# ---- tx_axis_framer_flat ----
**src/rtl/tx_axis_framer_if.sv**
```systemverilog
// rtl/tx_axis_framer_if.sv - pipe-side and AXI-stream-side handshake bundle for the tx framer
interface tx_axis_framer_if;
    logic [9:0] tx_pipe_data;
    logic       tx_pipe_ack;
    logic       tx_pipe_req;
    logic [7:0] tx_axis_tdata;
    logic       tx_axis_tvalid;
    logic       tx_axis_tready;
    logic       tx_axis_tlast;
    logic       tx_axis_tuser;

    modport master (
        input  tx_pipe_data, tx_pipe_ack, tx_axis_tready,
        output tx_pipe_req, tx_axis_tdata, tx_axis_tvalid, tx_axis_tlast, tx_axis_tuser
    );

    modport slave (
        output tx_pipe_data, tx_pipe_ack, tx_axis_tready,
        input  tx_pipe_req, tx_axis_tdata, tx_axis_tvalid, tx_axis_tlast, tx_axis_tuser
    );
endinterface

```
**src/rtl/tx_axis_framer.sv**
```systemverilog
// rtl/tx_axis_framer.sv - pipe words to byte AXI-stream with min-length zero padding; TX_MAXLEN_EN adds length limit/drop
module tx_axis_framer #(
    parameter int MIN_LEN = 60,
    parameter int MAX_LEN = 1514,
    parameter int CNT_W   = 11
) (
    input  logic               clk,
    input  logic               reset,
    tx_axis_framer_if.master   tx,
    output logic [15:0]        frame_count,
    output logic               pad_active
);

`ifdef TX_MAXLEN_EN
    typedef enum logic [1:0] {S_IDLE, S_DATA, S_PAD, S_DROP} state_t;
    localparam logic [CNT_W-1:0] MAX_C = CNT_W'(MAX_LEN);
    logic       tuser_q, tuser_d;
    logic       unused_ok;
    assign unused_ok = tx.tx_pipe_data[0];
`else
    typedef enum logic [1:0] {S_IDLE, S_DATA, S_PAD} state_t;
    logic       unused_ok;
    assign unused_ok = ^{tx.tx_pipe_data[0], 32'(MAX_LEN)};
`endif

    localparam logic [CNT_W-1:0] MIN_C = CNT_W'(MIN_LEN);

    state_t             state_q, state_d;
    logic [CNT_W-1:0]   cnt_q, cnt_d, cnt_inc;
    logic [7:0]         tdata_q, tdata_d;
    logic               tvalid_q, tvalid_d;
    logic               tlast_q, tlast_d;
    logic [15:0]        fc_q;
    logic               en_q;
    logic               slot_free, req, accept, in_last;
    logic [7:0]         in_byte;

    assign slot_free = !tvalid_q || tx.tx_axis_tready;
    assign accept    = tx.tx_pipe_ack && req;
    assign in_last   = tx.tx_pipe_data[9];
    assign in_byte   = tx.tx_pipe_data[8:1];
    // saturating increment: a runaway frame must never wrap back under MIN_LEN
    assign cnt_inc   = (cnt_q == {CNT_W{1'b1}}) ? cnt_q : cnt_q + 1'b1;

    // next state, pipe ready and output-beat loading
    always_comb begin
        state_d  = state_q;
        cnt_d    = cnt_q;
        tdata_d  = tdata_q;
        tlast_d  = tlast_q;
        tvalid_d = tvalid_q && !tx.tx_axis_tready;
        req      = 1'b0;
`ifdef TX_MAXLEN_EN
        tuser_d  = tuser_q;
`endif
        case (state_q)
            S_IDLE, S_DATA: begin
                req = en_q && slot_free;
                if (accept) begin
                    tvalid_d = 1'b1;
                    tdata_d  = in_byte;
                    tlast_d  = 1'b0;
                    cnt_d    = cnt_inc;
`ifdef TX_MAXLEN_EN
                    tuser_d  = 1'b0;
`endif
                    if (in_last) begin
                        if (cnt_inc >= MIN_C) begin
                            tlast_d = 1'b1;
                            cnt_d   = '0;
                            state_d = S_IDLE;
                        end else begin
                            state_d = S_PAD;
                        end
`ifdef TX_MAXLEN_EN
                    end else if (cnt_inc == MAX_C) begin
                        tlast_d = 1'b1;
                        tuser_d = 1'b1;
                        cnt_d   = '0;
                        state_d = S_DROP;
`endif
                    end else begin
                        state_d = S_DATA;
                    end
                end
            end
            S_PAD: begin
                if (slot_free) begin
                    tvalid_d = 1'b1;
                    tdata_d  = 8'h00;
                    tlast_d  = 1'b0;
                    cnt_d    = cnt_inc;
`ifdef TX_MAXLEN_EN
                    tuser_d  = 1'b0;
`endif
                    if (cnt_inc >= MIN_C) begin
                        tlast_d = 1'b1;
                        cnt_d   = '0;
                        state_d = S_IDLE;
                    end
                end
            end
`ifdef TX_MAXLEN_EN
            S_DROP: begin
                req = en_q;
                if (accept && in_last) begin
                    state_d = S_IDLE;
                end
            end
`endif
            default: state_d = S_IDLE;
        endcase
    end

    // state, counters and the single output beat register
    always_ff @(posedge clk or negedge reset) begin
        if (!reset) begin
            state_q  <= S_IDLE;
            cnt_q    <= '0;
            tdata_q  <= 8'h00;
            tvalid_q <= 1'b0;
            tlast_q  <= 1'b0;
            fc_q     <= 16'h0000;
            en_q     <= 1'b0;
`ifdef TX_MAXLEN_EN
            tuser_q  <= 1'b0;
`endif
        end else begin
            state_q  <= state_d;
            cnt_q    <= cnt_d;
            tdata_q  <= tdata_d;
            tvalid_q <= tvalid_d;
            tlast_q  <= tlast_d;
            en_q     <= 1'b1;
`ifdef TX_MAXLEN_EN
            tuser_q  <= tuser_d;
`endif
            if (tvalid_q && tx.tx_axis_tready && tlast_q) begin
                fc_q <= fc_q + 16'd1;
            end
        end
    end

    assign tx.tx_pipe_req    = req;
    assign tx.tx_axis_tdata  = tdata_q;
    assign tx.tx_axis_tvalid = tvalid_q;
    assign tx.tx_axis_tlast  = tlast_q;
`ifdef TX_MAXLEN_EN
    assign tx.tx_axis_tuser  = tuser_q;
`else
    assign tx.tx_axis_tuser  = 1'b0;
`endif
    assign frame_count       = fc_q;
    assign pad_active        = (state_q == S_PAD);

endmodule
```
**src/flat_wrapper.sv**
```systemverilog
// flat-port wrapper written by rule: the top's interface ports become plain ports
module tx_axis_framer_flat 
#(
    parameter int MIN_LEN = 60,
    parameter int MAX_LEN = 1514,
    parameter int CNT_W   = 11
)
  (clk, reset, frame_count, pad_active, tx_tx_pipe_data, tx_tx_pipe_ack, tx_tx_axis_tready, tx_tx_pipe_req, tx_tx_axis_tdata, tx_tx_axis_tvalid, tx_tx_axis_tlast, tx_tx_axis_tuser);
  tx_axis_framer_if tx_i ();
  input  logic clk;
  input  logic reset;
  output logic [15:0] frame_count;
  output logic pad_active;
  input wire logic [$bits(tx_i.tx_pipe_data)-1:0] tx_tx_pipe_data;
  input wire logic [$bits(tx_i.tx_pipe_ack)-1:0] tx_tx_pipe_ack;
  input wire logic [$bits(tx_i.tx_axis_tready)-1:0] tx_tx_axis_tready;
  output wire logic [$bits(tx_i.tx_pipe_req)-1:0] tx_tx_pipe_req;
  output wire logic [$bits(tx_i.tx_axis_tdata)-1:0] tx_tx_axis_tdata;
  output wire logic [$bits(tx_i.tx_axis_tvalid)-1:0] tx_tx_axis_tvalid;
  output wire logic [$bits(tx_i.tx_axis_tlast)-1:0] tx_tx_axis_tlast;
  output wire logic [$bits(tx_i.tx_axis_tuser)-1:0] tx_tx_axis_tuser;
  assign tx_i.tx_pipe_data = tx_tx_pipe_data;
  assign tx_i.tx_pipe_ack = tx_tx_pipe_ack;
  assign tx_i.tx_axis_tready = tx_tx_axis_tready;
  assign tx_tx_pipe_req = tx_i.tx_pipe_req;
  assign tx_tx_axis_tdata = tx_i.tx_axis_tdata;
  assign tx_tx_axis_tvalid = tx_i.tx_axis_tvalid;
  assign tx_tx_axis_tlast = tx_i.tx_axis_tlast;
  assign tx_tx_axis_tuser = tx_i.tx_axis_tuser;
  tx_axis_framer #(.MIN_LEN(MIN_LEN), .MAX_LEN(MAX_LEN), .CNT_W(CNT_W)) u_core (.clk(clk), .reset(reset), .tx(tx_i), .frame_count(frame_count), .pad_active(pad_active));
endmodule
```
**config.mk**
```make
export PLATFORM = sky130hd
export DESIGN_NAME = tx_axis_framer_flat
export DESIGN_NICKNAME = d
export VERILOG_FILES = /design/src/rtl/tx_axis_framer_if.sv /design/src/rtl/tx_axis_framer.sv /design/src/flat_wrapper.sv
export SDC_FILE = /design/constraint.sdc
export NUM_CORES = 1
export LEC_CHECK = 0
export ABC_AREA = 1
export ABC_CLOCK_PERIOD_IN_PS = 2400
export CORE_MARGIN = 2
export CORE_UTILIZATION = 52
export CTS_CLUSTER_DIAMETER = 120
export DETAILED_ROUTE_END_ITERATION = 7
export PLACE_DENSITY_LB_ADDON = 0.25
export RECOVER_POWER = 100
export SLEW_MARGIN = 20
export SYNTH_ARGS = -nofsm -noshare
export SYNTH_HDL_FRONTEND = slang
export SYNTH_SLANG_ARGS = --single-unit
```
**constraint.sdc**
```tcl
create_clock -name clk -period 2.4 [get_ports clk]
set_clock_uncertainty 0.05 [all_clocks]
set_input_delay 0.48 -clock clk [delete_from_list [all_inputs] [get_ports clk]]
set_output_delay 0.48 -clock clk [all_outputs]
set_load 0.03 [all_outputs]
```
Figure 1. Power grid (tx_axis_framer_flat).
The bar under the picture is 20 um long. Pins as bars on the die edge.
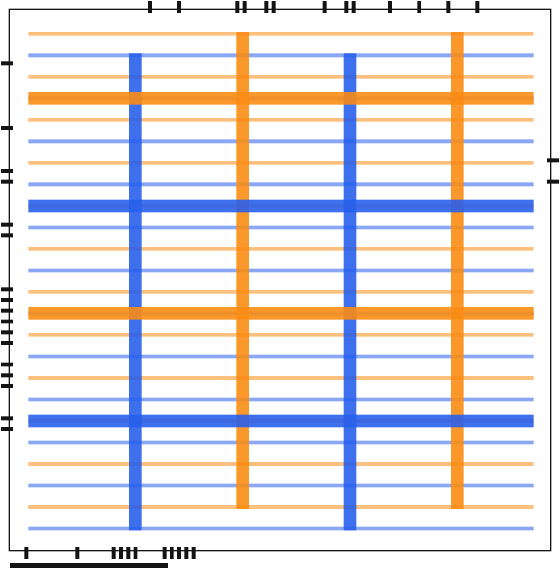
legend:
  VSS:
    colour: blue
  VDD:
    colour: orange
met5 straps: 4
met4 straps: 4
die height: 68.3 um
core area: 0.00400 sq mm

Figure 2. Cells coloured by class (tx_axis_framer_flat).
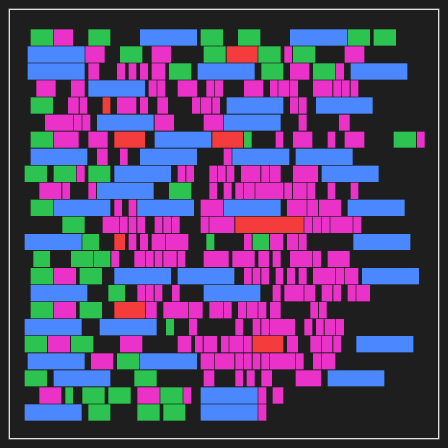
legend:
  flip-flops:
    colour: blue
    cells: 40
    share_of_their_area: 38%
  clock drivers and dummy loads:
    colour: red
    cells: 8
    share_of_their_area: 4.1%
  other buffers and delay cells:
    colour: green
    cells: 47
    share_of_their_area: 17%
  all other logic:
    colour: magenta
    cells: 194
    share_of_their_area: 41%
row count: 23
flop share of the area: 0.374
Final Util: 0.669

Figure 3. Clock network drawn from the DEF (tx_axis_framer_flat).
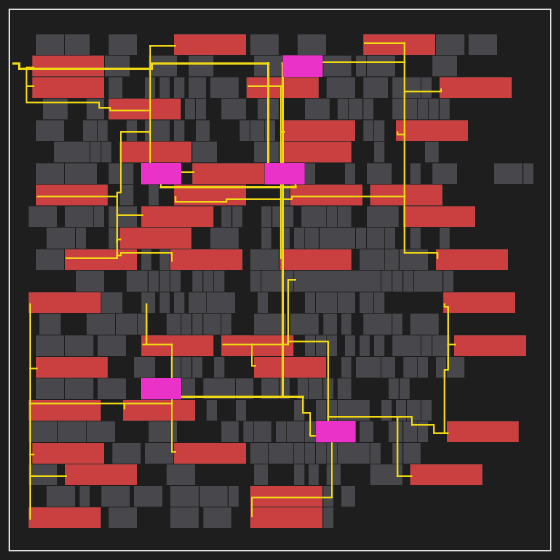
legend:
  clock wires:
    colour: yellow
    length: 529 um
  cells driving clock nets:
    colour: magenta
    count: 5
  flip-flops:
    colour: red
    count: 40
routed clock nets: 6

==> run_results.csv <==
group,metric,value,unit
run_status,status,"finished, final reports clean",
logic_synthesis,ys.flops,40,
flow_run,warning_count,27,
placement,gp_congestion,0.860,
logic_synthesis,syn_area_per_cell,8.99,sq um
sta,final_max_slew_viol_count,0,
pwr,pg_seq,0.000964,W
pwr,combPwrFrac,0.422,
route,wl_met2,2.06,mm
cells_and_area,final_area,0.00268,sq mm
cells_and_area,logic_gates,161,
pwr,p_per_area,977,mW/mm^2
setup_path,cp_num_cells,3,
flow_run,drv_cap,0,
sta,period_needed,2240,ps
sta,rsz0062_at_grt,"false",
logic_synthesis,synth.distinct_cells,29,
setup_path,path_cells,"inv_1 -> nor2_1 -> clkdlybuf4s50_1",
global_route,met2_usage,0.340,
logic_synthesis,synth_nets,255,

# ---- alu_issue_decoder ----
[config.mk]
export PLATFORM = sky130hd
export DESIGN_NAME = alu_issue_decoder
export DESIGN_NICKNAME = d
export VERILOG_FILES = /design/src/rtl/alu_issue_decoder_pkg.sv /design/src/rtl/alu_issue_decoder_id_alu_decode.sv /design/src/rtl/alu_issue_decoder.sv
export SDC_FILE = /design/constraint.sdc
export NUM_CORES = 1
export LEC_CHECK = 0
export CAP_MARGIN = 30
export CORE_MARGIN = 2
export CORE_UTILIZATION = 45
export CTS_CLUSTER_DIAMETER = 50
export DETAILED_ROUTE_END_ITERATION = 10
export PLACE_DENSITY = 0.87
export SKIP_CTS_REPAIR_TIMING = 1
export SYNTH_ARGS = -nofsm -noshare
export SYNTH_HDL_FRONTEND = slang
export SYNTH_SLANG_ARGS = --single-unit
[constraint.sdc]
create_clock -name clk -period 7.6 [get_ports clk]
set_clock_uncertainty 0.05 [all_clocks]
set_input_delay 1.52 -clock clk [delete_from_list [all_inputs] [get_ports clk]]
set_output_delay 1.52 -clock clk [all_outputs]
set_load 0.03 [all_outputs]
[src/rtl/alu_issue_decoder_pkg.sv]
// Shared constants and types for the ALU issue decoder.
//  - Datapath / register-file widths.
//  - ALU operation codes (ALU_OP_*). Code 0 is reserved for "no operation",
//    so an illegal instruction leaves alu_op at 0.
//  - RV32I opcode / funct7 constants used by the decoder.
//  - Payload struct carried from decode to EX, and the buffer FSM states.
package alu_issue_decoder_pkg;

    localparam int XLEN              = 32;
    localparam int DATA_WIDTH_GPR    = XLEN;
    localparam int REG_ADDR_W        = 5;
    localparam int DATA_WIDTH_ALU_OP = 5;

    typedef logic [DATA_WIDTH_ALU_OP-1:0] alu_op_t;

    localparam alu_op_t ALU_OP_NONE  = 5'd0;
    localparam alu_op_t ALU_OP_ADD   = 5'd1;
    localparam alu_op_t ALU_OP_SUB   = 5'd2;
    localparam alu_op_t ALU_OP_SLL   = 5'd3;
    localparam alu_op_t ALU_OP_SLT   = 5'd4;
    localparam alu_op_t ALU_OP_SLTU  = 5'd5;
    localparam alu_op_t ALU_OP_XOR   = 5'd6;
    localparam alu_op_t ALU_OP_SRL   = 5'd7;
    localparam alu_op_t ALU_OP_SRA   = 5'd8;
    localparam alu_op_t ALU_OP_OR    = 5'd9;
    localparam alu_op_t ALU_OP_AND   = 5'd10;
    localparam alu_op_t ALU_OP_ADDI  = 5'd11;
    localparam alu_op_t ALU_OP_SLTI  = 5'd12;
    localparam alu_op_t ALU_OP_SLTIU = 5'd13;
    localparam alu_op_t ALU_OP_XORI  = 5'd14;
    localparam alu_op_t ALU_OP_ORI   = 5'd15;
    localparam alu_op_t ALU_OP_ANDI  = 5'd16;
    localparam alu_op_t ALU_OP_SLLI  = 5'd17;
    localparam alu_op_t ALU_OP_SRLI  = 5'd18;
    localparam alu_op_t ALU_OP_SRAI  = 5'd19;
    localparam alu_op_t ALU_OP_LUI   = 5'd20;
    localparam alu_op_t ALU_OP_AUIPC = 5'd21;

    localparam logic [6:0] OPC_OP_IMM = 7'b0010011;
    localparam logic [6:0] OPC_OP     = 7'b0110011;
    localparam logic [6:0] OPC_LUI    = 7'b0110111;
    localparam logic [6:0] OPC_AUIPC  = 7'b0010111;

    localparam logic [6:0] FUNCT7_BASE = 7'b0000000;
    localparam logic [6:0] FUNCT7_ALT  = 7'b0100000;

    typedef struct packed {
        alu_op_t                 alu_op;
        logic [XLEN-1:0]         in0;
        logic [XLEN-1:0]         in1;
        logic [REG_ADDR_W-1:0]   rd_addr;
        logic                    rd_we;
        logic                    illegal;
        logic [XLEN-1:0]         pc;
    } issue_payload_t;

    typedef enum logic [1:0] {
        BUF_EMPTY = 2'd0,
        BUF_ONE   = 2'd1,
        BUF_TWO   = 2'd2
    } buf_state_t;

endpackage

[src/rtl/alu_issue_decoder_id_alu_decode.sv]
// id_alu_decode: purely combinational RV32I OP / OP-IMM / LUI / AUIPC decoder.
// Ports:
//  insn     in   raw 32-bit instruction
//  pc       in   pc of insn
//  rs1_data in   register-file data for insn[19:15]
//  rs2_data in   register-file data for insn[24:20]
//  payload  out  alu_op, operands, rd, write enable, illegal flag, pc
// Operand convention: immediates (and the upper immediate) go on in0; the
// register/pc operand goes on in1. Illegal encodings produce all-zero op and operands.
module id_alu_decode
    import alu_issue_decoder_pkg::*;
(
    input  logic [31:0]     insn,
    input  logic [XLEN-1:0] pc,
    input  logic [XLEN-1:0] rs1_data,
    input  logic [XLEN-1:0] rs2_data,
    output issue_payload_t  payload
);

    logic [6:0]      opcode;
    logic [2:0]      funct3;
    logic [6:0]      funct7;
    logic [XLEN-1:0] imm_i;
    logic [XLEN-1:0] shamt;
    logic [XLEN-1:0] imm_u;
    logic            legal;
    alu_op_t         op;
    logic [XLEN-1:0] in0;
    logic [XLEN-1:0] in1;

    assign opcode = insn[6:0];
    assign funct3 = insn[14:12];
    assign funct7 = insn[31:25];
    assign imm_i  = {{(XLEN-12){insn[31]}}, insn[31:20]};
    assign shamt  = {{(XLEN-5){1'b0}}, insn[24:20]};
    // Unshifted upper immediate; the ALU applies the <<12 itself.
    assign imm_u  = {{(XLEN-20){1'b0}}, insn[31:12]};

    always_comb begin
        legal = 1'b0;
        op    = ALU_OP_NONE;
        in0   = '0;
        in1   = '0;
        unique case (opcode)
            OPC_OP_IMM: begin
                unique case (funct3)
                    3'b000: begin legal = 1'b1; op = ALU_OP_ADDI;  in0 = imm_i; in1 = rs1_data; end
                    3'b010: begin legal = 1'b1; op = ALU_OP_SLTI;  in0 = imm_i; in1 = rs1_data; end
                    3'b011: begin legal = 1'b1; op = ALU_OP_SLTIU; in0 = imm_i; in1 = rs1_data; end
                    3'b100: begin legal = 1'b1; op = ALU_OP_XORI;  in0 = imm_i; in1 = rs1_data; end
                    3'b110: begin legal = 1'b1; op = ALU_OP_ORI;   in0 = imm_i; in1 = rs1_data; end
                    3'b111: begin legal = 1'b1; op = ALU_OP_ANDI;  in0 = imm_i; in1 = rs1_data; end
                    3'b001: begin
                        if (funct7 == FUNCT7_BASE) begin
                            legal = 1'b1; op = ALU_OP_SLLI; in0 = shamt; in1 = rs1_data;
                        end
                    end
                    default: begin // 3'b101
                        if (funct7 == FUNCT7_BASE) begin
                            legal = 1'b1; op = ALU_OP_SRLI; in0 = shamt; in1 = rs1_data;
                        end else if (funct7 == FUNCT7_ALT) begin
                            legal = 1'b1; op = ALU_OP_SRAI; in0 = shamt; in1 = rs1_data;
                        end
                    end
                endcase
            end
            OPC_OP: begin
                if (funct7 == FUNCT7_BASE) begin
                    legal = 1'b1;
                    in0   = rs1_data;
                    in1   = rs2_data;
                    unique case (funct3)
                        3'b000:  op = ALU_OP_ADD;
                        3'b001:  op = ALU_OP_SLL;
                        3'b010:  op = ALU_OP_SLT;
                        3'b011:  op = ALU_OP_SLTU;
                        3'b100:  op = ALU_OP_XOR;
                        3'b101:  op = ALU_OP_SRL;
                        3'b110:  op = ALU_OP_OR;
                        default: op = ALU_OP_AND;
                    endcase
                end else if (funct7 == FUNCT7_ALT && (funct3 == 3'b000 || funct3 == 3'b101)) begin
                    legal = 1'b1;
                    in0   = rs1_data;
                    in1   = rs2_data;
                    op    = (funct3 == 3'b000) ? ALU_OP_SUB : ALU_OP_SRA;
                end
            end
            OPC_LUI: begin
                legal = 1'b1; op = ALU_OP_LUI; in0 = imm_u; in1 = '0;
            end
            OPC_AUIPC: begin
                legal = 1'b1; op = ALU_OP_AUIPC; in0 = imm_u; in1 = pc;
            end
            default: ;
        endcase
    end

    always_comb begin
        payload         = '0;
        payload.alu_op  = op;
        payload.in0     = in0;
        payload.in1     = in1;
        payload.rd_addr = insn[11:7];
        payload.rd_we   = legal && (insn[11:7] != '0);
        payload.illegal = ~legal;
        payload.pc      = pc;
    end

endmodule

[src/rtl/alu_issue_decoder.sv]
// alu_issue_decoder: ID-stage producer for the EX-stage ALU.
// Decodes the incoming instruction with id_alu_decode and buffers the result in a
// main + skid register pair with valid/ready handshakes on both sides.
// Ports:
//  clk, rst                 clock, asynchronous active-high reset
//  if_valid/if_ready        fetch-side handshake (if_ready = skid empty)
//  if_pc, if_insn           instruction and its pc
//  rs1_addr, rs2_addr       combinational register-file read addresses
//  rs1_data, rs2_data       register-file read data (same cycle)
//  flush                    synchronous kill of buffered and incoming work
//  ex_valid/ex_ready        EX-side handshake
//  ex_alu_op .. ex_pc       buffered decode payload (main register)
module alu_issue_decoder
    import alu_issue_decoder_pkg::*;
(
    input  logic                         clk,
    input  logic                         rst,
    input  logic                         if_valid,
    output logic                         if_ready,
    input  logic [XLEN-1:0]              if_pc,
    input  logic [31:0]                  if_insn,
    output logic [REG_ADDR_W-1:0]        rs1_addr,
    output logic [REG_ADDR_W-1:0]        rs2_addr,
    input  logic [XLEN-1:0]              rs1_data,
    input  logic [XLEN-1:0]              rs2_data,
    input  logic                         flush,
    output logic                         ex_valid,
    input  logic                         ex_ready,
    output logic [DATA_WIDTH_ALU_OP-1:0] ex_alu_op,
    output logic [XLEN-1:0]              ex_alu_in_0,
    output logic [XLEN-1:0]              ex_alu_in_1,
    output logic [REG_ADDR_W-1:0]        ex_rd_addr,
    output logic                         ex_rd_we,
    output logic                         ex_illegal,
    output logic [XLEN-1:0]              ex_pc
);

    buf_state_t     state_reg;
    buf_state_t     state_next;
    issue_payload_t main_reg;
    issue_payload_t skid_reg;
    issue_payload_t dec_payload;
    logic           accept;
    logic           consume;
    logic           load_main_dec;
    logic           load_main_skid;
    logic           load_skid_dec;

    assign rs1_addr = if_insn[19:15];
    assign rs2_addr = if_insn[24:20];

    id_alu_decode u_decode (
        .insn     (if_insn),
        .pc       (if_pc),
        .rs1_data (rs1_data),
        .rs2_data (rs2_data),
        .payload  (dec_payload)
    );

    // A handshake coinciding with flush is dropped, so it never counts as an accept.
    assign accept  = if_valid && if_ready && !flush;
    assign consume = ex_valid && ex_ready;

    always_ff @(posedge clk or posedge rst) begin
        if (rst) begin
            state_reg <= BUF_EMPTY;
        end else begin
            state_reg <= state_next;
        end
    end

    always_comb begin
        state_next     = state_reg;
        load_main_dec  = 1'b0;
        load_main_skid = 1'b0;
        load_skid_dec  = 1'b0;
        if (flush) begin
            state_next = BUF_EMPTY;
        end else begin
            unique case (state_reg)
                BUF_EMPTY: begin
                    if (accept) begin
                        state_next    = BUF_ONE;
                        load_main_dec = 1'b1;
                    end
                end
                BUF_ONE: begin
                    if (consume && accept) begin
                        load_main_dec = 1'b1;
                    end else if (consume) begin
                        state_next = BUF_EMPTY;
                    end else if (accept) begin
                        state_next    = BUF_TWO;
                        load_skid_dec = 1'b1;
                    end
                end
                default: begin // BUF_TWO: no accept possible, skid drains into main
                    if (consume) begin
                        state_next     = BUF_ONE;
                        load_main_skid = 1'b1;
                    end
                end
            endcase
        end
    end

    always_comb begin
        ex_valid = (state_reg != BUF_EMPTY);
        if_ready = (state_reg != BUF_TWO);
    end

    always_ff @(posedge clk or posedge rst) begin
        if (rst) begin
            main_reg <= '0;
            skid_reg <= '0;
        end else begin
            if (load_main_dec) begin
                main_reg <= dec_payload;
            end else if (load_main_skid) begin
                main_reg <= skid_reg;
            end
            if (load_skid_dec) begin
                skid_reg <= dec_payload;
            end
        end
    end

    assign ex_alu_op   = main_reg.alu_op;
    assign ex_alu_in_0 = main_reg.in0;
    assign ex_alu_in_1 = main_reg.in1;
    assign ex_rd_addr  = main_reg.rd_addr;
    assign ex_rd_we    = main_reg.rd_we;
    assign ex_illegal  = main_reg.illegal;
    assign ex_pc       = main_reg.pc;

endmodule
Figure 4. Power grid (alu_issue_decoder).
The bar under the picture is 50 um long. Pins as bars on the die edge.
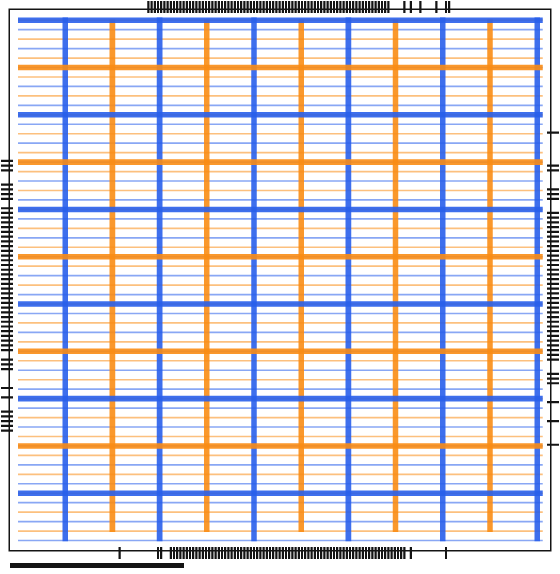
legend:
  VSS:
    colour: blue
  VDD:
    colour: orange
met1 rails: 56
signal pins: 253
rows: 55
met4 straps: 11
met5 straps: 11
core area: 0.0226 sq mm
Die X: 155 um
die height: 155 um

==> run_results.csv <==
group,metric,value,unit
hold_path,min_path_type,"register to register",
logic_synthesis,postSynthSeqShare,0.530,
pwr,pwr-share-seq,0.424,
sta,fmax,0.221,GHz
logic_synthesis,synth-edff-count,0,
clock_network,cts_buffers,26,
route,wl_met3,3.67,mm
cells_and_area,num-nonclk-inverters,5,
cells_and_area,area_growth,34.8,%
flow_run,warning_count,29,
logic_synthesis,synthTopCellsByArea,"dfrtp_1 53%, nand2_1 11%, a21oi_1 3.6%",
cells_and_area,fin_cells,1626,
pwr,p_per_area,233,mW/mm^2
setup_path,path_buffers,3,
die,nWellTaps,285,
die,rows,55,
global_route,met2_usage,0.443,
global_route,use_met3,0.0649,
route,drt-pass1-iter-count,9,
pwr,top_power_group,"registers",
sta,hold_ws,423,ps
route,wl_met2,16.2,mm
logic_synthesis,syn_area_per_cell,9.22,sq um
cells_and_area,post-route-util,0.615,
cells_and_area,combGateArea,0.00439,sq mm
cells_and_area,regArea,0.00546,sq mm
cells_and_area,nNetsFinal,1452,
pwr,combPwrFrac,0.163,
cells_and_area,buf_share,0.195,
logic_synthesis,ys.flops,218,
hold_path,hold_depth,2,
clock_network,cts_tree,"yes",
setup_path,crit_start,"if_insn[2]",
cells_and_area,logic_gates,795,
global_route,grt_pass1_wl,55.2,mm
global_route,grt_pass1_vias,9616,
setup_path,rr_worst_depth,7,
setup_path,cpMaxStageDelayCell,"nor3_4",
placement,place_area,0.0129,sq mm
route,highest_layer,"met4",
cells_and_area,comb_share,0.316,
run_status,status,"finished, final reports clean",

# ---- onehot_grant_decoder_flat ----
File: src/rtl/onehot_grant_pkg.sv
// Shared types and helpers for the one-hot grant decoder.
// Holds the FSM state encoding and index decode.
package onehot_grant_pkg;

  localparam int N_DEF     = 8;
  localparam int DEPTH_DEF = 4;
  localparam int OH_MAX    = 16;

  typedef enum logic [1:0] {
    IDLE  = 2'd0,
    GRANT = 2'd1,
    GAP   = 2'd2
  } state_e;

  // Zero result flags an index beyond the requester count.
  function automatic logic [OH_MAX-1:0] idx_to_onehot(
    input logic [3:0] idx,
    input int         n
  );
    logic [OH_MAX-1:0] r;
    r = '0;
    if (int'(idx) < n) r[idx] = 1'b1;
    return r;
  endfunction

endpackage

File: src/rtl/onehot_grant_decoder_if.sv
// Beat handshake and grant/ack bundle.
// master drives beats and acks, slave is the decoder.
interface onehot_grant_decoder_if #(
  parameter int N     = 8,
  parameter int IDX_W = $clog2(N)
) ();

  logic             in_valid;
  logic             in_ready;
  logic [IDX_W-1:0] in_idx;
  logic             in_idle;
  logic [N-1:0]     grant;
  logic             grant_valid;
  logic             grant_ack;

  modport master (
    output in_valid, in_idx, in_idle, grant_ack,
    input  in_ready, grant, grant_valid
  );

  modport slave (
    input  in_valid, in_idx, in_idle, grant_ack,
    output in_ready, grant, grant_valid
  );

endinterface

File: src/rtl/grant_fifo.sv
// Small synchronous FIFO of encoded indices.
// Count is registered so full/empty are glitch-free.
module grant_fifo #(
  parameter int W     = 3,
  parameter int DEPTH = 4,
  parameter int AW    = $clog2(DEPTH),
  parameter int CW    = $clog2(DEPTH) + 1
) (
  input  logic          clk,
  input  logic          rst_n,
  input  logic          push,
  input  logic          pop,
  input  logic [W-1:0]  wdata,
  output logic [W-1:0]  rdata,
  output logic [CW-1:0] count,
  output logic          full,
  output logic          empty
);

  logic [W-1:0]  mem [DEPTH];
  logic [AW-1:0] wptr_q;
  logic [AW-1:0] rptr_q;
  logic [CW-1:0] count_q;
  logic [CW-1:0] count_d;
  logic          push_ok;
  logic          pop_ok;

  assign full    = (count_q == CW'(DEPTH));
  assign empty   = (count_q == '0);
  assign push_ok = push && !full;
  assign pop_ok  = pop && !empty;
  assign rdata   = mem[rptr_q];
  assign count   = count_q;

  // Occupancy next-state; simultaneous push/pop cancel.
  always_comb begin
    count_d = count_q;
    if (push_ok && !pop_ok) count_d = count_q + CW'(1);
    if (!push_ok && pop_ok) count_d = count_q - CW'(1);
  end

  // Storage array, no reset needed.
  always_ff @(posedge clk) begin
    if (push_ok) mem[wptr_q] <= wdata;
  end

  // Pointers and occupancy.
  always_ff @(posedge clk or negedge rst_n) begin
    if (!rst_n) begin
      wptr_q  <= '0;
      rptr_q  <= '0;
      count_q <= '0;
    end else begin
      if (push_ok) wptr_q <= wptr_q + AW'(1);
      if (pop_ok)  rptr_q <= rptr_q + AW'(1);
      count_q <= count_d;
    end
  end

endmodule

File: src/rtl/onehot_grant_decoder.sv
// Turns queued encoder beats into a held one-hot grant.
// Each grant is followed by one all-zero gap cycle.
module onehot_grant_decoder
  import onehot_grant_pkg::*;
#(
  parameter int N     = N_DEF,
  parameter int DEPTH = DEPTH_DEF,
  parameter int IDX_W = $clog2(N),
  parameter int CW    = $clog2(DEPTH) + 1
) (
  input  logic                   clk,
  input  logic                   rst_n,
  onehot_grant_decoder_if.slave  bus,
  output logic                   err,
  output logic [CW-1:0]          count,
  output logic                   busy
);

  state_e           state_q;
  logic [N-1:0]     grant_q;
  logic             gv_q;
  logic             err_q;
  logic             err_d;
  logic             accept;
  logic             in_range;
  logic             push;
  logic             pop;
  logic [IDX_W-1:0] rdata;
  logic             full;
  logic             empty;
  logic [N-1:0]     load;

  assign in_range = |idx_to_onehot(4'(bus.in_idx), N);
  assign accept   = bus.in_valid && bus.in_ready;
  assign push     = accept && !bus.in_idle && in_range;
  assign err_d    = accept && !bus.in_idle && !in_range;
  assign pop      = !empty && (state_q != GRANT);
  assign load     = N'(idx_to_onehot(4'(rdata), N));

  assign bus.in_ready    = !full;
  assign bus.grant       = grant_q;
  assign bus.grant_valid = gv_q;
  assign err             = err_q;
  assign busy            = !empty || (state_q != IDLE);

  grant_fifo #(
    .W     (IDX_W),
    .DEPTH (DEPTH)
  ) u_fifo (
    .clk   (clk),
    .rst_n (rst_n),
    .push  (push),
    .pop   (pop),
    .wdata (bus.in_idx),
    .rdata (rdata),
    .count (count),
    .full  (full),
    .empty (empty)
  );

  // One-cycle pulse for a dropped out-of-range beat.
  always_ff @(posedge clk or negedge rst_n) begin
    if (!rst_n) err_q <= 1'b0;
    else        err_q <= err_d;
  end

  // Grant sequencer: load on pop, hold until ack, then one gap.
  always_ff @(posedge clk or negedge rst_n) begin
    if (!rst_n) begin
      state_q <= IDLE;
      grant_q <= '0;
      gv_q    <= 1'b0;
    end else begin
      unique case (state_q)
        IDLE, GAP: begin
          if (!empty) begin
            grant_q <= load;
            gv_q    <= 1'b1;
            state_q <= GRANT;
          end else begin
            state_q <= IDLE;
          end
        end
        GRANT: begin
          if (bus.grant_ack) begin
            grant_q <= '0;
            gv_q    <= 1'b0;
            state_q <= GAP;
          end
        end
        default: begin
          grant_q <= '0;
          gv_q    <= 1'b0;
          state_q <= IDLE;
        end
      endcase
    end
  end

endmodule

File: src/flat_wrapper.sv
// flat-port wrapper written by rule: the top's interface ports become plain ports
module onehot_grant_decoder_flat import onehot_grant_pkg::*;
#(
  parameter int N     = N_DEF,
  parameter int DEPTH = DEPTH_DEF,
  parameter int IDX_W = $clog2(N),
  parameter int CW    = $clog2(DEPTH) + 1
)
  (clk, rst_n, err, count, busy, bus_in_valid, bus_in_idx, bus_in_idle, bus_grant_ack, bus_in_ready, bus_grant, bus_grant_valid);
  onehot_grant_decoder_if #(.N(N), .IDX_W(IDX_W)) bus_i ();
  input  logic clk;
  input  logic rst_n;
  output logic err;
  output logic [CW-1:0] count;
  output logic busy;
  input wire logic [$bits(bus_i.in_valid)-1:0] bus_in_valid;
  input wire logic [$bits(bus_i.in_idx)-1:0] bus_in_idx;
  input wire logic [$bits(bus_i.in_idle)-1:0] bus_in_idle;
  input wire logic [$bits(bus_i.grant_ack)-1:0] bus_grant_ack;
  output wire logic [$bits(bus_i.in_ready)-1:0] bus_in_ready;
  output wire logic [$bits(bus_i.grant)-1:0] bus_grant;
  output wire logic [$bits(bus_i.grant_valid)-1:0] bus_grant_valid;
  assign bus_i.in_valid = bus_in_valid;
  assign bus_i.in_idx = bus_in_idx;
  assign bus_i.in_idle = bus_in_idle;
  assign bus_i.grant_ack = bus_grant_ack;
  assign bus_in_ready = bus_i.in_ready;
  assign bus_grant = bus_i.grant;
  assign bus_grant_valid = bus_i.grant_valid;
  onehot_grant_decoder #(.N(N), .DEPTH(DEPTH), .IDX_W(IDX_W), .CW(CW)) u_core (.clk(clk), .rst_n(rst_n), .bus(bus_i), .err(err), .count(count), .busy(busy));
endmodule
File: config.mk
export PLATFORM = sky130hd
export DESIGN_NAME = onehot_grant_decoder_flat
export DESIGN_NICKNAME = d
export VERILOG_FILES = /design/src/rtl/onehot_grant_pkg.sv /design/src/rtl/onehot_grant_decoder_if.sv /design/src/rtl/grant_fifo.sv /design/src/rtl/onehot_grant_decoder.sv /design/src/flat_wrapper.sv
export SDC_FILE = /design/constraint.sdc
export NUM_CORES = 1
export LEC_CHECK = 0
export ABC_AREA = 1
export CAP_MARGIN = 10
export CORE_MARGIN = 1.5
export CORE_UTILIZATION = 45
export DETAILED_ROUTE_END_ITERATION = 7
export PLACE_DENSITY = 0.69
export SLEW_MARGIN = 20
export SYNTH_ARGS = -nofsm -noshare
export SYNTH_HDL_FRONTEND = slang
export SYNTH_SLANG_ARGS = --single-unit
File: constraint.sdc
create_clock -name clk -period 2.8 [get_ports clk]
set_clock_uncertainty 0.2 [all_clocks]
set_input_delay 0.28 -clock clk [delete_from_list [all_inputs] [get_ports clk]]
set_output_delay 0.28 -clock clk [all_outputs]
set_load 0.005 [all_outputs]
==> run_results.csv <==
group,metric,value,unit
logic_synthesis,synth_chip_area,0.00146,sq mm
logic_synthesis,synth-edff-count,12,
run_status,status,"finished, final reports clean",
hold_path,min_path_type,"input port to asynchronous set/reset pin",
pwr,p_sw,0.000729,W
route,wl_met3,103,um
sta,timing.slew.headroom,0.433,
placement,dp_hpwl,1.77,mm
setup_path,cpMaxStageDelayCell,"dfrtp_1",
route,drt-pass1-iter-count,4,
global_route,grt_use_met1,0.163,
die,nWellTaps,44,
die,floorplanUtilization,0.477,
setup_path,crit_path_start_kind,"register",
sta,rsz0062_at_grt,"false",
cells_and_area,clockNetworkAreaShare,0.0339,
setup_path,rr_worst_depth,9,
logic_synthesis,syn_area_per_cell,9.77,sq um
route,wl_met2,1.17,mm
logic_synthesis,top_logic_kind,"simple AND/OR/NAND/NOR gates",
clock_network,hold_buffers,0,
setup_path,cp-end-kind,"register",
cells_and_area,regArea,836,sq um
logic_synthesis,top_area_frac,0.327,
cells_and_area,largest_reg_flops,12,
Figure 5. Power grid (onehot_grant_decoder_flat).
The bar under the picture is 20 um long. Pins as bars on the die edge.
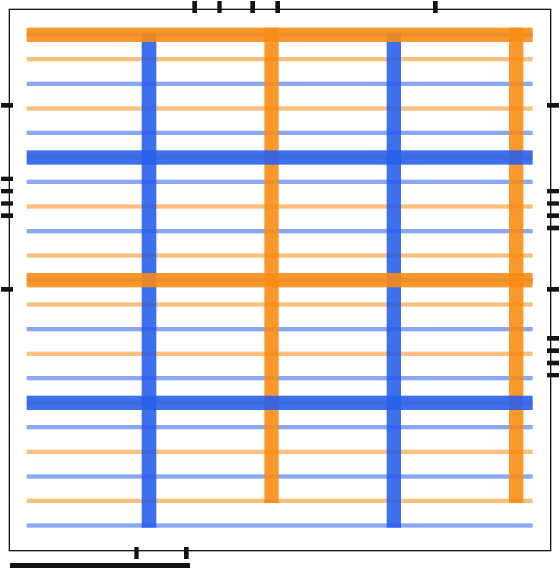
legend:
  VSS:
    colour: blue
  VDD:
    colour: orange
met4 straps: 4
rows: 20

Figure 6. Cells coloured by class (onehot_grant_decoder_flat).
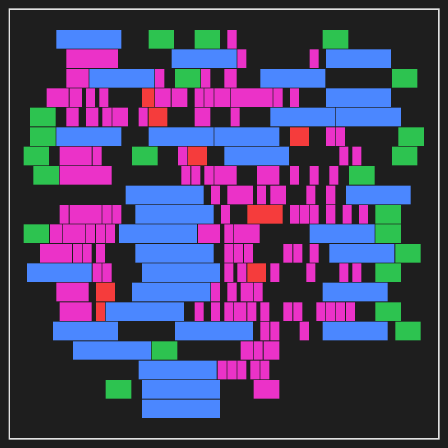
legend:
  other buffers and delay cells:
    colour: green
    cells: 22
    share_of_their_area: 13%
  clock drivers and dummy loads:
    colour: red
    cells: 8
    share_of_their_area: 3.5%
  flip-flops:
    colour: blue
    cells: 31
    share_of_their_area: 49%
  all other logic:
    colour: magenta
    cells: 116
    share_of_their_area: 35%
core area: 0.00305 sq mm
row count: 20
flop share of the area: 0.472
design area: 0.00177 sq mm


# ---- ysyx_23060236_dcache_wbuf ----
Figure 7. Power grid (ysyx_23060236_dcache_wbuf).
The bar under the picture is 50 um long. Pins as bars on the die edge.
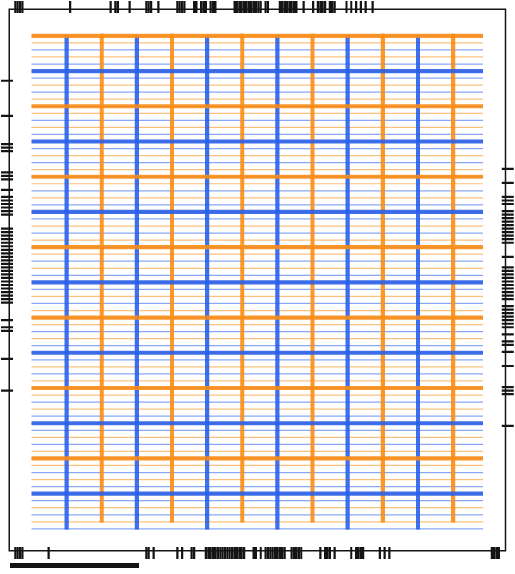
Figure 8. Cells coloured by class (ysyx_23060236_dcache_wbuf).
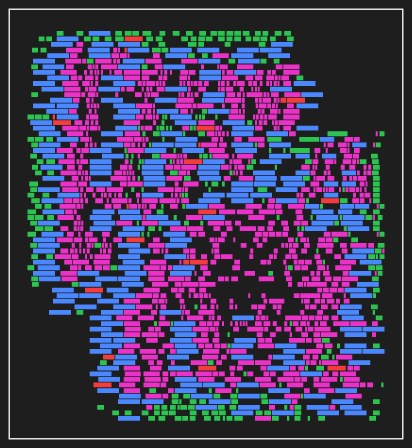
[config.mk]
export PLATFORM = sky130hd
export DESIGN_NAME = ysyx_23060236_dcache_wbuf
export DESIGN_NICKNAME = d
export VERILOG_FILES = /design/src/rtl/ysyx_23060236_dcache_wbuf_pkg.sv /design/src/rtl/ysyx_23060236_wbuf_fifo.sv /design/src/rtl/ysyx_23060236_dcache_wbuf.sv
export SDC_FILE = /design/constraint.sdc
export NUM_CORES = 1
export LEC_CHECK = 0
export CAP_MARGIN = 0
export CORE_ASPECT_RATIO = 1.1
export CORE_MARGIN = 8
export CORE_UTILIZATION = 50
export CTS_CLUSTER_DIAMETER = 120
export CTS_CLUSTER_SIZE = 28
export DETAILED_ROUTE_END_ITERATION = 10
export GPL_TIMING_DRIVEN = 0
export HOLD_SLACK_MARGIN = 0.15
export PLACE_DENSITY = 0.76
export SETUP_SLACK_MARGIN = 0.4
export SLEW_MARGIN = 15
export SYNTH_ARGS = -nofsm -noshare
export SYNTH_HDL_FRONTEND = slang
export SYNTH_HIERARCHICAL = 1
export SYNTH_SLANG_ARGS = --single-unit
[constraint.sdc]
create_clock -name clock -period 8.97 [get_ports clock]
set_input_delay 2.691 -clock clock [delete_from_list [all_inputs] [get_ports clock]]
set_output_delay 2.691 -clock clock [all_outputs]
set_load 0.01 [all_outputs]
[src/rtl/ysyx_23060236_dcache_wbuf_pkg.sv]
// Shared dcache constants: address split, AXI response code and write-back buffer FSM encodings.
package ysyx_23060236_dcache_wbuf_pkg;

    localparam int ADDR_LEN   = 32;
    localparam int DATA_LEN   = 32;
    localparam int OFFSET_LEN = 2;
    localparam int INDEX_LEN  = 4;
    localparam int TAG_LEN    = ADDR_LEN - OFFSET_LEN - INDEX_LEN;
    localparam int WORD_LEN   = ADDR_LEN - OFFSET_LEN;

    localparam logic [1:0] AXI_OKAY = 2'b00;

    localparam logic [1:0] WB_IDLE = 2'd0;
    localparam logic [1:0] WB_SEND = 2'd1;
    localparam logic [1:0] WB_RESP = 2'd2;

    function automatic logic resp_is_err(input logic [1:0] resp);
        return resp != AXI_OKAY;
    endfunction

endpackage

[src/rtl/ysyx_23060236_wbuf_fifo.sv]
// Victim-word queue of the write-back buffer: storage, head/tail/count and the forwarding lookup.
module ysyx_23060236_wbuf_fifo
    import ysyx_23060236_dcache_wbuf_pkg::*;
#(
    parameter int DEPTH = 4
) (
    input  logic                clock,
    input  logic                reset,
    input  logic                push_en,
    input  logic [WORD_LEN-1:0] push_addr,
    input  logic [DATA_LEN-1:0] push_data,
    input  logic                pop_en,
    output logic [WORD_LEN-1:0] head_addr,
    output logic [DATA_LEN-1:0] head_data,
    output logic                full,
    output logic                empty,
    input  logic [WORD_LEN-1:0] fwd_addr,
    output logic                fwd_hit,
    output logic [DATA_LEN-1:0] fwd_data
);

    localparam int PTR_W = $clog2(DEPTH);

    logic [PTR_W-1:0]    head;
    logic [PTR_W-1:0]    tail;
    logic [PTR_W:0]      count;
    logic [WORD_LEN-1:0] addr_mem [DEPTH];
    logic [DATA_LEN-1:0] data_mem [DEPTH];
    logic [PTR_W-1:0]    slot;

    // NOTE: non-blocking assignments in clocked blocks, so every register samples pre-edge values.
    always_ff @(posedge clock) begin
        if (reset) begin
            head  <= '0;
            tail  <= '0;
            count <= '0;
        end else begin
            // Pointers wrap naturally because DEPTH is a power of two.
            if (push_en) tail <= tail + 1'b1;
            if (pop_en)  head <= head + 1'b1;
            case ({push_en, pop_en})
                2'b10:   count <= count + 1'b1;
                2'b01:   count <= count - 1'b1;
                default: ;
            endcase
        end
    end

    // NOTE: storage has no reset; count alone decides which slots hold live entries.
    always_ff @(posedge clock) begin
        if (push_en) begin
            addr_mem[tail] <= push_addr;
            data_mem[tail] <= push_data;
        end
    end

    assign full      = count == (PTR_W+1)'(DEPTH);
    assign empty     = count == '0;
    assign head_addr = addr_mem[head];
    assign head_data = data_mem[head];

    // Walk oldest to youngest so the youngest matching entry is the one left standing.
    always_comb begin
        // NOTE: every always_comb output gets a default first, otherwise a latch is inferred.
        fwd_hit  = 1'b0;
        fwd_data = '0;
        slot     = head;
        for (int k = 0; k < DEPTH; k++) begin
            slot = head + PTR_W'(k);
            if ((PTR_W+1)'(k) < count && addr_mem[slot] == fwd_addr) begin
                fwd_hit  = 1'b1;
                fwd_data = data_mem[slot];
            end
        end
    end

endmodule

[src/rtl/ysyx_23060236_dcache_wbuf.sv]
// Dcache write-back buffer: queues dirty victims and drains them over AXI4-Lite AW/W/B.
// Define YSYX_23060236_WBUF_ERR_EN to record non-OKAY write responses in a sticky wb_err flag.
module ysyx_23060236_dcache_wbuf
    import ysyx_23060236_dcache_wbuf_pkg::*;
#(
    parameter int DEPTH = 4
) (
    input  logic                  clock,
    input  logic                  reset,
    input  logic                  push_valid,
    output logic                  push_ready,
    input  logic [TAG_LEN-1:0]    push_tag,
    input  logic [INDEX_LEN-1:0]  push_index,
    input  logic [DATA_LEN-1:0]   push_data,
    input  logic [ADDR_LEN-1:0]   fwd_addr,
    output logic                  fwd_hit,
    output logic [DATA_LEN-1:0]   fwd_data,
    output logic                  awvalid,
    input  logic                  awready,
    output logic [ADDR_LEN-1:0]   awaddr,
    output logic                  wvalid,
    input  logic                  wready,
    output logic [DATA_LEN-1:0]   wdata,
    output logic [DATA_LEN/8-1:0] wstrb,
    input  logic                  bvalid,
    output logic                  bready,
    input  logic [1:0]            bresp,
    output logic                  drain_done,
    output logic                  wb_err
);

    logic [1:0]          state;
    logic                aw_done;
    logic                w_done;
    logic                full;
    logic                empty;
    logic                push_en;
    logic                b_hs;
    logic                aw_hs;
    logic                w_hs;
    logic [WORD_LEN-1:0] head_addr;
    logic [DATA_LEN-1:0] head_data;

    assign push_ready = !full;
    assign push_en    = push_valid && push_ready;
    assign aw_hs      = awvalid && awready;
    assign w_hs       = wvalid && wready;
    assign b_hs       = bvalid && bready;

    ysyx_23060236_wbuf_fifo #(.DEPTH(DEPTH)) u_fifo (
        .clock     (clock),
        .reset     (reset),
        .push_en   (push_en),
        .push_addr ({push_tag, push_index}),
        .push_data (push_data),
        .pop_en    (b_hs),
        .head_addr (head_addr),
        .head_data (head_data),
        .full      (full),
        .empty     (empty),
        .fwd_addr  (fwd_addr[ADDR_LEN-1:OFFSET_LEN]),
        .fwd_hit   (fwd_hit),
        .fwd_data  (fwd_data)
    );

    // Head only moves on the B handshake, so address/data stay stable while valids are up.
    assign awvalid    = (state == WB_SEND) && !aw_done;
    assign wvalid     = (state == WB_SEND) && !w_done;
    assign bready     = state == WB_RESP;
    assign awaddr     = {head_addr, {OFFSET_LEN{1'b0}}};
    assign wdata      = head_data;
    assign wstrb      = '1;
    assign drain_done = empty && (state == WB_IDLE);

    always_ff @(posedge clock) begin
        if (reset) begin
            state   <= WB_IDLE;
            aw_done <= 1'b0;
            w_done  <= 1'b0;
        end else begin
            case (state)
                WB_IDLE: begin
                    if (!empty) begin
                        state   <= WB_SEND;
                        aw_done <= 1'b0;
                        w_done  <= 1'b0;
                    end
                end
                WB_SEND: begin
                    if (aw_hs) aw_done <= 1'b1;
                    if (w_hs)  w_done  <= 1'b1;
                    if ((aw_done || aw_hs) && (w_done || w_hs)) state <= WB_RESP;
                end
                WB_RESP: begin
                    if (bvalid) state <= WB_IDLE;
                end
                default: state <= WB_IDLE;
            endcase
        end
    end

`ifdef YSYX_23060236_WBUF_ERR_EN
    logic err_q;
    logic unused_bits;

    always_ff @(posedge clock) begin
        if (reset) begin
            err_q <= 1'b0;
        end else if (b_hs && resp_is_err(bresp)) begin
            err_q <= 1'b1;
        end
    end

    assign wb_err      = err_q;
    assign unused_bits = ^fwd_addr[OFFSET_LEN-1:0];
`else
    logic unused_bits;

    assign wb_err      = 1'b0;
    assign unused_bits = ^{fwd_addr[OFFSET_LEN-1:0], bresp};
`endif

endmodule

==> run_results.csv <==
group,metric,value,unit
run_status,status,"finished, final reports clean",
global_route,grt_start_max_net_pins,46,
setup_path,cpMaxStageDelayCell,"clkdlybuf4s50_1",
route,final_antenna_net_count,0,
clock_network,clock-root-buffer,"clkbuf_16",
setup_path,crit_path_start_kind,"input port",
pwr,p_sw,0.000684,W
pwr,power.share.switching,0.263,
cells_and_area,clock_buffers,17,
cells_and_area,regMostFlops,"u_fifo/data_mem",
pwr,powerComb,0.000487,W
route,wl_met2,26.3,mm
pwr,clkPwrFrac,0.256,
clock_network,hold_buffers,0,
logic_synthesis,ys.flops,261,
pwr,combPwrFrac,0.187,
route,drtIter0Drc,1386,
setup_path,path_cells,"clkdlybuf4s50_1 -> inv_2 -> xnor2_1 -> nand4_1 -> nor4_1 -> nand2_1 -> clkbuf_2 -> clkbuf_2 -> a31oi_2 -> clkdlybuf4s50_1",
pwr,pg_seq,0.00145,W
setup_path,path_buffers,5,
clock_network,cts_buffers,13,
cells_and_area,design.seq.count,261,
global_route,track_usage,0.270,
placement,gp_congestion,0.982,
cells_and_area,comb_share,0.441,
global_route,top_usage_layer,"met2",
hold_path,hold_start,"aw_done",
die,chipArea,0.0398,sq mm
cells_and_area,largest_registers,"u_fifo/data_mem (128), u_fifo/addr_mem (120), u_fifo/count (3)",
placement,pre_cts_slack,-633,ps
global_route,overflow,0,
cells_and_area,nFillCells,2562,
logic_synthesis,synth-edff-count,248,
clock_network,clk_latency,510,ps
cells_and_area,drive_gt1_frac,0.238,
clock_network,clock_sinks,261,
setup_path,regToRegSetupSlack,5670,ps
logic_synthesis,synth.distinct_cells,63,
cells_and_area,final_area,0.0201,sq mm
logic_synthesis,aoi_share,0.0555,
sta,finalSetupTns,0,ps
## Picture notes: Figure 7
legend:
  VSS:
    colour: blue
  VDD:
    colour: orange
signal pins: 209
rows: 70
Die X: 191 um
die height: 209 um
VDD IR max: 179 uV
core area: 0.0332 sq mm

## Picture notes: Figure 8
legend:
  other buffers and delay cells:
    colour: green
    cells: 300
    share_of_their_area: 13%
  clock drivers and dummy loads:
    colour: red
    cells: 20
    share_of_their_area: 1.9%
  flip-flops:
    colour: blue
    cells: 261
    share_of_their_area: 39%
  all other logic:
    colour: magenta
    cells: 879
    share_of_their_area: 46%
Final Util: 0.605
row count: 70


# ---- fetch_unit_flat ----
===== config.mk =====
export PLATFORM = sky130hd
export DESIGN_NAME = fetch_unit_flat
export DESIGN_NICKNAME = d
export VERILOG_FILES = /design/src/rtl/fetch_unit_if.sv /design/src/rtl/fetch_unit.sv /design/src/flat_wrapper.sv
export SDC_FILE = /design/constraint.sdc
export NUM_CORES = 2
export LEC_CHECK = 0
export ABC_AREA = 1
export CAP_MARGIN = 20
export CORE_MARGIN = 1
export CORE_UTILIZATION = 60
export CTS_CLUSTER_SIZE = 28
export DETAILED_ROUTE_END_ITERATION = 8
export GPL_TIMING_DRIVEN = 0
export PLACE_DENSITY = 0.77
export SLEW_MARGIN = 20
export SYNTH_ARGS = -nofsm -noshare
export SYNTH_HDL_FRONTEND = slang
export SYNTH_SLANG_ARGS = --single-unit

===== constraint.sdc =====
create_clock -name clk -period 9.22 [get_ports clk]
set_clock_uncertainty 0.15 [all_clocks]
set_input_delay 2.305 -clock clk [delete_from_list [all_inputs] [get_ports clk]]
set_output_delay 2.305 -clock clk [all_outputs]
set_load 0.01 [all_outputs]

===== src/rtl/fetch_unit_if.sv =====
// fetch_unit_if: program-memory load port, execute redirect and decode-side instruction stream
interface fetch_unit_if #(
  parameter int ADDR_WIDTH = 6
);
  logic                  imem_we;
  logic [ADDR_WIDTH-1:0] imem_waddr;
  logic [31:0]           imem_wdata;
  logic                  redirect_valid;
  logic [31:0]           redirect_pc;
  logic                  instr_valid;
  logic                  instr_ready;
  logic [31:0]           instr;
  logic [31:0]           instr_pc;
  logic [31:0]           fetch_pc;
  modport master (
    output imem_we, imem_waddr, imem_wdata, redirect_valid, redirect_pc, instr_ready,
    input  instr_valid, instr, instr_pc, fetch_pc
  );
  modport slave (
    input  imem_we, imem_waddr, imem_wdata, redirect_valid, redirect_pc, instr_ready,
    output instr_valid, instr, instr_pc, fetch_pc
  );
endinterface


===== src/rtl/fetch_unit.sv =====
// fetch_unit: fetch PC, synchronous-read program memory, JAL predecode and {instr, pc} output FIFO
module fetch_unit #(
  parameter int          ADDR_WIDTH = 6,
  parameter int          BUF_DEPTH  = 2,
  parameter logic [31:0] RESET_PC   = 32'h0
) (
  input logic         clk,
  input logic         rst_n,
  fetch_unit_if.slave bus
);
  localparam int         MEM_DEPTH = 2 ** ADDR_WIDTH;
  localparam int         PW        = (BUF_DEPTH > 1) ? $clog2(BUF_DEPTH) : 1;
  localparam int         CW        = $clog2(BUF_DEPTH + 1) + 1;
  localparam logic [6:0] OP_JAL    = 7'b1101111;

  logic [31:0]   r_mem [MEM_DEPTH];
  logic [31:0]   r_rdata;
  logic          r_inflight;
  logic [31:0]   r_inflight_pc;
  logic [31:0]   r_fetch_pc;
  logic [31:0]   r_buf_instr [BUF_DEPTH];
  logic [31:0]   r_buf_pc [BUF_DEPTH];
  logic [PW-1:0] r_rd_ptr;
  logic [PW-1:0] r_wr_ptr;
  logic [CW-1:0] r_count;

  logic          w_valid;
  logic          w_pop;
  logic          w_ret;
  logic          w_jal;
  logic          w_issue;
  logic [31:0]   w_jimm;
  logic [31:0]   w_sel;
  logic [CW-1:0] w_occ;

  function automatic logic [PW-1:0] f_inc(input logic [PW-1:0] p);
    return (p == PW'(BUF_DEPTH - 1)) ? '0 : p + 1'b1;
  endfunction

  // Issue decision and address select; a redirect kills the returning word and empties the FIFO,
  // so the occupancy seen by the issue rule is zero in that cycle.
  always_comb begin
    w_valid = r_count != '0;
    w_pop   = w_valid & bus.instr_ready;
    w_ret   = r_inflight & ~bus.redirect_valid;
    w_jal   = w_ret & (r_rdata[6:0] == OP_JAL);
    w_jimm  = {{11{r_rdata[31]}}, r_rdata[31], r_rdata[19:12], r_rdata[20], r_rdata[30:21], 1'b0};
    w_occ   = bus.redirect_valid ? '0 : r_count - CW'(w_pop) + CW'(w_ret);
    w_issue = w_occ < CW'(BUF_DEPTH);
    w_sel   = bus.redirect_valid ? (bus.redirect_pc & ~32'h3) :
              w_jal              ? r_inflight_pc + w_jimm :
                                   r_fetch_pc;
  end

  // Program memory: load port plus one-cycle read of the selected address (old data on collision)
  always_ff @(posedge clk) begin
    if (bus.imem_we) r_mem[bus.imem_waddr] <= bus.imem_wdata;
    r_rdata <= r_mem[w_sel[ADDR_WIDTH+1:2]];
  end

  // Fetch PC and in-flight read tracking; an unissued target is held in the fetch PC
  always_ff @(posedge clk or negedge rst_n) begin
    if (!rst_n) begin
      r_fetch_pc    <= RESET_PC;
      r_inflight    <= 1'b0;
      r_inflight_pc <= '0;
    end else begin
      r_fetch_pc    <= w_issue ? w_sel + 32'd4 : w_sel;
      r_inflight    <= w_issue;
      r_inflight_pc <= w_sel;
    end
  end

  // Output FIFO: enqueue surviving returns, dequeue on handshake, clear on redirect
  always_ff @(posedge clk or negedge rst_n) begin
    if (!rst_n) begin
      r_rd_ptr <= '0;
      r_wr_ptr <= '0;
      r_count  <= '0;
      for (int i = 0; i < BUF_DEPTH; i++) begin
        r_buf_instr[i] <= '0;
        r_buf_pc[i]    <= '0;
      end
    end else if (bus.redirect_valid) begin
      r_rd_ptr <= '0;
      r_wr_ptr <= '0;
      r_count  <= '0;
    end else begin
      if (w_pop) r_rd_ptr <= f_inc(r_rd_ptr);
      if (w_ret) begin
        r_buf_instr[r_wr_ptr] <= r_rdata;
        r_buf_pc[r_wr_ptr]    <= r_inflight_pc;
        r_wr_ptr              <= f_inc(r_wr_ptr);
      end
      r_count <= w_occ;
    end
  end

  assign bus.instr_valid = w_valid;
  assign bus.instr       = r_buf_instr[r_rd_ptr];
  assign bus.instr_pc    = r_buf_pc[r_rd_ptr];
  assign bus.fetch_pc    = r_fetch_pc;
endmodule


===== src/flat_wrapper.sv =====
// flat-port wrapper written by rule: the top's interface ports become plain ports
module fetch_unit_flat 
#(
  parameter int          ADDR_WIDTH = 6,
  parameter int          BUF_DEPTH  = 2,
  parameter logic [31:0] RESET_PC   = 32'h0
)
  (clk, rst_n, bus_imem_we, bus_imem_waddr, bus_imem_wdata, bus_redirect_valid, bus_redirect_pc, bus_instr_ready, bus_instr_valid, bus_instr, bus_instr_pc, bus_fetch_pc);
  fetch_unit_if #(.ADDR_WIDTH(ADDR_WIDTH)) bus_i ();
  input logic clk;
  input logic rst_n;
  input wire logic [$bits(bus_i.imem_we)-1:0] bus_imem_we;
  input wire logic [$bits(bus_i.imem_waddr)-1:0] bus_imem_waddr;
  input wire logic [$bits(bus_i.imem_wdata)-1:0] bus_imem_wdata;
  input wire logic [$bits(bus_i.redirect_valid)-1:0] bus_redirect_valid;
  input wire logic [$bits(bus_i.redirect_pc)-1:0] bus_redirect_pc;
  input wire logic [$bits(bus_i.instr_ready)-1:0] bus_instr_ready;
  output wire logic [$bits(bus_i.instr_valid)-1:0] bus_instr_valid;
  output wire logic [$bits(bus_i.instr)-1:0] bus_instr;
  output wire logic [$bits(bus_i.instr_pc)-1:0] bus_instr_pc;
  output wire logic [$bits(bus_i.fetch_pc)-1:0] bus_fetch_pc;
  assign bus_i.imem_we = bus_imem_we;
  assign bus_i.imem_waddr = bus_imem_waddr;
  assign bus_i.imem_wdata = bus_imem_wdata;
  assign bus_i.redirect_valid = bus_redirect_valid;
  assign bus_i.redirect_pc = bus_redirect_pc;
  assign bus_i.instr_ready = bus_instr_ready;
  assign bus_instr_valid = bus_i.instr_valid;
  assign bus_instr = bus_i.instr;
  assign bus_instr_pc = bus_i.instr_pc;
  assign bus_fetch_pc = bus_i.fetch_pc;
  fetch_unit #(.ADDR_WIDTH(ADDR_WIDTH), .BUF_DEPTH(BUF_DEPTH), .RESET_PC(RESET_PC)) u_core (.clk(clk), .rst_n(rst_n), .bus(bus_i));
endmodule

Figure 9. Power grid (fetch_unit_flat).
The bar under the picture is 100 um long. Pins as bars on the die edge.
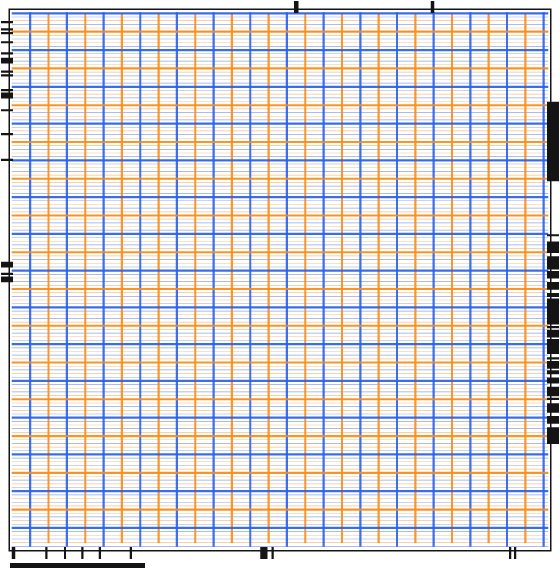
legend:
  VDD:
    colour: orange
  VSS:
    colour: blue
met4 straps: 29
met5 straps: 29

==> run_results.csv <==
group,metric,value,unit
die,rows,145,
route,drc,1,
logic_synthesis,common_cells,"2,048 x edfxtp_1, 1,612 x nand2_1, 798 x nor2_1",
setup_path,worstSetupEndpoint,"u_core.r_rdata[2]",
route,vias_per_cell,6.67,
sta,hold_viol,0,
clock_network,clock_path_buffers,3,
logic_synthesis,synth_chip_area,0.0948,sq mm
run_status,status,"complete, but fails checks",
clock_network,cts_buffers,220,
logic_synthesis,synth_cells,8315,
setup_path,crit_path_start_kind,"input port",
cells_and_area,nFillCells,10800,
sta,final_max_slew_viol_count,0,
logic_synthesis,yosysWarnings,0,
pwr,top_power_group,"registers",
sta,fmax,0.142,GHz
sta,timing.slew.headroom,0.0878,
setup_path,rr_endpoint,"u_core.r_rdata[2]",
pwr,pg_seq,0.0120,W
logic_synthesis,adder_share,0.00478,
cells_and_area,regArea,0.0670,sq mm
route,wl_met2,169,mm
hold_path,min_path_type,"register to register",
clock_network,clock_sinks,2273,
logic_synthesis,ys.flop_type,"edfxtp_1",
run_status,failed_checks,"design-rule violations",
clock_network,clk_latency,890,ps
pwr,power.share.switching,0.370,
cells_and_area,layout_top_cells,"2,048 x edfxtp_1, 1,612 x nand2_1, 742 x nor2_1",

# ---- id_ex_stage ----
Figure 10. Power grid (id_ex_stage).
The bar under the picture is 50 um long. Pins as bars on the die edge.
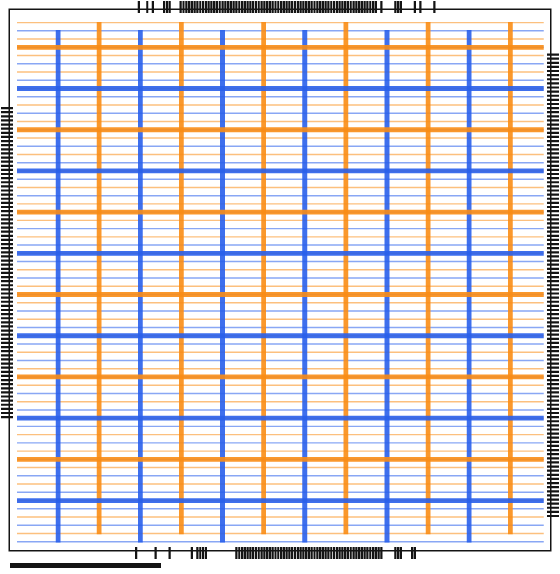
Figure 11. Cells coloured by class (id_ex_stage).
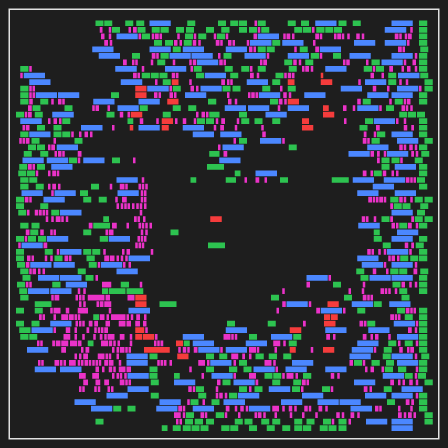
Figure 12. Clock network drawn from the DEF (id_ex_stage).
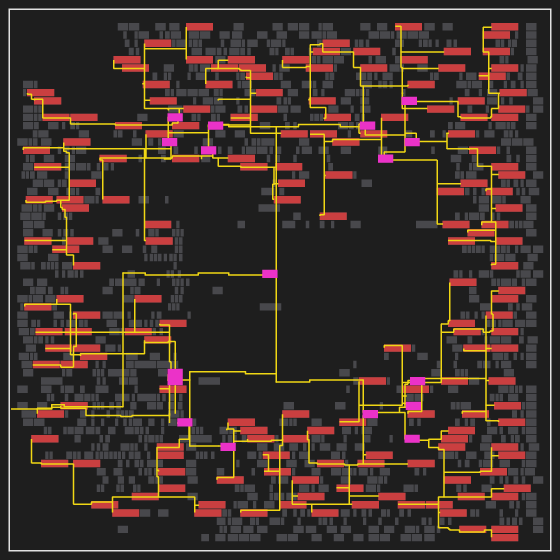
[config.mk]
export PLATFORM = sky130hd
export DESIGN_NAME = id_ex_stage
export DESIGN_NICKNAME = d
export VERILOG_FILES = /design/src/rtl/id_ex_stage.sv
export SDC_FILE = /design/constraint.sdc
export NUM_CORES = 1
export LEC_CHECK = 0
export ABC_AREA = 1
export CORE_MARGIN = 2
export CORE_UTILIZATION = 25
export CTS_BUF_LIST = sky130_fd_sc_hd__clkbuf_8
export DETAILED_ROUTE_END_ITERATION = 12
export PLACE_DENSITY = 0.6
export SLEW_MARGIN = 20
export SYNTH_ARGS = -nofsm -noshare
export SYNTH_HDL_FRONTEND = slang
export SYNTH_SLANG_ARGS = --single-unit
export TNS_END_PERCENT = 30
[constraint.sdc]
create_clock -name clk -period 2.8 [get_ports clk]
set_clock_uncertainty 0.05 [all_clocks]
set_input_delay 0.56 -clock clk [delete_from_list [all_inputs] [get_ports clk]]
set_output_delay 0.56 -clock clk [all_outputs]
set_load 0.05 [all_outputs]
[src/rtl/id_ex_stage.sv]
// ID/EX pipeline register for the MIPS pipeline. It detects load-use hazards,
// handles branch flush and EX back-pressure, and counts inserted load-use bubbles.
module id_ex_stage #(
  parameter int DATA_W = 32,
  parameter int CTRL_W = 12,
  parameter int CNT_W  = 16
) (
  input  logic              clk,
  input  logic              reset,
  input  logic              id_valid,
  input  logic [DATA_W-1:0] id_pc,
  input  logic [4:0]        id_rs_addr,
  input  logic [4:0]        id_rt_addr,
  input  logic [4:0]        id_dst_addr,
  input  logic              id_uses_rs,
  input  logic              id_uses_rt,
  input  logic [DATA_W-1:0] id_rs_data,
  input  logic [DATA_W-1:0] id_rt_data,
  input  logic [DATA_W-1:0] id_imm,
  input  logic [CTRL_W-1:0] id_ctrl,
  input  logic              id_mem_read,
  input  logic              id_reg_write,
  input  logic              flush,
  input  logic              ex_hold,
  output logic              stall,
  output logic              ex_valid,
  output logic [DATA_W-1:0] ex_pc,
  output logic [4:0]        ex_rs_addr,
  output logic [4:0]        ex_rt_addr,
  output logic [4:0]        ex_dst_addr,
  output logic [DATA_W-1:0] ex_rs_data,
  output logic [DATA_W-1:0] ex_rt_data,
  output logic [DATA_W-1:0] ex_imm,
  output logic [CTRL_W-1:0] ex_ctrl,
  output logic              ex_mem_read,
  output logic              ex_reg_write,
  output logic [CNT_W-1:0]  bubble_cnt
);

  logic rs_match;
  logic rt_match;
  logic load_use;
  logic bubble;

  // A load writing $0 produces nothing to wait for, so it can never cause a stall.
  assign rs_match = id_uses_rs && (id_rs_addr == ex_dst_addr);
  assign rt_match = id_uses_rt && (id_rt_addr == ex_dst_addr);
  assign load_use = id_valid && ex_valid && ex_mem_read && ex_reg_write &&
                    (ex_dst_addr != 5'd0) && (rs_match || rt_match);

  assign stall  = ex_hold || (load_use && !flush);
  assign bubble = flush || load_use;

  // NOTE: sequential state uses non-blocking assignments, so every register
  // samples the pre-edge values of ex_* (load_use is built from them).
  always_ff @(posedge clk or negedge reset) begin
    if (!reset) begin
      ex_valid     <= 1'b0;
      ex_pc        <= '0;
      ex_rs_addr   <= '0;
      ex_rt_addr   <= '0;
      ex_dst_addr  <= '0;
      ex_rs_data   <= '0;
      ex_rt_data   <= '0;
      ex_imm       <= '0;
      ex_ctrl      <= '0;
      ex_mem_read  <= 1'b0;
      ex_reg_write <= 1'b0;
      bubble_cnt   <= '0;
    end else if (ex_hold) begin
      // EX is frozen. A pending flush stays asserted upstream and is applied after the hold ends.
    end else if (bubble) begin
      ex_valid     <= 1'b0;
      ex_pc        <= '0;
      ex_rs_addr   <= '0;
      ex_rt_addr   <= '0;
      ex_dst_addr  <= '0;
      ex_rs_data   <= '0;
      ex_rt_data   <= '0;
      ex_imm       <= '0;
      ex_ctrl      <= '0;
      ex_mem_read  <= 1'b0;
      ex_reg_write <= 1'b0;
      // A flush takes priority, so a squashed load-use hazard is not counted.
      if (!flush && (bubble_cnt != {CNT_W{1'b1}}))
        bubble_cnt <= bubble_cnt + 1'b1;
    end else begin
      ex_valid     <= id_valid;
      ex_pc        <= id_pc;
      ex_rs_addr   <= id_rs_addr;
      ex_rt_addr   <= id_rt_addr;
      ex_dst_addr  <= id_dst_addr;
      ex_rs_data   <= id_rs_data;
      ex_rt_data   <= id_rt_data;
      ex_imm       <= id_imm;
      // An empty slot must never trigger memory reads, register writes or other control actions.
      ex_ctrl      <= id_valid ? id_ctrl : '0;
      ex_mem_read  <= id_valid && id_mem_read;
      ex_reg_write <= id_valid && id_reg_write;
    end
  end

endmodule
==> run_results.csv <==
group,metric,value,unit
run_status,status,"finished, final reports clean",
global_route,grt_antenna_before_repair,2,
cells_and_area,design.seq.count,174,
sta,rsz0062_at_grt,"false",
route,vias,7048,
die,pin_count,339,
logic_synthesis,common_cells,"392 x nand2_1, 174 x dfrtp_1, 109 x o21ai_0",
cells_and_area,drive_gt1_frac,0.0609,
pwr,powerComb,0.00166,W
placement,dp_cells,1573,
setup_path,cpMaxStageDelayCell,"clkdlybuf4s50_1",
sta,finalCritPeriodShare,0.936,
logic_synthesis,top_area_frac,0.574,
route,wl_per_cell,15.5,um
route,final_antenna_net_count,0,
global_route,use_met3,0.0524,
placement,pre_cts_slack,27.1,ps
route,drt-pass1-iter-count,4,
logic_synthesis,synth.distinct_cells,27,
setup_path,rr_endpoint,"ex_rs_data[4]",
setup_path,regToRegSetupSlack,760,ps
logic_synthesis,ys_sh_xor,0.0150,
clock_network,cts_buffers,17,
clock_network,cts.repair.resized,0,
sta,setup_slack,179,ps
logic_synthesis,synth_top_cell_by_count,"nand2_1",
global_route,track_usage,0.155,
cells_and_area,nFillCells,3035,
cells_and_area,post-route-util,0.394,
cells_and_area,biggestCellCategory,"registers",
die,die_y,178,um
route,vias_per_cell,4.39,
hold_path,min_path_type,"input port to asynchronous set/reset pin",
pwr,pg_seq,0.00278,W
logic_synthesis,netlist.top_cell.by_area,"dfrtp_1",
cells_and_area,nNetsFinal,1367,
setup_path,worstSetupEndpoint,"stall",
sta,period_needed,2620,ps
flow_run,drv_cap,0,
logic_synthesis,syn-cell-area,0.00759,sq mm
## Picture notes: Figure 10
legend:
  VSS:
    colour: blue
  VDD:
    colour: orange
met1 rails: 64
met5 straps: 12
met4 straps: 12
signal pins: 339

## Picture notes: Figure 11
legend:
  all other logic:
    colour: magenta
    cells: 654
    share_of_their_area: 26%
  flip-flops:
    colour: blue
    cells: 174
    share_of_their_area: 39%
  other buffers and delay cells:
    colour: green
    cells: 355
    share_of_their_area: 32%
  clock drivers and dummy loads:
    colour: red
    cells: 32
    share_of_their_area: 3.4%

## Picture notes: Figure 12
legend:
  cells driving clock nets:
    colour: magenta
    count: 17
  flip-flops:
    colour: red
    count: 174
  clock wires:
    colour: yellow
    length: 2,530 um
routed clock nets: 18
flops lie: all over the die
Clock power frac: 0.284
clock-net power: 0.00176 W
Latency at later pin: 470 ps


# ---- indicator_panel_rx ----
Figure 13. Power grid (indicator_panel_rx).
The bar under the picture is 50 um long. Pins as bars on the die edge.
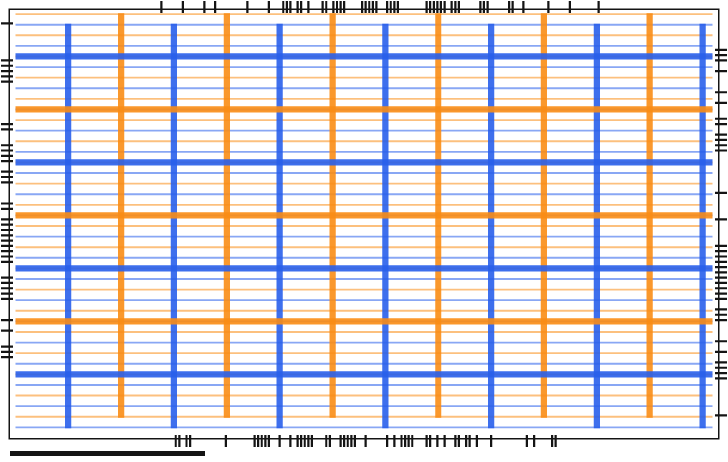
Figure 14. Cells coloured by class (indicator_panel_rx).
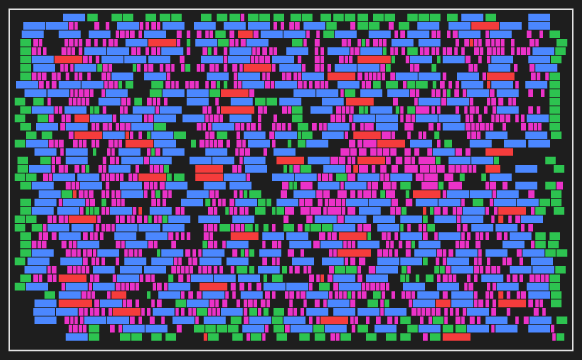
$ cat src/rtl/indicator_panel_rx_pkg.sv
// Shared constants and frame-boundary classification for the QSIC indicator-panel receiver.
// Frame geometry is shared with the panel driver in the QSIC top.
package indicator_panel_rx_pkg;

   localparam int IP_ROWS       = 4;
   localparam int IP_ROW_BITS   = 36;
   localparam int IP_FRAME_BITS = IP_ROWS * IP_ROW_BITS;

   // Outcome of a frame marker for the frame that just ended
   typedef enum logic [1:0] {
      FC_NONE   = 2'd0,
      FC_COMMIT = 2'd1,
      FC_ERROR  = 2'd2
   } frame_chk_e;

   // A marker only judges the previous frame once the receiver has locked onto a boundary
   function automatic frame_chk_e frame_check(input logic synced,
                                              input logic cnt_full,
                                              input logic overrun);
      frame_chk_e res;
      if (!synced) begin
         res = FC_NONE;
      end else if (cnt_full && !overrun) begin
         res = FC_COMMIT;
      end else begin
         res = FC_ERROR;
      end
      return res;
   endfunction

endpackage

$ cat src/rtl/indicator_panel_rx_sync_edge.sv
// sync_edge: two-flop synchronizer plus history flop for one asynchronous link line.
// o_level is the history-stage level and o_rise the registered rising pulse, so the
// level of every line and the ip_clk rise pulse line up on the same cycle.
module sync_edge (
   input  logic clk20,
   input  logic reset,
   input  logic i_d,
   output logic o_level,
   output logic o_rise
);

   logic r_meta;
   logic r_sync;
   logic r_hist;
   logic r_rise;

   // Resynchronize the line, keep one cycle of history and register the rising edge
   always_ff @(posedge clk20) begin
      if (reset) begin
         r_meta <= 1'b0;
         r_sync <= 1'b0;
         r_hist <= 1'b0;
         r_rise <= 1'b0;
      end else begin
         r_meta <= i_d;
         r_sync <= r_meta;
         r_hist <= r_sync;
         r_rise <= r_sync & ~r_hist;
      end
   end

   assign o_level = r_hist;
   assign o_rise  = r_rise;

endmodule

$ cat src/rtl/indicator_panel_rx.sv
// indicator_panel_rx: panel-side receiver for the QSIC indicator-panel serial link.
// Deserializes latch-delimited frames, commits complete frames to the lamp register
// and counts malformed frames with a saturating counter.
// Optional feature macro IP_WATCHDOG_EN: link watchdog that blanks the lamps and raises
// link_lost after WDOG_CYCLES clk20 cycles without an ip_clk rise.
module indicator_panel_rx
   import indicator_panel_rx_pkg::*;
#(
   parameter int FRAME_BITS = IP_FRAME_BITS,
   parameter int ERR_W      = 8
`ifdef IP_WATCHDOG_EN
   , parameter int WDOG_CYCLES = 4096
`endif
) (
   input  logic                  clk20,
   input  logic                  reset,
   input  logic                  ip_clk,
   input  logic                  ip_latch,
   input  logic                  ip_out,
   output logic [FRAME_BITS-1:0] lamps,
   output logic                  frame_valid,
   output logic                  frame_done,
   output logic                  frame_err,
   output logic [ERR_W-1:0]      err_count,
   output logic                  link_lost
);

   localparam int              CNT_W    = $clog2(FRAME_BITS + 1);
   localparam logic [CNT_W-1:0] CNT_FULL = CNT_W'(FRAME_BITS);
   localparam logic [CNT_W-1:0] CNT_ONE  = CNT_W'(1);
   localparam logic [ERR_W-1:0] ERR_ONE  = ERR_W'(1);

   logic w_clk_rise;
   logic w_clk_lvl;
   logic w_latch_lvl;
   logic w_latch_rise;
   logic w_out_lvl;
   logic w_out_rise;
   logic w_unused;

   logic [FRAME_BITS-1:0] r_shift;
   logic [FRAME_BITS-1:0] r_lamps;
   logic [CNT_W-1:0]      r_bit_cnt;
   logic [ERR_W-1:0]      r_err_count;
   logic                  r_synced;
   logic                  r_overrun;
   logic                  r_valid;
   logic                  r_done;
   logic                  r_err;

   frame_chk_e w_chk;

   sync_edge u_sync_clk (
      .clk20   (clk20),
      .reset   (reset),
      .i_d     (ip_clk),
      .o_level (w_clk_lvl),
      .o_rise  (w_clk_rise)
   );

   sync_edge u_sync_latch (
      .clk20   (clk20),
      .reset   (reset),
      .i_d     (ip_latch),
      .o_level (w_latch_lvl),
      .o_rise  (w_latch_rise)
   );

   sync_edge u_sync_out (
      .clk20   (clk20),
      .reset   (reset),
      .i_d     (ip_out),
      .o_level (w_out_lvl),
      .o_rise  (w_out_rise)
   );

   // Only the ip_clk edge and the latch/data levels drive the frame logic
   assign w_unused = w_clk_lvl ^ w_latch_rise ^ w_out_rise;

   // Judgement of the frame that a marker closes, from state before the marker
   assign w_chk = frame_check(r_synced, (r_bit_cnt == CNT_FULL), r_overrun);

`ifdef IP_WATCHDOG_EN
   localparam int              WD_W    = $clog2(WDOG_CYCLES + 1);
   localparam logic [WD_W-1:0] WD_MAX  = WD_W'(WDOG_CYCLES);
   localparam logic [WD_W-1:0] WD_LAST = WD_W'(WDOG_CYCLES - 1);
   localparam logic [WD_W-1:0] WD_ONE  = WD_W'(1);

   logic [WD_W-1:0] r_wdog;
   logic            r_link_lost;
`endif

   // Frame deserializer, lamp commit, error counting and (optionally) the link watchdog
   always_ff @(posedge clk20) begin
      if (reset) begin
         r_shift     <= '0;
         r_lamps     <= '0;
         r_bit_cnt   <= '0;
         r_err_count <= '0;
         r_synced    <= 1'b0;
         r_overrun   <= 1'b0;
         r_valid     <= 1'b0;
         r_done      <= 1'b0;
         r_err       <= 1'b0;
`ifdef IP_WATCHDOG_EN
         r_wdog      <= '0;
         r_link_lost <= 1'b0;
`endif
      end else begin
         r_done <= 1'b0;
         r_err  <= 1'b0;
         if (w_clk_rise) begin
`ifdef IP_WATCHDOG_EN
            r_wdog <= '0;
`endif
            if (w_latch_lvl) begin
               case (w_chk)
                  FC_COMMIT: begin
                     r_lamps <= r_shift;
                     r_done  <= 1'b1;
                     r_valid <= 1'b1;
`ifdef IP_WATCHDOG_EN
                     r_link_lost <= 1'b0;
`endif
                  end
                  FC_ERROR: begin
                     r_err <= 1'b1;
                     if (r_err_count != '1) begin
                        r_err_count <= r_err_count + ERR_ONE;
                     end
                  end
                  default: begin
                  end
               endcase
               // The marker bit is bit 0 of the new frame
               r_shift   <= {r_shift[FRAME_BITS-2:0], w_out_lvl};
               r_bit_cnt <= CNT_ONE;
               r_overrun <= 1'b0;
               r_synced  <= 1'b1;
            end else if (r_synced) begin
               if (r_bit_cnt < CNT_FULL) begin
                  r_shift   <= {r_shift[FRAME_BITS-2:0], w_out_lvl};
                  r_bit_cnt <= r_bit_cnt + CNT_ONE;
               end else begin
                  // Excess bits are dropped; the frame is rejected at its closing marker
                  r_overrun <= 1'b1;
               end
            end
`ifdef IP_WATCHDOG_EN
         end else if (r_wdog != WD_MAX) begin
            r_wdog <= r_wdog + WD_ONE;
            if (r_wdog == WD_LAST) begin
               // Link silent: blank the panel and wait for a fresh marker to resync
               r_link_lost <= 1'b1;
               r_lamps     <= '0;
               r_valid     <= 1'b0;
               r_synced    <= 1'b0;
            end
`endif
         end
      end
   end

   assign lamps       = r_lamps;
   assign frame_valid = r_valid;
   assign frame_done  = r_done;
   assign frame_err   = r_err;
   assign err_count   = r_err_count;
`ifdef IP_WATCHDOG_EN
   assign link_lost   = r_link_lost;
`else
   assign link_lost   = 1'b0;
`endif

endmodule

$ cat config.mk
export PLATFORM = sky130hd
export DESIGN_NAME = indicator_panel_rx
export DESIGN_NICKNAME = d
export VERILOG_FILES = /design/src/rtl/indicator_panel_rx_pkg.sv /design/src/rtl/indicator_panel_rx_sync_edge.sv /design/src/rtl/indicator_panel_rx.sv
export SDC_FILE = /design/constraint.sdc
export NUM_CORES = 1
export LEC_CHECK = 0
export ABC_AREA = 0
export ABC_CLOCK_PERIOD_IN_PS = 3340
export CORE_ASPECT_RATIO = 0.6
export CORE_UTILIZATION = 58
export CTS_CLUSTER_SIZE = 20
export DETAILED_ROUTE_END_ITERATION = 8
export GPL_TIMING_DRIVEN = 0
export PLACE_DENSITY = 0.81
export SLEW_MARGIN = 0
export SYNTH_ARGS = -nofsm -noshare
export SYNTH_HDL_FRONTEND = slang
export SYNTH_HIERARCHICAL = 1
export SYNTH_SLANG_ARGS = --single-unit
$ cat constraint.sdc
create_clock -name clk20 -period 3.34 [get_ports clk20]
set_input_delay 1.002 -clock clk20 [delete_from_list [all_inputs] [get_ports clk20]]
set_output_delay 1.002 -clock clk20 [all_outputs]
set_load 0.05 [all_outputs]
==> run_results.csv <==
group,metric,value,unit
run_status,status,"finished, final reports clean",
cells_and_area,comb_share,0.304,
setup_path,rr_endpoint,"lamps[89]",
clock_network,clock-root-buffer,"clkbuf_16",
setup_path,worstPathMaxFanout,11,
hold_path,hold_depth,1,
route,wl_met3,1.66,mm
global_route,use_met3,0.0384,
cells_and_area,buf_share,0.152,
route,drt-pass1-iter-count,5,
setup_path,cp-end-kind,"register",
global_route,overflow,0,
cells_and_area,design.seq.count,319,
cells_and_area,num-nonclk-inverters,5,
pwr,clkPwrFrac,0.463,
global_route,grt_start_max_net_pins,16,
route,final_antenna_net_count,0,
pwr,pg_seq,0.00381,W
cells_and_area,fin_cells,1851,
Notes on Figure 13 above:
legend:
  VDD:
    colour: orange
  VSS:
    colour: blue
met5 straps: 7
rows: 39
met4 straps: 13
signal pins: 161
met1 rails: 40

Notes on Figure 14 above:
legend:
  other buffers and delay cells:
    colour: green
    cells: 263
    share_of_their_area: 15%
  clock drivers and dummy loads:
    colour: red
    cells: 49
    share_of_their_area: 7.0%
  all other logic:
    colour: magenta
    cells: 974
    share_of_their_area: 31%
  flip-flops:
    colour: blue
    cells: 319
    share_of_their_area: 46%
flop share of the area: 0.453
design area: 0.0141 sq mm
row count: 39
Final Util: 0.743
core area: 0.0190 sq mm


# ---- vga_timing_gen ----
Figure 15. Power grid (vga_timing_gen).
The bar under the picture is 20 um long. Pins as bars on the die edge.
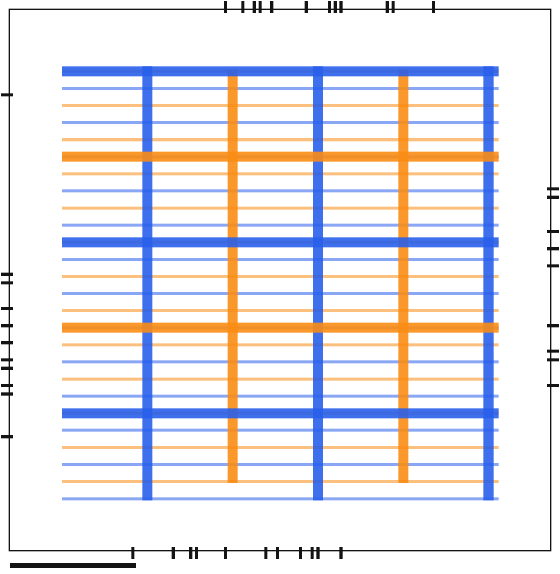
Figure 16. Cells coloured by class (vga_timing_gen).
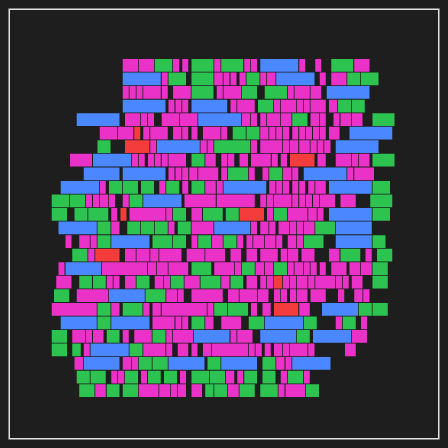
==> config.mk <==
export PLATFORM = sky130hd
export DESIGN_NAME = vga_timing_gen
export DESIGN_NICKNAME = d
export VERILOG_FILES = /design/src/rtl/vga_timing_gen.sv
export SDC_FILE = /design/constraint.sdc
export NUM_CORES = 1
export LEC_CHECK = 0
export ABC_AREA = 1
export CAP_MARGIN = 20
export CORE_MARGIN = 8
export CORE_UTILIZATION = 47
export DETAILED_ROUTE_END_ITERATION = 10
export PLACE_DENSITY = 0.85
export SLEW_MARGIN = 20
export SYNTH_ARGS = -nofsm -noshare
export SYNTH_HDL_FRONTEND = slang
export SYNTH_SLANG_ARGS = --single-unit
==> constraint.sdc <==
create_clock -name vga_clk -period 1.5 [get_ports vga_clk]
set_input_delay 0.3 -clock vga_clk [delete_from_list [all_inputs] [get_ports vga_clk]]
set_output_delay 0.3 -clock vga_clk [all_outputs]
set_load 0.005 [all_outputs]
==> src/rtl/vga_timing_gen.sv <==
// rtl/vga_timing_gen.sv - 640x480@60 VGA raster timing with SYNC_DELAY-aligned blank/hs/vs
// Optional colour-bar test pattern outputs under VGA_TESTPAT_EN.
module vga_timing_gen #(
  parameter int H_VISIBLE  = 640,
  parameter int H_FP       = 16,
  parameter int H_SYNC     = 96,
  parameter int H_BP       = 48,
  parameter int V_VISIBLE  = 480,
  parameter int V_FP       = 10,
  parameter int V_SYNC     = 2,
  parameter int V_BP       = 33,
  parameter int SYNC_DELAY = 1
) (
  input  logic        vga_clk,
  input  logic        reset_n,
  output logic [9:0]  DrawX,
  output logic [9:0]  DrawY,
  output logic        blank,
  output logic        hs,
  output logic        vs,
  output logic        line_start,
  output logic        frame_start,
  output logic [15:0] frame_count
`ifdef VGA_TESTPAT_EN
  ,
  output logic [3:0]  tp_red,
  output logic [3:0]  tp_green,
  output logic [3:0]  tp_blue
`endif
);

  localparam logic [9:0] H_LAST   = 10'(H_VISIBLE + H_FP + H_SYNC + H_BP - 1);
  localparam logic [9:0] V_LAST   = 10'(V_VISIBLE + V_FP + V_SYNC + V_BP - 1);
  localparam logic [9:0] H_VIS    = 10'(H_VISIBLE);
  localparam logic [9:0] V_VIS    = 10'(V_VISIBLE);
  localparam logic [9:0] HS_START = 10'(H_VISIBLE + H_FP);
  localparam logic [9:0] HS_END   = 10'(H_VISIBLE + H_FP + H_SYNC);
  localparam logic [9:0] VS_START = 10'(V_VISIBLE + V_FP);
  localparam logic [9:0] VS_END   = 10'(V_VISIBLE + V_FP + V_SYNC);

`ifdef VGA_TESTPAT_EN
  localparam int PW = 15;
`else
  localparam int PW = 3;
`endif
  // Stage word layout: {colour (optional), vs, hs, blank}; idle = blanked, syncs high.
  localparam logic [PW-1:0] IDLE_W = {{(PW-3){1'b0}}, 3'b110};

  logic [9:0]    hc_q, hc_d, vc_q, vc_d;
  logic [15:0]   frame_count_q, frame_count_d;
  logic          h_wrap, v_wrap;
  logic          blank_raw, hs_raw, vs_raw;
  logic [PW-1:0] raw_w, out_w;

  assign h_wrap        = (hc_q == H_LAST);
  assign v_wrap        = (vc_q == V_LAST);
  assign hc_d          = h_wrap ? 10'd0 : hc_q + 10'd1;
  assign vc_d          = h_wrap ? (v_wrap ? 10'd0 : vc_q + 10'd1) : vc_q;
  assign frame_count_d = (h_wrap && v_wrap) ? frame_count_q + 16'd1 : frame_count_q;

  always_ff @(posedge vga_clk) begin
    if (!reset_n) begin
      hc_q          <= 10'd0;
      vc_q          <= 10'd0;
      frame_count_q <= 16'd0;
    end else begin
      hc_q          <= hc_d;
      vc_q          <= vc_d;
      frame_count_q <= frame_count_d;
    end
  end

  assign blank_raw = (hc_q < H_VIS) && (vc_q < V_VIS);
  assign hs_raw    = !((hc_q >= HS_START) && (hc_q < HS_END));
  assign vs_raw    = !((vc_q >= VS_START) && (vc_q < VS_END));

`ifdef VGA_TESTPAT_EN
  logic [2:0] bar;
  assign bar   = 3'(hc_q / 10'd80);
  assign raw_w = {{4{bar[2]}}, {4{bar[1]}}, {4{bar[0]}}, vs_raw, hs_raw, blank_raw};
`else
  assign raw_w = {vs_raw, hs_raw, blank_raw};
`endif

  // Matches the renderers' colour latency so sync and pixels leave the chip together.
  generate
    if (SYNC_DELAY == 0) begin : g_nodelay
      assign out_w = raw_w;
    end else begin : g_delay
      logic [PW-1:0] pipe_q [SYNC_DELAY];
      always_ff @(posedge vga_clk) begin
        if (!reset_n) begin
          for (int i = 0; i < SYNC_DELAY; i++) pipe_q[i] <= IDLE_W;
        end else begin
          pipe_q[0] <= raw_w;
          for (int i = 1; i < SYNC_DELAY; i++) pipe_q[i] <= pipe_q[i-1];
        end
      end
      assign out_w = pipe_q[SYNC_DELAY-1];
    end
  endgenerate

  assign DrawX       = hc_q;
  assign DrawY       = vc_q;
  assign blank       = out_w[0];
  assign hs          = out_w[1];
  assign vs          = out_w[2];
  assign line_start  = (hc_q == 10'd0);
  assign frame_start = (hc_q == 10'd0) && (vc_q == 10'd0);
  assign frame_count = frame_count_q;

`ifdef VGA_TESTPAT_EN
  assign tp_blue  = out_w[6:3]   & {4{out_w[0]}};
  assign tp_green = out_w[10:7]  & {4{out_w[0]}};
  assign tp_red   = out_w[14:11] & {4{out_w[0]}};
`endif

endmodule

==> run_results.csv <==
group,metric,value,unit
run_status,failed_checks,"negative setup slack",
global_route,grt_use_met1,0.232,
logic_synthesis,synth_chip_area,0.00230,sq mm
hold_path,holdPathEnd,"frame_count[15]",
placement,place_area,0.00314,sq mm
sta,finalCritPeriodShare,1.37,
logic_synthesis,netlist.top_cell.by_area,"dfxtp_1",
pwr,p_per_area,514,mW/mm^2
logic_synthesis,common_cells,"87 x nand2_1, 50 x nor2_1, 49 x inv_1",
sta,finalSetupViolations,31,
pwr,powerClk,0.000737,W
hold_path,hold_depth,2,
setup_path,crit_type,"register to primary output",
cells_and_area,nFillCells,271,
cells_and_area,largest_reg_flops,16,
logic_synthesis,ys.flop_type,"dfxtp_1",
sta,hold_viol,0,
logic_synthesis,top_logic_kind,"simple AND/OR/NAND/NOR gates",
route,wl_met3,987,um
global_route,grt_start_max_net_pins,13,
setup_path,critPathTopFamily,"simple AND/OR/NAND/NOR gates",
logic_synthesis,ys_sh_simple,0.437,
logic_synthesis,adder_share,0.0272,
route,wl_per_cell,18.0,um
route,drtIter0Drc,353,
setup_path,worstSetupEndpoint,"frame_start",
die,die_w,85.9,um
route,final_antenna_net_count,0,
cells_and_area,buf_share,0.261,
cells_and_area,drive_gt1_frac,0.435,
pwr,ir_worst_vdd,576,uV
setup_path,path_cells,"inv_2 -> ha_4 -> nor3b_2 -> nand4_1 -> buf_4 -> nor4_4 -> buf_2",
sta,setup_slack,-558,ps
route,wirelength,9.54,mm
logic_synthesis,postSynthSeqShare,0.340,
cells_and_area,combGateArea,0.00159,sq mm
setup_path,worstPathMaxFanout,2,
cells_and_area,comb_share,0.419,
run_status,status,"complete, but fails checks",
pwr,finalPower,0.00194,W
logic_synthesis,ys_sh_mux,0,
setup_path,cp-end-kind,"primary output",
## Picture notes: Figure 15
legend:
  VSS:
    colour: blue
  VDD:
    colour: orange
met5 straps: 5
rows: 25
met4 straps: 5
signal pins: 43
met1 rails: 26

## Picture notes: Figure 16
legend:
  clock drivers and dummy loads:
    colour: red
    cells: 8
    share_of_their_area: 2.2%
  other buffers and delay cells:
    colour: green
    cells: 112
    share_of_their_area: 27%
  flip-flops:
    colour: blue
    cells: 39
    share_of_their_area: 23%
  all other logic:
    colour: magenta
    cells: 303
    share_of_their_area: 48%
Final Util: 0.801
flop share of the area: 0.223
design area: 0.00378 sq mm
core area: 0.00472 sq mm
row count: 25


# ---- keypad_scanner ----
Figure 17. Power grid (keypad_scanner).
The bar under the picture is 20 um long. Pins as bars on the die edge.
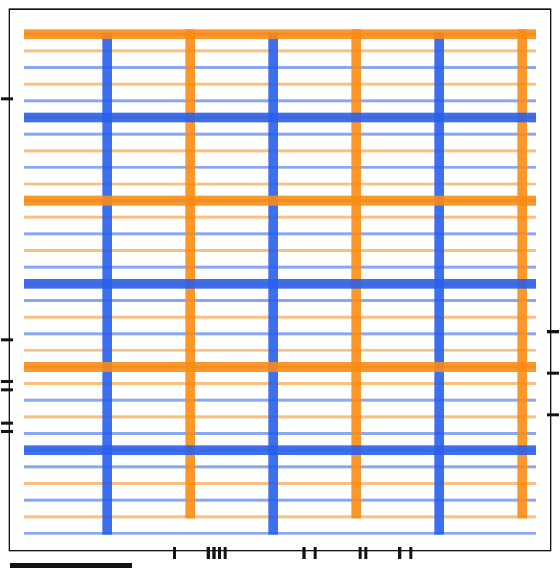
Figure 18. Cells coloured by class (keypad_scanner).
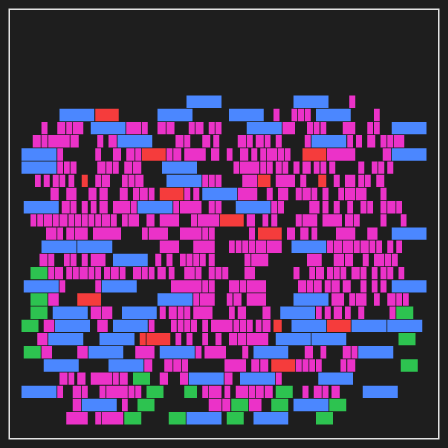
--- config.mk ---
export PLATFORM = sky130hd
export DESIGN_NAME = keypad_scanner
export DESIGN_NICKNAME = d
export VERILOG_FILES = /design/src/rtl/keypad_scanner.sv
export SDC_FILE = /design/constraint.sdc
export NUM_CORES = 1
export LEC_CHECK = 0
export ABC_AREA = 1
export CORE_MARGIN = 2
export CORE_UTILIZATION = 45
export CTS_CLUSTER_DIAMETER = 80
export DETAILED_ROUTE_END_ITERATION = 6
export PLACE_DENSITY = 0.73
export SLEW_MARGIN = 20
export SYNTH_ARGS = -nofsm -noshare
export SYNTH_HDL_FRONTEND = slang
export SYNTH_SLANG_ARGS = --single-unit
--- constraint.sdc ---
create_clock -name clk -period 3.4 [get_ports clk]
set_input_delay 1.02 -clock clk [delete_from_list [all_inputs] [get_ports clk]]
set_output_delay 1.02 -clock clk [all_outputs]
set_load 0.01 [all_outputs]
--- src/rtl/keypad_scanner.sv ---
// 4x4 matrix keypad scanner: row drive, column sync and debounce.
// Emits a one-cycle key_valid per accepted press with one-hot r/c.
module keypad_scanner #(
    parameter int SCAN_DIV        = 1200,
    parameter int DEBOUNCE_CYCLES = 240000
) (
    input  logic       clk,
    input  logic       reset_n,
    input  logic [3:0] col_in,
    output logic [3:0] row_drv,
    output logic [3:0] r,
    output logic [3:0] c,
    output logic       key_valid,
    output logic       key_held
);

    localparam int SW = (SCAN_DIV > 1) ? $clog2(SCAN_DIV) : 1;
    localparam int DW = (DEBOUNCE_CYCLES > 1) ? $clog2(DEBOUNCE_CYCLES) : 1;
    localparam logic [SW-1:0] SCAN_LAST = SW'(SCAN_DIV - 1);
    localparam logic [DW-1:0] DEB_LAST  = DW'(DEBOUNCE_CYCLES - 1);

    typedef enum logic [1:0] {
        SCAN,
        DEB_PRESS,
        HELD,
        DEB_REL
    } state_t;

    state_t        state, state_n;
    logic [3:0]    sync1, sync2, cs;
    logic [1:0]    idx, idx_n;
    logic [1:0]    cap_row, cap_row_n;
    logic [3:0]    cap_col, cap_col_n;
    logic [3:0]    r_n, c_n;
    logic [SW-1:0] scnt, scnt_n;
    logic [DW-1:0] dcnt, dcnt_n;
    logic          kv_n, kh_n;
    logic          onehot, cap_hit;

    assign cs      = ~sync2;
    assign onehot  = (cs != 4'd0) && ((cs & (cs - 4'd1)) == 4'd0);
    assign cap_hit = |(cs & cap_col);
    assign row_drv = ~(4'b1000 >> idx);

    always_ff @(posedge clk) begin
        if (!reset_n) begin
            sync1     <= 4'hf;
            sync2     <= 4'hf;
            state     <= SCAN;
            idx       <= 2'd0;
            cap_row   <= 2'd0;
            cap_col   <= 4'd0;
            scnt      <= '0;
            dcnt      <= '0;
            r         <= 4'd0;
            c         <= 4'd0;
            key_valid <= 1'b0;
            key_held  <= 1'b0;
        end else begin
            sync1     <= col_in;
            sync2     <= sync1;
            state     <= state_n;
            idx       <= idx_n;
            cap_row   <= cap_row_n;
            cap_col   <= cap_col_n;
            scnt      <= scnt_n;
            dcnt      <= dcnt_n;
            r         <= r_n;
            c         <= c_n;
            key_valid <= kv_n;
            key_held  <= kh_n;
        end
    end

    always_comb begin
        state_n   = state;
        idx_n     = idx;
        cap_row_n = cap_row;
        cap_col_n = cap_col;
        scnt_n    = scnt;
        dcnt_n    = dcnt;
        r_n       = r;
        c_n       = c;
        kv_n      = 1'b0;
        kh_n      = key_held;
        unique case (state)
            SCAN: begin
                kh_n = 1'b0;
                if (scnt == SCAN_LAST) begin
                    scnt_n = '0;
                    // several columns at once is ambiguous; keep scanning
                    if (onehot) begin
                        state_n   = DEB_PRESS;
                        cap_row_n = idx;
                        cap_col_n = cs;
                        dcnt_n    = '0;
                    end else begin
                        idx_n = idx + 2'd1;
                    end
                end else begin
                    scnt_n = scnt + 1'b1;
                end
            end
            DEB_PRESS: begin
                if (cs != cap_col) begin
                    state_n = SCAN;
                    idx_n   = idx + 2'd1;
                    scnt_n  = '0;
                    dcnt_n  = '0;
                end else if (dcnt == DEB_LAST) begin
                    state_n = HELD;
                    dcnt_n  = '0;
                    r_n     = 4'b1000 >> cap_row;
                    c_n     = cap_col;
                    kv_n    = 1'b1;
                    kh_n    = 1'b1;
                end else begin
                    dcnt_n = dcnt + 1'b1;
                end
            end
            HELD: begin
                kh_n = 1'b1;
                if (!cap_hit) begin
                    state_n = DEB_REL;
                    dcnt_n  = '0;
                end
            end
            DEB_REL: begin
                if (cap_hit) begin
                    state_n = HELD;
                    dcnt_n  = '0;
                end else if (dcnt == DEB_LAST) begin
                    state_n = SCAN;
                    kh_n    = 1'b0;
                    idx_n   = idx + 2'd1;
                    scnt_n  = '0;
                    dcnt_n  = '0;
                end else begin
                    dcnt_n = dcnt + 1'b1;
                end
            end
            default: state_n = SCAN;
        endcase
    end

endmodule
==> run_results.csv <==
group,metric,value,unit
cells_and_area,insertedDiodeCount,0,
logic_synthesis,synth_chip_area,0.00320,sq mm
route,wl_per_cell,11.2,um
cells_and_area,nNetsFinal,503,
route,drc,0,
sta,setup_slack,783,ps
setup_path,cp_num_cells,4,
clock_network,clock_path_buffers,2,
placement,gp_congestion,0.926,
die,die_w,88.3,um
setup_path,crit_path_max_incr_delay,530,ps
pwr,internal-power,0.000970,W
global_route,grt_use_met1,0.230,
sta,timing.slew.headroom,0.553,
hold_path,hold_depth,1,
logic_synthesis,ys_sh_xor,0.0137,
global_route,grt_pass1_wl,11.2,mm
sta,finalSetupViolations,0,
die,die_y,88.3,um
setup_path,rr_worst_depth,12,
logic_synthesis,yosys_cells,462,
setup_path,cp.arrival,1600,ps
pwr,p_leak,1.46,nW
global_route,track_usage,0.183,
logic_synthesis,top_logic_kind,"simple AND/OR/NAND/NOR gates",
sta,fmax,0.382,GHz
logic_synthesis,common_cells,"114 x nand2_1, 63 x nor2_1, 57 x dfxtp_1",
pwr,pwr-share-seq,0.540,
route,highest_layer,"met4",
route,vias_per_cell,4.98,
cells_and_area,regArea,0.00114,sq mm
run_status,status,"finished, final reports clean",
logic_synthesis,synth.distinct_cells,34,
hold_path,min_path_type,"register to register",
Notes on Figure 17 above:
legend:
  VDD:
    colour: orange
  VSS:
    colour: blue
met4 straps: 6
signal pins: 20
rows: 30
met5 straps: 6
met1 rails: 31

Notes on Figure 18 above:
legend:
  clock drivers and dummy loads:
    colour: red
    cells: 15
    share_of_their_area: 4.7%
  all other logic:
    colour: magenta
    cells: 395
    share_of_their_area: 57%
  flip-flops:
    colour: blue
    cells: 57
    share_of_their_area: 33%
  other buffers and delay cells:
    colour: green
    cells: 20
    share_of_their_area: 5.7%


# ---- operand_sequencer ----
Figure 19. Power grid (operand_sequencer).
The bar under the picture is 20 um long. Pins as bars on the die edge.
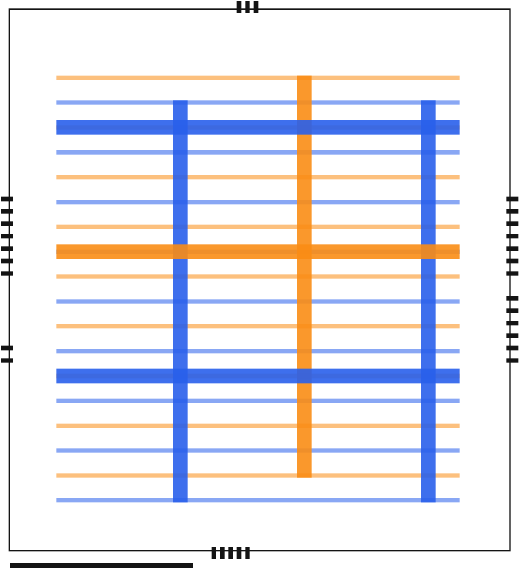
### src/rtl/opseq_pkg.sv
// Shared types and widths for the operand sequencer.
// Latency: none (declarations only).
// Backpressure: none (declarations only).
package opseq_pkg;
  localparam int OPW  = 3;
  localparam int SUMW = 4;
  localparam int CNTW = 4;

  typedef enum logic [1:0] {
    IDLE  = 2'd0,
    GOT_X = 2'd1,
    VALID = 2'd2,
    DONE  = 2'd3
  } state_t;
endpackage

### src/rtl/operand_sequencer_load_pulse.sv
// Turns the asynchronous load button level into one clk-wide pulse per press.
// Latency: pulse in the 3rd cycle after load rises (debounce off), or after DEBOUNCE_CYCLES synced-high cycles.
// Backpressure: none; a press is either pulsed or ignored. Debounce: OPERAND_SEQUENCER_DEBOUNCE_EN.
module load_pulse #(
  parameter int DEBOUNCE_CYCLES = 4
) (
  input  logic clk,
  input  logic rst,
  input  logic load,
  output logic pulse
);

  logic sync1;
  logic sync2;

  // Reject unusable debounce lengths at elaboration time.
  if (DEBOUNCE_CYCLES < 2 || DEBOUNCE_CYCLES > 15) begin : g_bad_cfg
    $error("load_pulse: DEBOUNCE_CYCLES must be 2..15");
  end

  // Two-flop synchroniser for the button level.
  always_ff @(posedge clk) begin
    if (rst) begin
      sync1 <= 1'b0;
      sync2 <= 1'b0;
    end else begin
      sync1 <= load;
      sync2 <= sync1;
    end
  end

`ifdef OPERAND_SEQUENCER_DEBOUNCE_EN
  localparam logic [3:0] RUN_LAST = 4'(DEBOUNCE_CYCLES - 1);

  // run_cnt counts prior consecutive high cycles; fired blocks repeats until the button is seen low.
  logic [3:0] run_cnt;
  logic       fired;

  assign pulse = sync2 & ~fired & (run_cnt == RUN_LAST);

  // Count the high run; any low cycle restarts the count and re-arms.
  always_ff @(posedge clk) begin
    if (rst) begin
      run_cnt <= 4'd0;
      fired   <= 1'b0;
    end else if (!sync2) begin
      run_cnt <= 4'd0;
      fired   <= 1'b0;
    end else begin
      if (run_cnt != RUN_LAST) run_cnt <= run_cnt + 4'd1;
      if (pulse) fired <= 1'b1;
    end
  end
`else
  logic sync2_q;

  assign pulse = sync2 & ~sync2_q;

  // Delay flop for rising-edge detection of the synced level.
  always_ff @(posedge clk) begin
    if (rst) sync2_q <= 1'b0;
    else     sync2_q <= sync2;
  end
`endif

endmodule

### src/rtl/operand_sequencer.sv
// Collects two switch operands by button presses, presents them to an adder and captures the sum.
// Latency: operand lands 3 cycles after load rises (more with OPERAND_SEQUENCER_DEBOUNCE_EN); sum captured on the op_ready cycle.
// Backpressure: holds x/y and op_valid in VALID until op_ready; presses are ignored meanwhile.
module operand_sequencer
  import opseq_pkg::*;
#(
  parameter int DEBOUNCE_CYCLES = 4
) (
  input  logic            clk,
  input  logic            rst,
  input  logic [OPW-1:0]  sw,
  input  logic            load,
  input  logic            clear,
  input  logic            op_ready,
  input  logic [SUMW-1:0] z_in,
  output logic [OPW-1:0]  x,
  output logic [OPW-1:0]  y,
  output logic            op_valid,
  output logic [SUMW-1:0] result,
  output logic            result_valid,
  output logic [1:0]      state,
  output logic [CNTW-1:0] op_count
);

  state_t st;
  logic   press;

  load_pulse #(
    .DEBOUNCE_CYCLES(DEBOUNCE_CYCLES)
  ) u_load_pulse (
    .clk  (clk),
    .rst  (rst),
    .load (load),
    .pulse(press)
  );

  assign op_valid = (st == VALID);
  assign state    = st;

  // Sequencer: clear beats any press or capture; result and op_count survive clear.
  always_ff @(posedge clk) begin
    if (rst) begin
      st           <= IDLE;
      x            <= '0;
      y            <= '0;
      result       <= '0;
      op_count     <= '0;
      result_valid <= 1'b0;
    end else begin
      result_valid <= 1'b0;
      if (clear) begin
        st <= IDLE;
        x  <= '0;
        y  <= '0;
      end else begin
        case (st)
          IDLE: if (press) begin
            x  <= sw;
            st <= GOT_X;
          end
          GOT_X: if (press) begin
            y  <= sw;
            st <= VALID;
          end
          VALID: if (op_ready) begin
            result       <= z_in;
            op_count     <= op_count + CNTW'(1);
            result_valid <= 1'b1;
            st           <= DONE;
          end
          DONE: if (press) begin
            x  <= sw;
            y  <= '0;
            st <= GOT_X;
          end
          default: st <= IDLE;
        endcase
      end
    end
  end

endmodule

### config.mk
export PLATFORM = sky130hd
export DESIGN_NAME = operand_sequencer
export DESIGN_NICKNAME = d
export VERILOG_FILES = /design/src/rtl/opseq_pkg.sv /design/src/rtl/operand_sequencer_load_pulse.sv /design/src/rtl/operand_sequencer.sv
export SDC_FILE = /design/constraint.sdc
export NUM_CORES = 1
export LEC_CHECK = 0
export ABC_AREA = 1
export CORE_ASPECT_RATIO = 1.1
export CORE_MARGIN = 5
export CORE_UTILIZATION = 39
export CTS_CLUSTER_DIAMETER = 80
export CTS_CLUSTER_SIZE = 40
export DETAILED_ROUTE_END_ITERATION = 6
export PLACE_DENSITY = 0.84
export SLEW_MARGIN = 0
export SYNTH_ARGS = -nofsm -noshare
export SYNTH_HDL_FRONTEND = slang
export SYNTH_SLANG_ARGS = --single-unit
### constraint.sdc
create_clock -name clk -period 1.19 [get_ports clk]
set_input_delay 0.357 -clock clk [delete_from_list [all_inputs] [get_ports clk]]
set_output_delay 0.357 -clock clk [all_outputs]
set_load 0.02 [all_outputs]
==> run_results.csv <==
group,metric,value,unit
cells_and_area,layout_top_cell,"nor2_1",
cells_and_area,num-nonclk-inverters,15,
hold_path,min_path_type,"input port to register",
sta,timing.slew.headroom,0.766,
cells_and_area,design.seq.count,20,
die,nWellTaps,28,
setup_path,path_cells,"inv_2 -> ha_4 -> buf_6",
clock_network,htreeDepth,1,
cells_and_area,largest_registers,"op_count (4), result (4)",
logic_synthesis,top_logic_kind,"simple AND/OR/NAND/NOR gates",
logic_synthesis,synth_chip_area,855,sq um
sta,finalSetupViolations,12,
logic_synthesis,ys.flop_type,"dfxtp_1",
cells_and_area,final_area,0.00150,sq mm
sta,setup_slack,-143,ps
logic_synthesis,synth.distinct_cells,15,
run_status,status,"complete, but fails checks",
hold_path,holdPathEnd,"u_load_pulse.sync1",
clock_network,cts_buffers,3,
pwr,p_per_area,943,mW/mm^2
route,vias,938,
logic_synthesis,ys_sh_simple,0.327,
die,die_y,59.1,um
flow_run,drv_cap,0,
sta,finalSetupTns,-720,ps
setup_path,critPathTopFamily,"flip-flops",
logic_synthesis,syn-cell-area,855,sq um
setup_path,worstSetupEndpoint,"op_valid",
setup_path,crit_path_start_kind,"register",
run_status,failed_checks,"negative setup slack",
die,design.core.area,0.00204,sq mm
route,drtIter0Drc,14,
clock_network,clock-root-buffer,"clkbuf_4",
logic_synthesis,top_area_frac,0.469,
clock_network,clock_path_buffers,2,
cells_and_area,clock_buffers,4,
setup_path,crit_start,"state[0]",
## Picture notes: Figure 19
legend:
  VDD:
    colour: orange
  VSS:
    colour: blue
met1 rails: 18
met4 straps: 3
signal pins: 30


# ---- picomips_fetch_flat ----
Figure 20. Power grid (picomips_fetch_flat).
The bar under the picture is 20 um long. Pins as bars on the die edge.
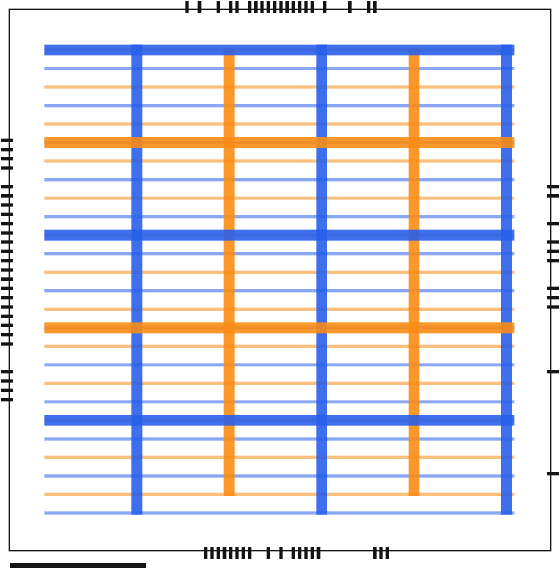
Figure 21. Cells coloured by class (picomips_fetch_flat).
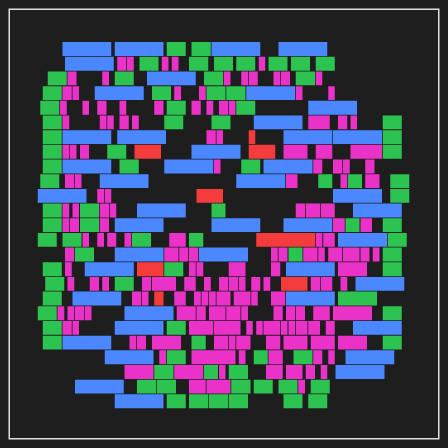
File: src/rtl/picomips_fetch_if.sv
// rtl/picomips_fetch_if.sv - fetch-stage bus bundle between fetch, program ROM and decoder
//
// Purpose: groups the program-ROM read port and the decoder-facing instruction bus
//          together with the decoder's branch/wait feedback.
// Signals:
//   prog_addr   ROM read address (driven by fetch)
//   prog_data   ROM word at prog_addr, same cycle (driven by ROM)
//   bus         registered instruction presented to decoder
//   cur_pc      address of the instruction currently on bus
//   branch_take decoder: instruction on bus is a taken branch
//   branch_rel  1 = relative target cur_pc+branch_off, 0 = absolute branch_off
//   branch_off  two's complement offset or absolute target
//   wait_req    decoder: instruction on bus waits on the switch
//   wait_level  sw_clean level that releases the wait
//   stall       fetch is parked waiting for the switch
// Modports: master = fetch stage, slave = ROM/decoder side.

interface picomips_fetch_if #(
  parameter int PC_WIDTH  = 6,
  parameter int BUS_WIDTH = 24
);
  logic [PC_WIDTH-1:0]  prog_addr;
  logic [BUS_WIDTH-1:0] prog_data;
  logic [BUS_WIDTH-1:0] bus;
  logic [PC_WIDTH-1:0]  cur_pc;
  logic                 branch_take;
  logic                 branch_rel;
  logic [PC_WIDTH-1:0]  branch_off;
  logic                 wait_req;
  logic                 wait_level;
  logic                 stall;

  modport master (
    output prog_addr, bus, cur_pc, stall,
    input  prog_data, branch_take, branch_rel, branch_off, wait_req, wait_level
  );

  modport slave (
    input  prog_addr, bus, cur_pc, stall,
    output prog_data, branch_take, branch_rel, branch_off, wait_req, wait_level
  );
endinterface

File: src/rtl/picomips_fetch.sv
// rtl/picomips_fetch.sv - instruction fetch / sequencer stage with switch-wait stall
//
// Purpose: holds the PC, addresses the async-read program ROM and registers the
//          fetched word onto the decoder bus. Redirects on taken branches (one
//          bubble plus a refill cycle) and stalls on switch-wait instructions until
//          the synchronised, debounced SW8 reaches the requested level.
// Ports:
//   clk       system clock, rising edge
//   reset     asynchronous, active-high
//   SW8       raw asynchronous switch input
//   sw_clean  synchronised, debounced SW8
//   fi        fetch bundle (master): ROM port, bus/cur_pc/stall out, decoder flags in

module picomips_fetch #(
  parameter int PC_WIDTH        = 6,
  parameter int BUS_WIDTH       = 24,
  parameter int DEBOUNCE_CYCLES = 4
) (
  input  logic             clk,
  input  logic             reset,
  input  logic             SW8,
  output logic             sw_clean,
  picomips_fetch_if.master fi
);

  // Counter only needs to reach DEBOUNCE_CYCLES-1; the terminal cycle updates sw_clean.
  localparam int CNT_W = (DEBOUNCE_CYCLES < 2) ? 1 : $clog2(DEBOUNCE_CYCLES);
  localparam logic [CNT_W-1:0] CNT_LAST = CNT_W'(DEBOUNCE_CYCLES - 1);

  typedef enum logic [1:0] {
    ST_FILL    = 2'd0,
    ST_RUN     = 2'd1,
    ST_WAIT_SW = 2'd2
  } state_t;

  state_t               state_q, state_d;
  logic [PC_WIDTH-1:0]  pc_q, pc_d;
  logic [PC_WIDTH-1:0]  cur_pc_q, cur_pc_d;
  logic [BUS_WIDTH-1:0] bus_q, bus_d;
  logic                 stall_q, stall_d;

  logic                 sync1_q, sync1_d;
  logic                 sync2_q, sync2_d;
  logic                 sw_clean_q, sw_clean_d;
  logic [CNT_W-1:0]     cnt_q, cnt_d;

  logic [PC_WIDTH-1:0]  pc_inc;
  logic [PC_WIDTH-1:0]  branch_target;

  // ---------------------------------------------------------------------------
  // Switch synchroniser and debouncer
  // ---------------------------------------------------------------------------
  always_comb begin
    sync1_d    = SW8;
    sync2_d    = sync1_q;
    sw_clean_d = sw_clean_q;
    cnt_d      = '0;
    // Any cycle where the synced value agrees with sw_clean restarts the count,
    // so only runs of DEBOUNCE_CYCLES consecutive disagreeing cycles get through.
    if (sync2_q != sw_clean_q) begin
      if (cnt_q == CNT_LAST) begin
        sw_clean_d = sync2_q;
      end else begin
        cnt_d = cnt_q + CNT_W'(1);
      end
    end
  end

  // ---------------------------------------------------------------------------
  // Fetch sequencer
  // ---------------------------------------------------------------------------
  assign pc_inc        = pc_q + PC_WIDTH'(1);
  // Relative targets wrap modulo the program space, like the PC itself.
  assign branch_target = fi.branch_rel ? (cur_pc_q + fi.branch_off) : fi.branch_off;

  always_comb begin
    state_d  = state_q;
    pc_d     = pc_q;
    cur_pc_d = cur_pc_q;
    bus_d    = bus_q;
    stall_d  = stall_q;

    case (state_q)
      // Decoder flags are ignored here: the bus holds a bubble or the reset NOP.
      ST_FILL: begin
        bus_d    = fi.prog_data;
        cur_pc_d = pc_q;
        pc_d     = pc_inc;
        state_d  = ST_RUN;
      end

      ST_RUN: begin
        if (fi.wait_req && (sw_clean_q != fi.wait_level)) begin
          // Park with the wait instruction still on the bus.
          state_d = ST_WAIT_SW;
          stall_d = 1'b1;
        end else if (fi.branch_take) begin
          // Flush: the fall-through word already addressed is discarded and a
          // NOP bubble goes to the decoder while FILL reads the target.
          pc_d    = branch_target;
          bus_d   = '0;
          state_d = ST_FILL;
        end else begin
          bus_d    = fi.prog_data;
          cur_pc_d = pc_q;
          pc_d     = pc_inc;
        end
      end

      ST_WAIT_SW: begin
        // Return to RUN without fetching so a combined wait+branch instruction
        // is re-evaluated and takes its branch only after release.
        if (sw_clean_q == fi.wait_level) begin
          state_d = ST_RUN;
          stall_d = 1'b0;
        end
      end

      default: begin
        state_d = ST_FILL;
        stall_d = 1'b0;
      end
    endcase
  end

  // ---------------------------------------------------------------------------
  // State registers
  // ---------------------------------------------------------------------------
  always_ff @(posedge clk or posedge reset) begin
    if (reset) begin
      state_q    <= ST_FILL;
      pc_q       <= '0;
      cur_pc_q   <= '0;
      bus_q      <= '0;
      stall_q    <= 1'b0;
      sync1_q    <= 1'b0;
      sync2_q    <= 1'b0;
      sw_clean_q <= 1'b0;
      cnt_q      <= '0;
    end else begin
      state_q    <= state_d;
      pc_q       <= pc_d;
      cur_pc_q   <= cur_pc_d;
      bus_q      <= bus_d;
      stall_q    <= stall_d;
      sync1_q    <= sync1_d;
      sync2_q    <= sync2_d;
      sw_clean_q <= sw_clean_d;
      cnt_q      <= cnt_d;
    end
  end

  // ---------------------------------------------------------------------------
  // Outputs
  // ---------------------------------------------------------------------------
  assign fi.prog_addr = pc_q;
  assign fi.bus       = bus_q;
  assign fi.cur_pc    = cur_pc_q;
  assign fi.stall     = stall_q;
  assign sw_clean     = sw_clean_q;

endmodule

File: src/flat_wrapper.sv
// flat-port wrapper written by rule: the top's interface ports become plain ports
module picomips_fetch_flat 
#(
  parameter int PC_WIDTH        = 6,
  parameter int BUS_WIDTH       = 24,
  parameter int DEBOUNCE_CYCLES = 4
)
  (clk, reset, SW8, sw_clean, fi_prog_addr, fi_bus, fi_cur_pc, fi_stall, fi_prog_data, fi_branch_take, fi_branch_rel, fi_branch_off, fi_wait_req, fi_wait_level);
  picomips_fetch_if #(.PC_WIDTH(PC_WIDTH), .BUS_WIDTH(BUS_WIDTH)) fi_i ();
  input  logic clk;
  input  logic reset;
  input  logic SW8;
  output logic sw_clean;
  output wire logic [$bits(fi_i.prog_addr)-1:0] fi_prog_addr;
  output wire logic [$bits(fi_i.bus)-1:0] fi_bus;
  output wire logic [$bits(fi_i.cur_pc)-1:0] fi_cur_pc;
  output wire logic [$bits(fi_i.stall)-1:0] fi_stall;
  input wire logic [$bits(fi_i.prog_data)-1:0] fi_prog_data;
  input wire logic [$bits(fi_i.branch_take)-1:0] fi_branch_take;
  input wire logic [$bits(fi_i.branch_rel)-1:0] fi_branch_rel;
  input wire logic [$bits(fi_i.branch_off)-1:0] fi_branch_off;
  input wire logic [$bits(fi_i.wait_req)-1:0] fi_wait_req;
  input wire logic [$bits(fi_i.wait_level)-1:0] fi_wait_level;
  assign fi_prog_addr = fi_i.prog_addr;
  assign fi_bus = fi_i.bus;
  assign fi_cur_pc = fi_i.cur_pc;
  assign fi_stall = fi_i.stall;
  assign fi_i.prog_data = fi_prog_data;
  assign fi_i.branch_take = fi_branch_take;
  assign fi_i.branch_rel = fi_branch_rel;
  assign fi_i.branch_off = fi_branch_off;
  assign fi_i.wait_req = fi_wait_req;
  assign fi_i.wait_level = fi_wait_level;
  picomips_fetch #(.PC_WIDTH(PC_WIDTH), .BUS_WIDTH(BUS_WIDTH), .DEBOUNCE_CYCLES(DEBOUNCE_CYCLES)) u_core (.clk(clk), .reset(reset), .SW8(SW8), .sw_clean(sw_clean), .fi(fi_i));
endmodule
File: config.mk
export PLATFORM = sky130hd
export DESIGN_NAME = picomips_fetch_flat
export DESIGN_NICKNAME = d
export VERILOG_FILES = /design/src/rtl/picomips_fetch_if.sv /design/src/rtl/picomips_fetch.sv /design/src/flat_wrapper.sv
export SDC_FILE = /design/constraint.sdc
export NUM_CORES = 1
export LEC_CHECK = 0
export CAP_MARGIN = 20
export CORE_MARGIN = 5
export CORE_UTILIZATION = 45
export DETAILED_ROUTE_END_ITERATION = 8
export PLACE_DENSITY = 0.83
export SLEW_MARGIN = 20
export SYNTH_ARGS = -nofsm -noshare
export SYNTH_HDL_FRONTEND = slang
export SYNTH_SLANG_ARGS = --single-unit
File: constraint.sdc
create_clock -name clk -period 2.4 [get_ports clk]
set_clock_uncertainty 0.1 [all_clocks]
set_input_delay 0.48 -clock clk [delete_from_list [all_inputs] [get_ports clk]]
set_output_delay 0.48 -clock clk [all_outputs]
set_load 0.05 [all_outputs]
==> run_results.csv <==
group,metric,value,unit
clock_network,clock-root-buffer,"clkbuf_8",
cells_and_area,nNetsFinal,350,
pwr,finalPower,0.00507,W
pwr,p_sw,0.00251,W
placement,io_buffer_count,74,
logic_synthesis,top_area_frac,0.509,
setup_path,cp-end-kind,"register",
cells_and_area,combGateArea,971,sq um
logic_synthesis,synthArstFlopShare,1.00,
run_status,status,"finished, final reports clean",
route,drt-pass1-iter-count,4,
clock_network,clk_latency,290,ps
logic_synthesis,synth_nets,271,
die,die_y,79.3,um
logic_synthesis,ys.flop_type,"dfrtp_1",
About Figure 20:
legend:
  VDD:
    colour: orange
  VSS:
    colour: blue
rows: 25
signal pins: 75
met5 straps: 5
met1 rails: 26
met4 straps: 5

About Figure 21:
legend:
  flip-flops:
    colour: blue
    cells: 44
    share_of_their_area: 36%
  other buffers and delay cells:
    colour: green
    cells: 84
    share_of_their_area: 27%
  clock drivers and dummy loads:
    colour: red
    cells: 8
    share_of_their_area: 3.5%
  all other logic:
    colour: magenta
    cells: 170
    share_of_their_area: 33%
flop share of the area: 0.355
row count: 25
Final Util: 0.662
design area: 0.00311 sq mm
core area: 0.00469 sq mm



==> notes/layouts.md <==
Pictures saved along the way, in no particular order.

Routed metal, one colour a layer.
image #1
The bar under the picture is 50 um long.
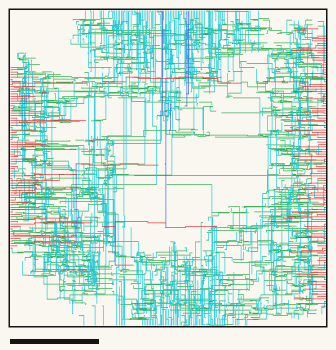
image #2
The bar under the picture is 50 um long.
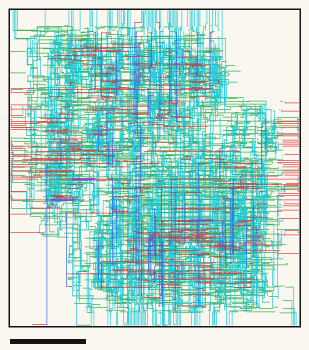
image #3
The bar under the picture is 20 um long.
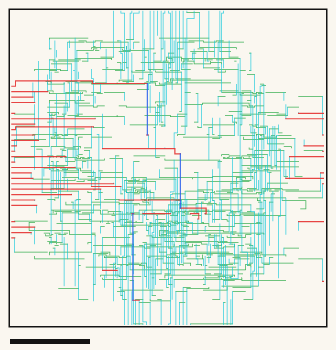
image #4
The bar under the picture is 50 um long.
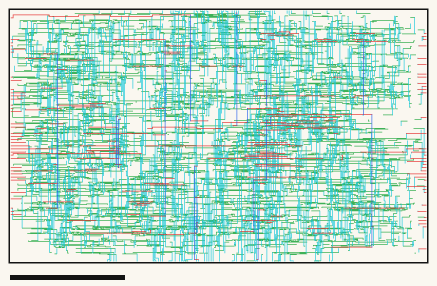
image #5
The bar under the picture is 20 um long.
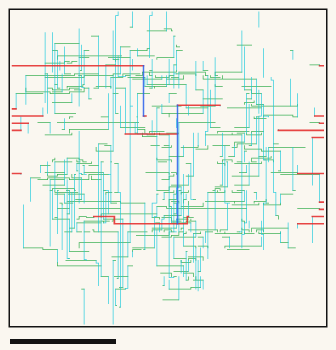
image #6
The bar under the picture is 20 um long.
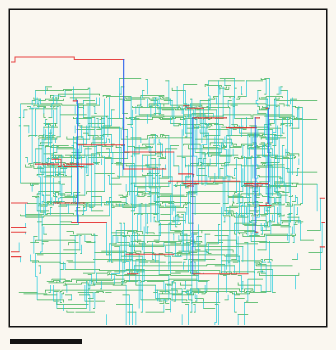
- least wire: image #5
- smallest die: image #5
For keypad_scanner, see image #6.
For picomips_fetch_flat, see image #3.
For ysyx_23060236_dcache_wbuf, see image #2.
For id_ex_stage, see image #1.
For onehot_grant_decoder_flat, see image #5.
For indicator_panel_rx, see image #4.


==> gallery <==
Clock network drawn from the DEF.
Plate I
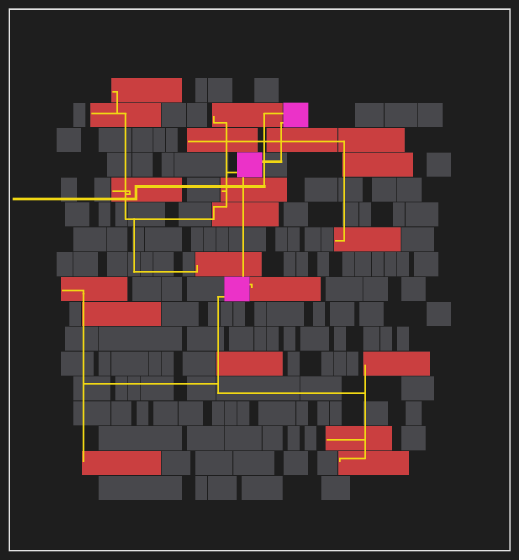
Plate II
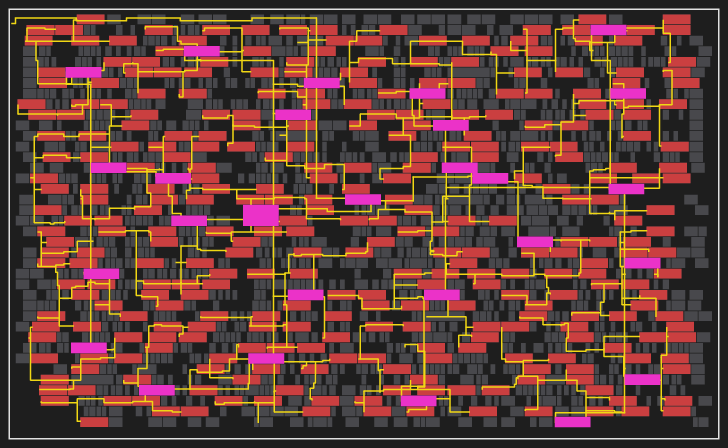
Plate III
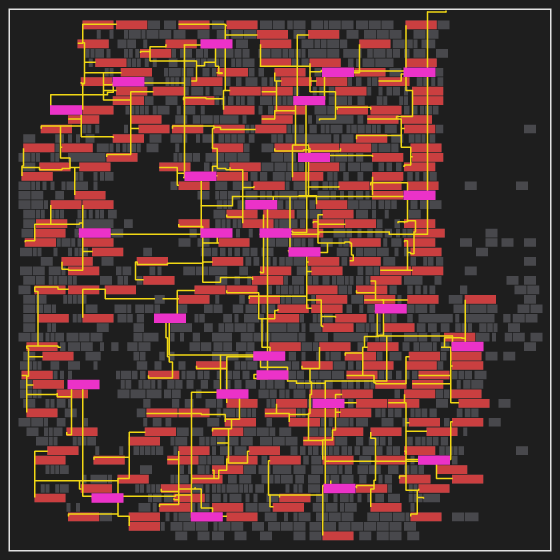
Plate IV
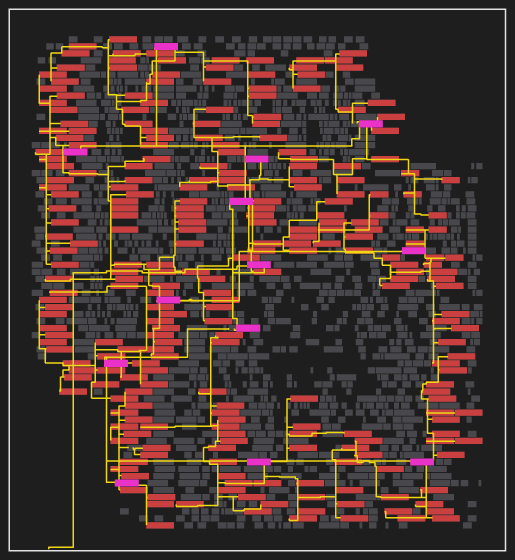
Plate V
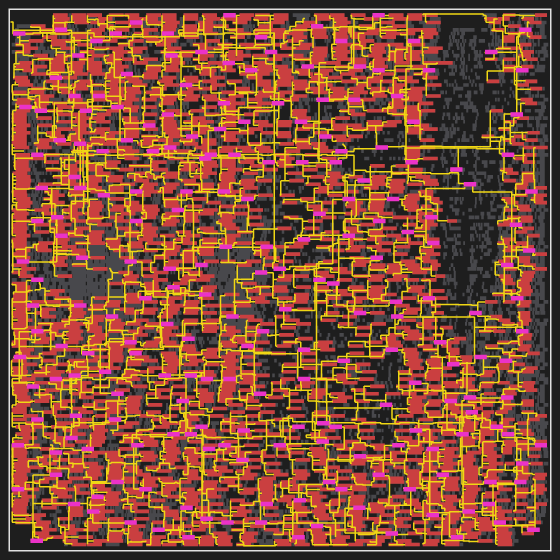
Plate VI
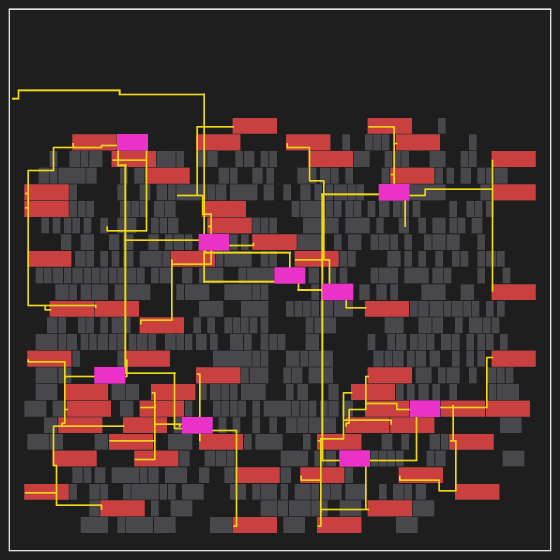
Plate VI comes from keypad_scanner.
Plate II comes from indicator_panel_rx.
Plate III comes from alu_issue_decoder.
Plate V comes from fetch_unit_flat.
Plate I comes from operand_sequencer.
Plate IV comes from ysyx_23060236_dcache_wbuf.
The one with the most sequential cells is Plate V.

Power is estimated from default activity; no workload was simulated.
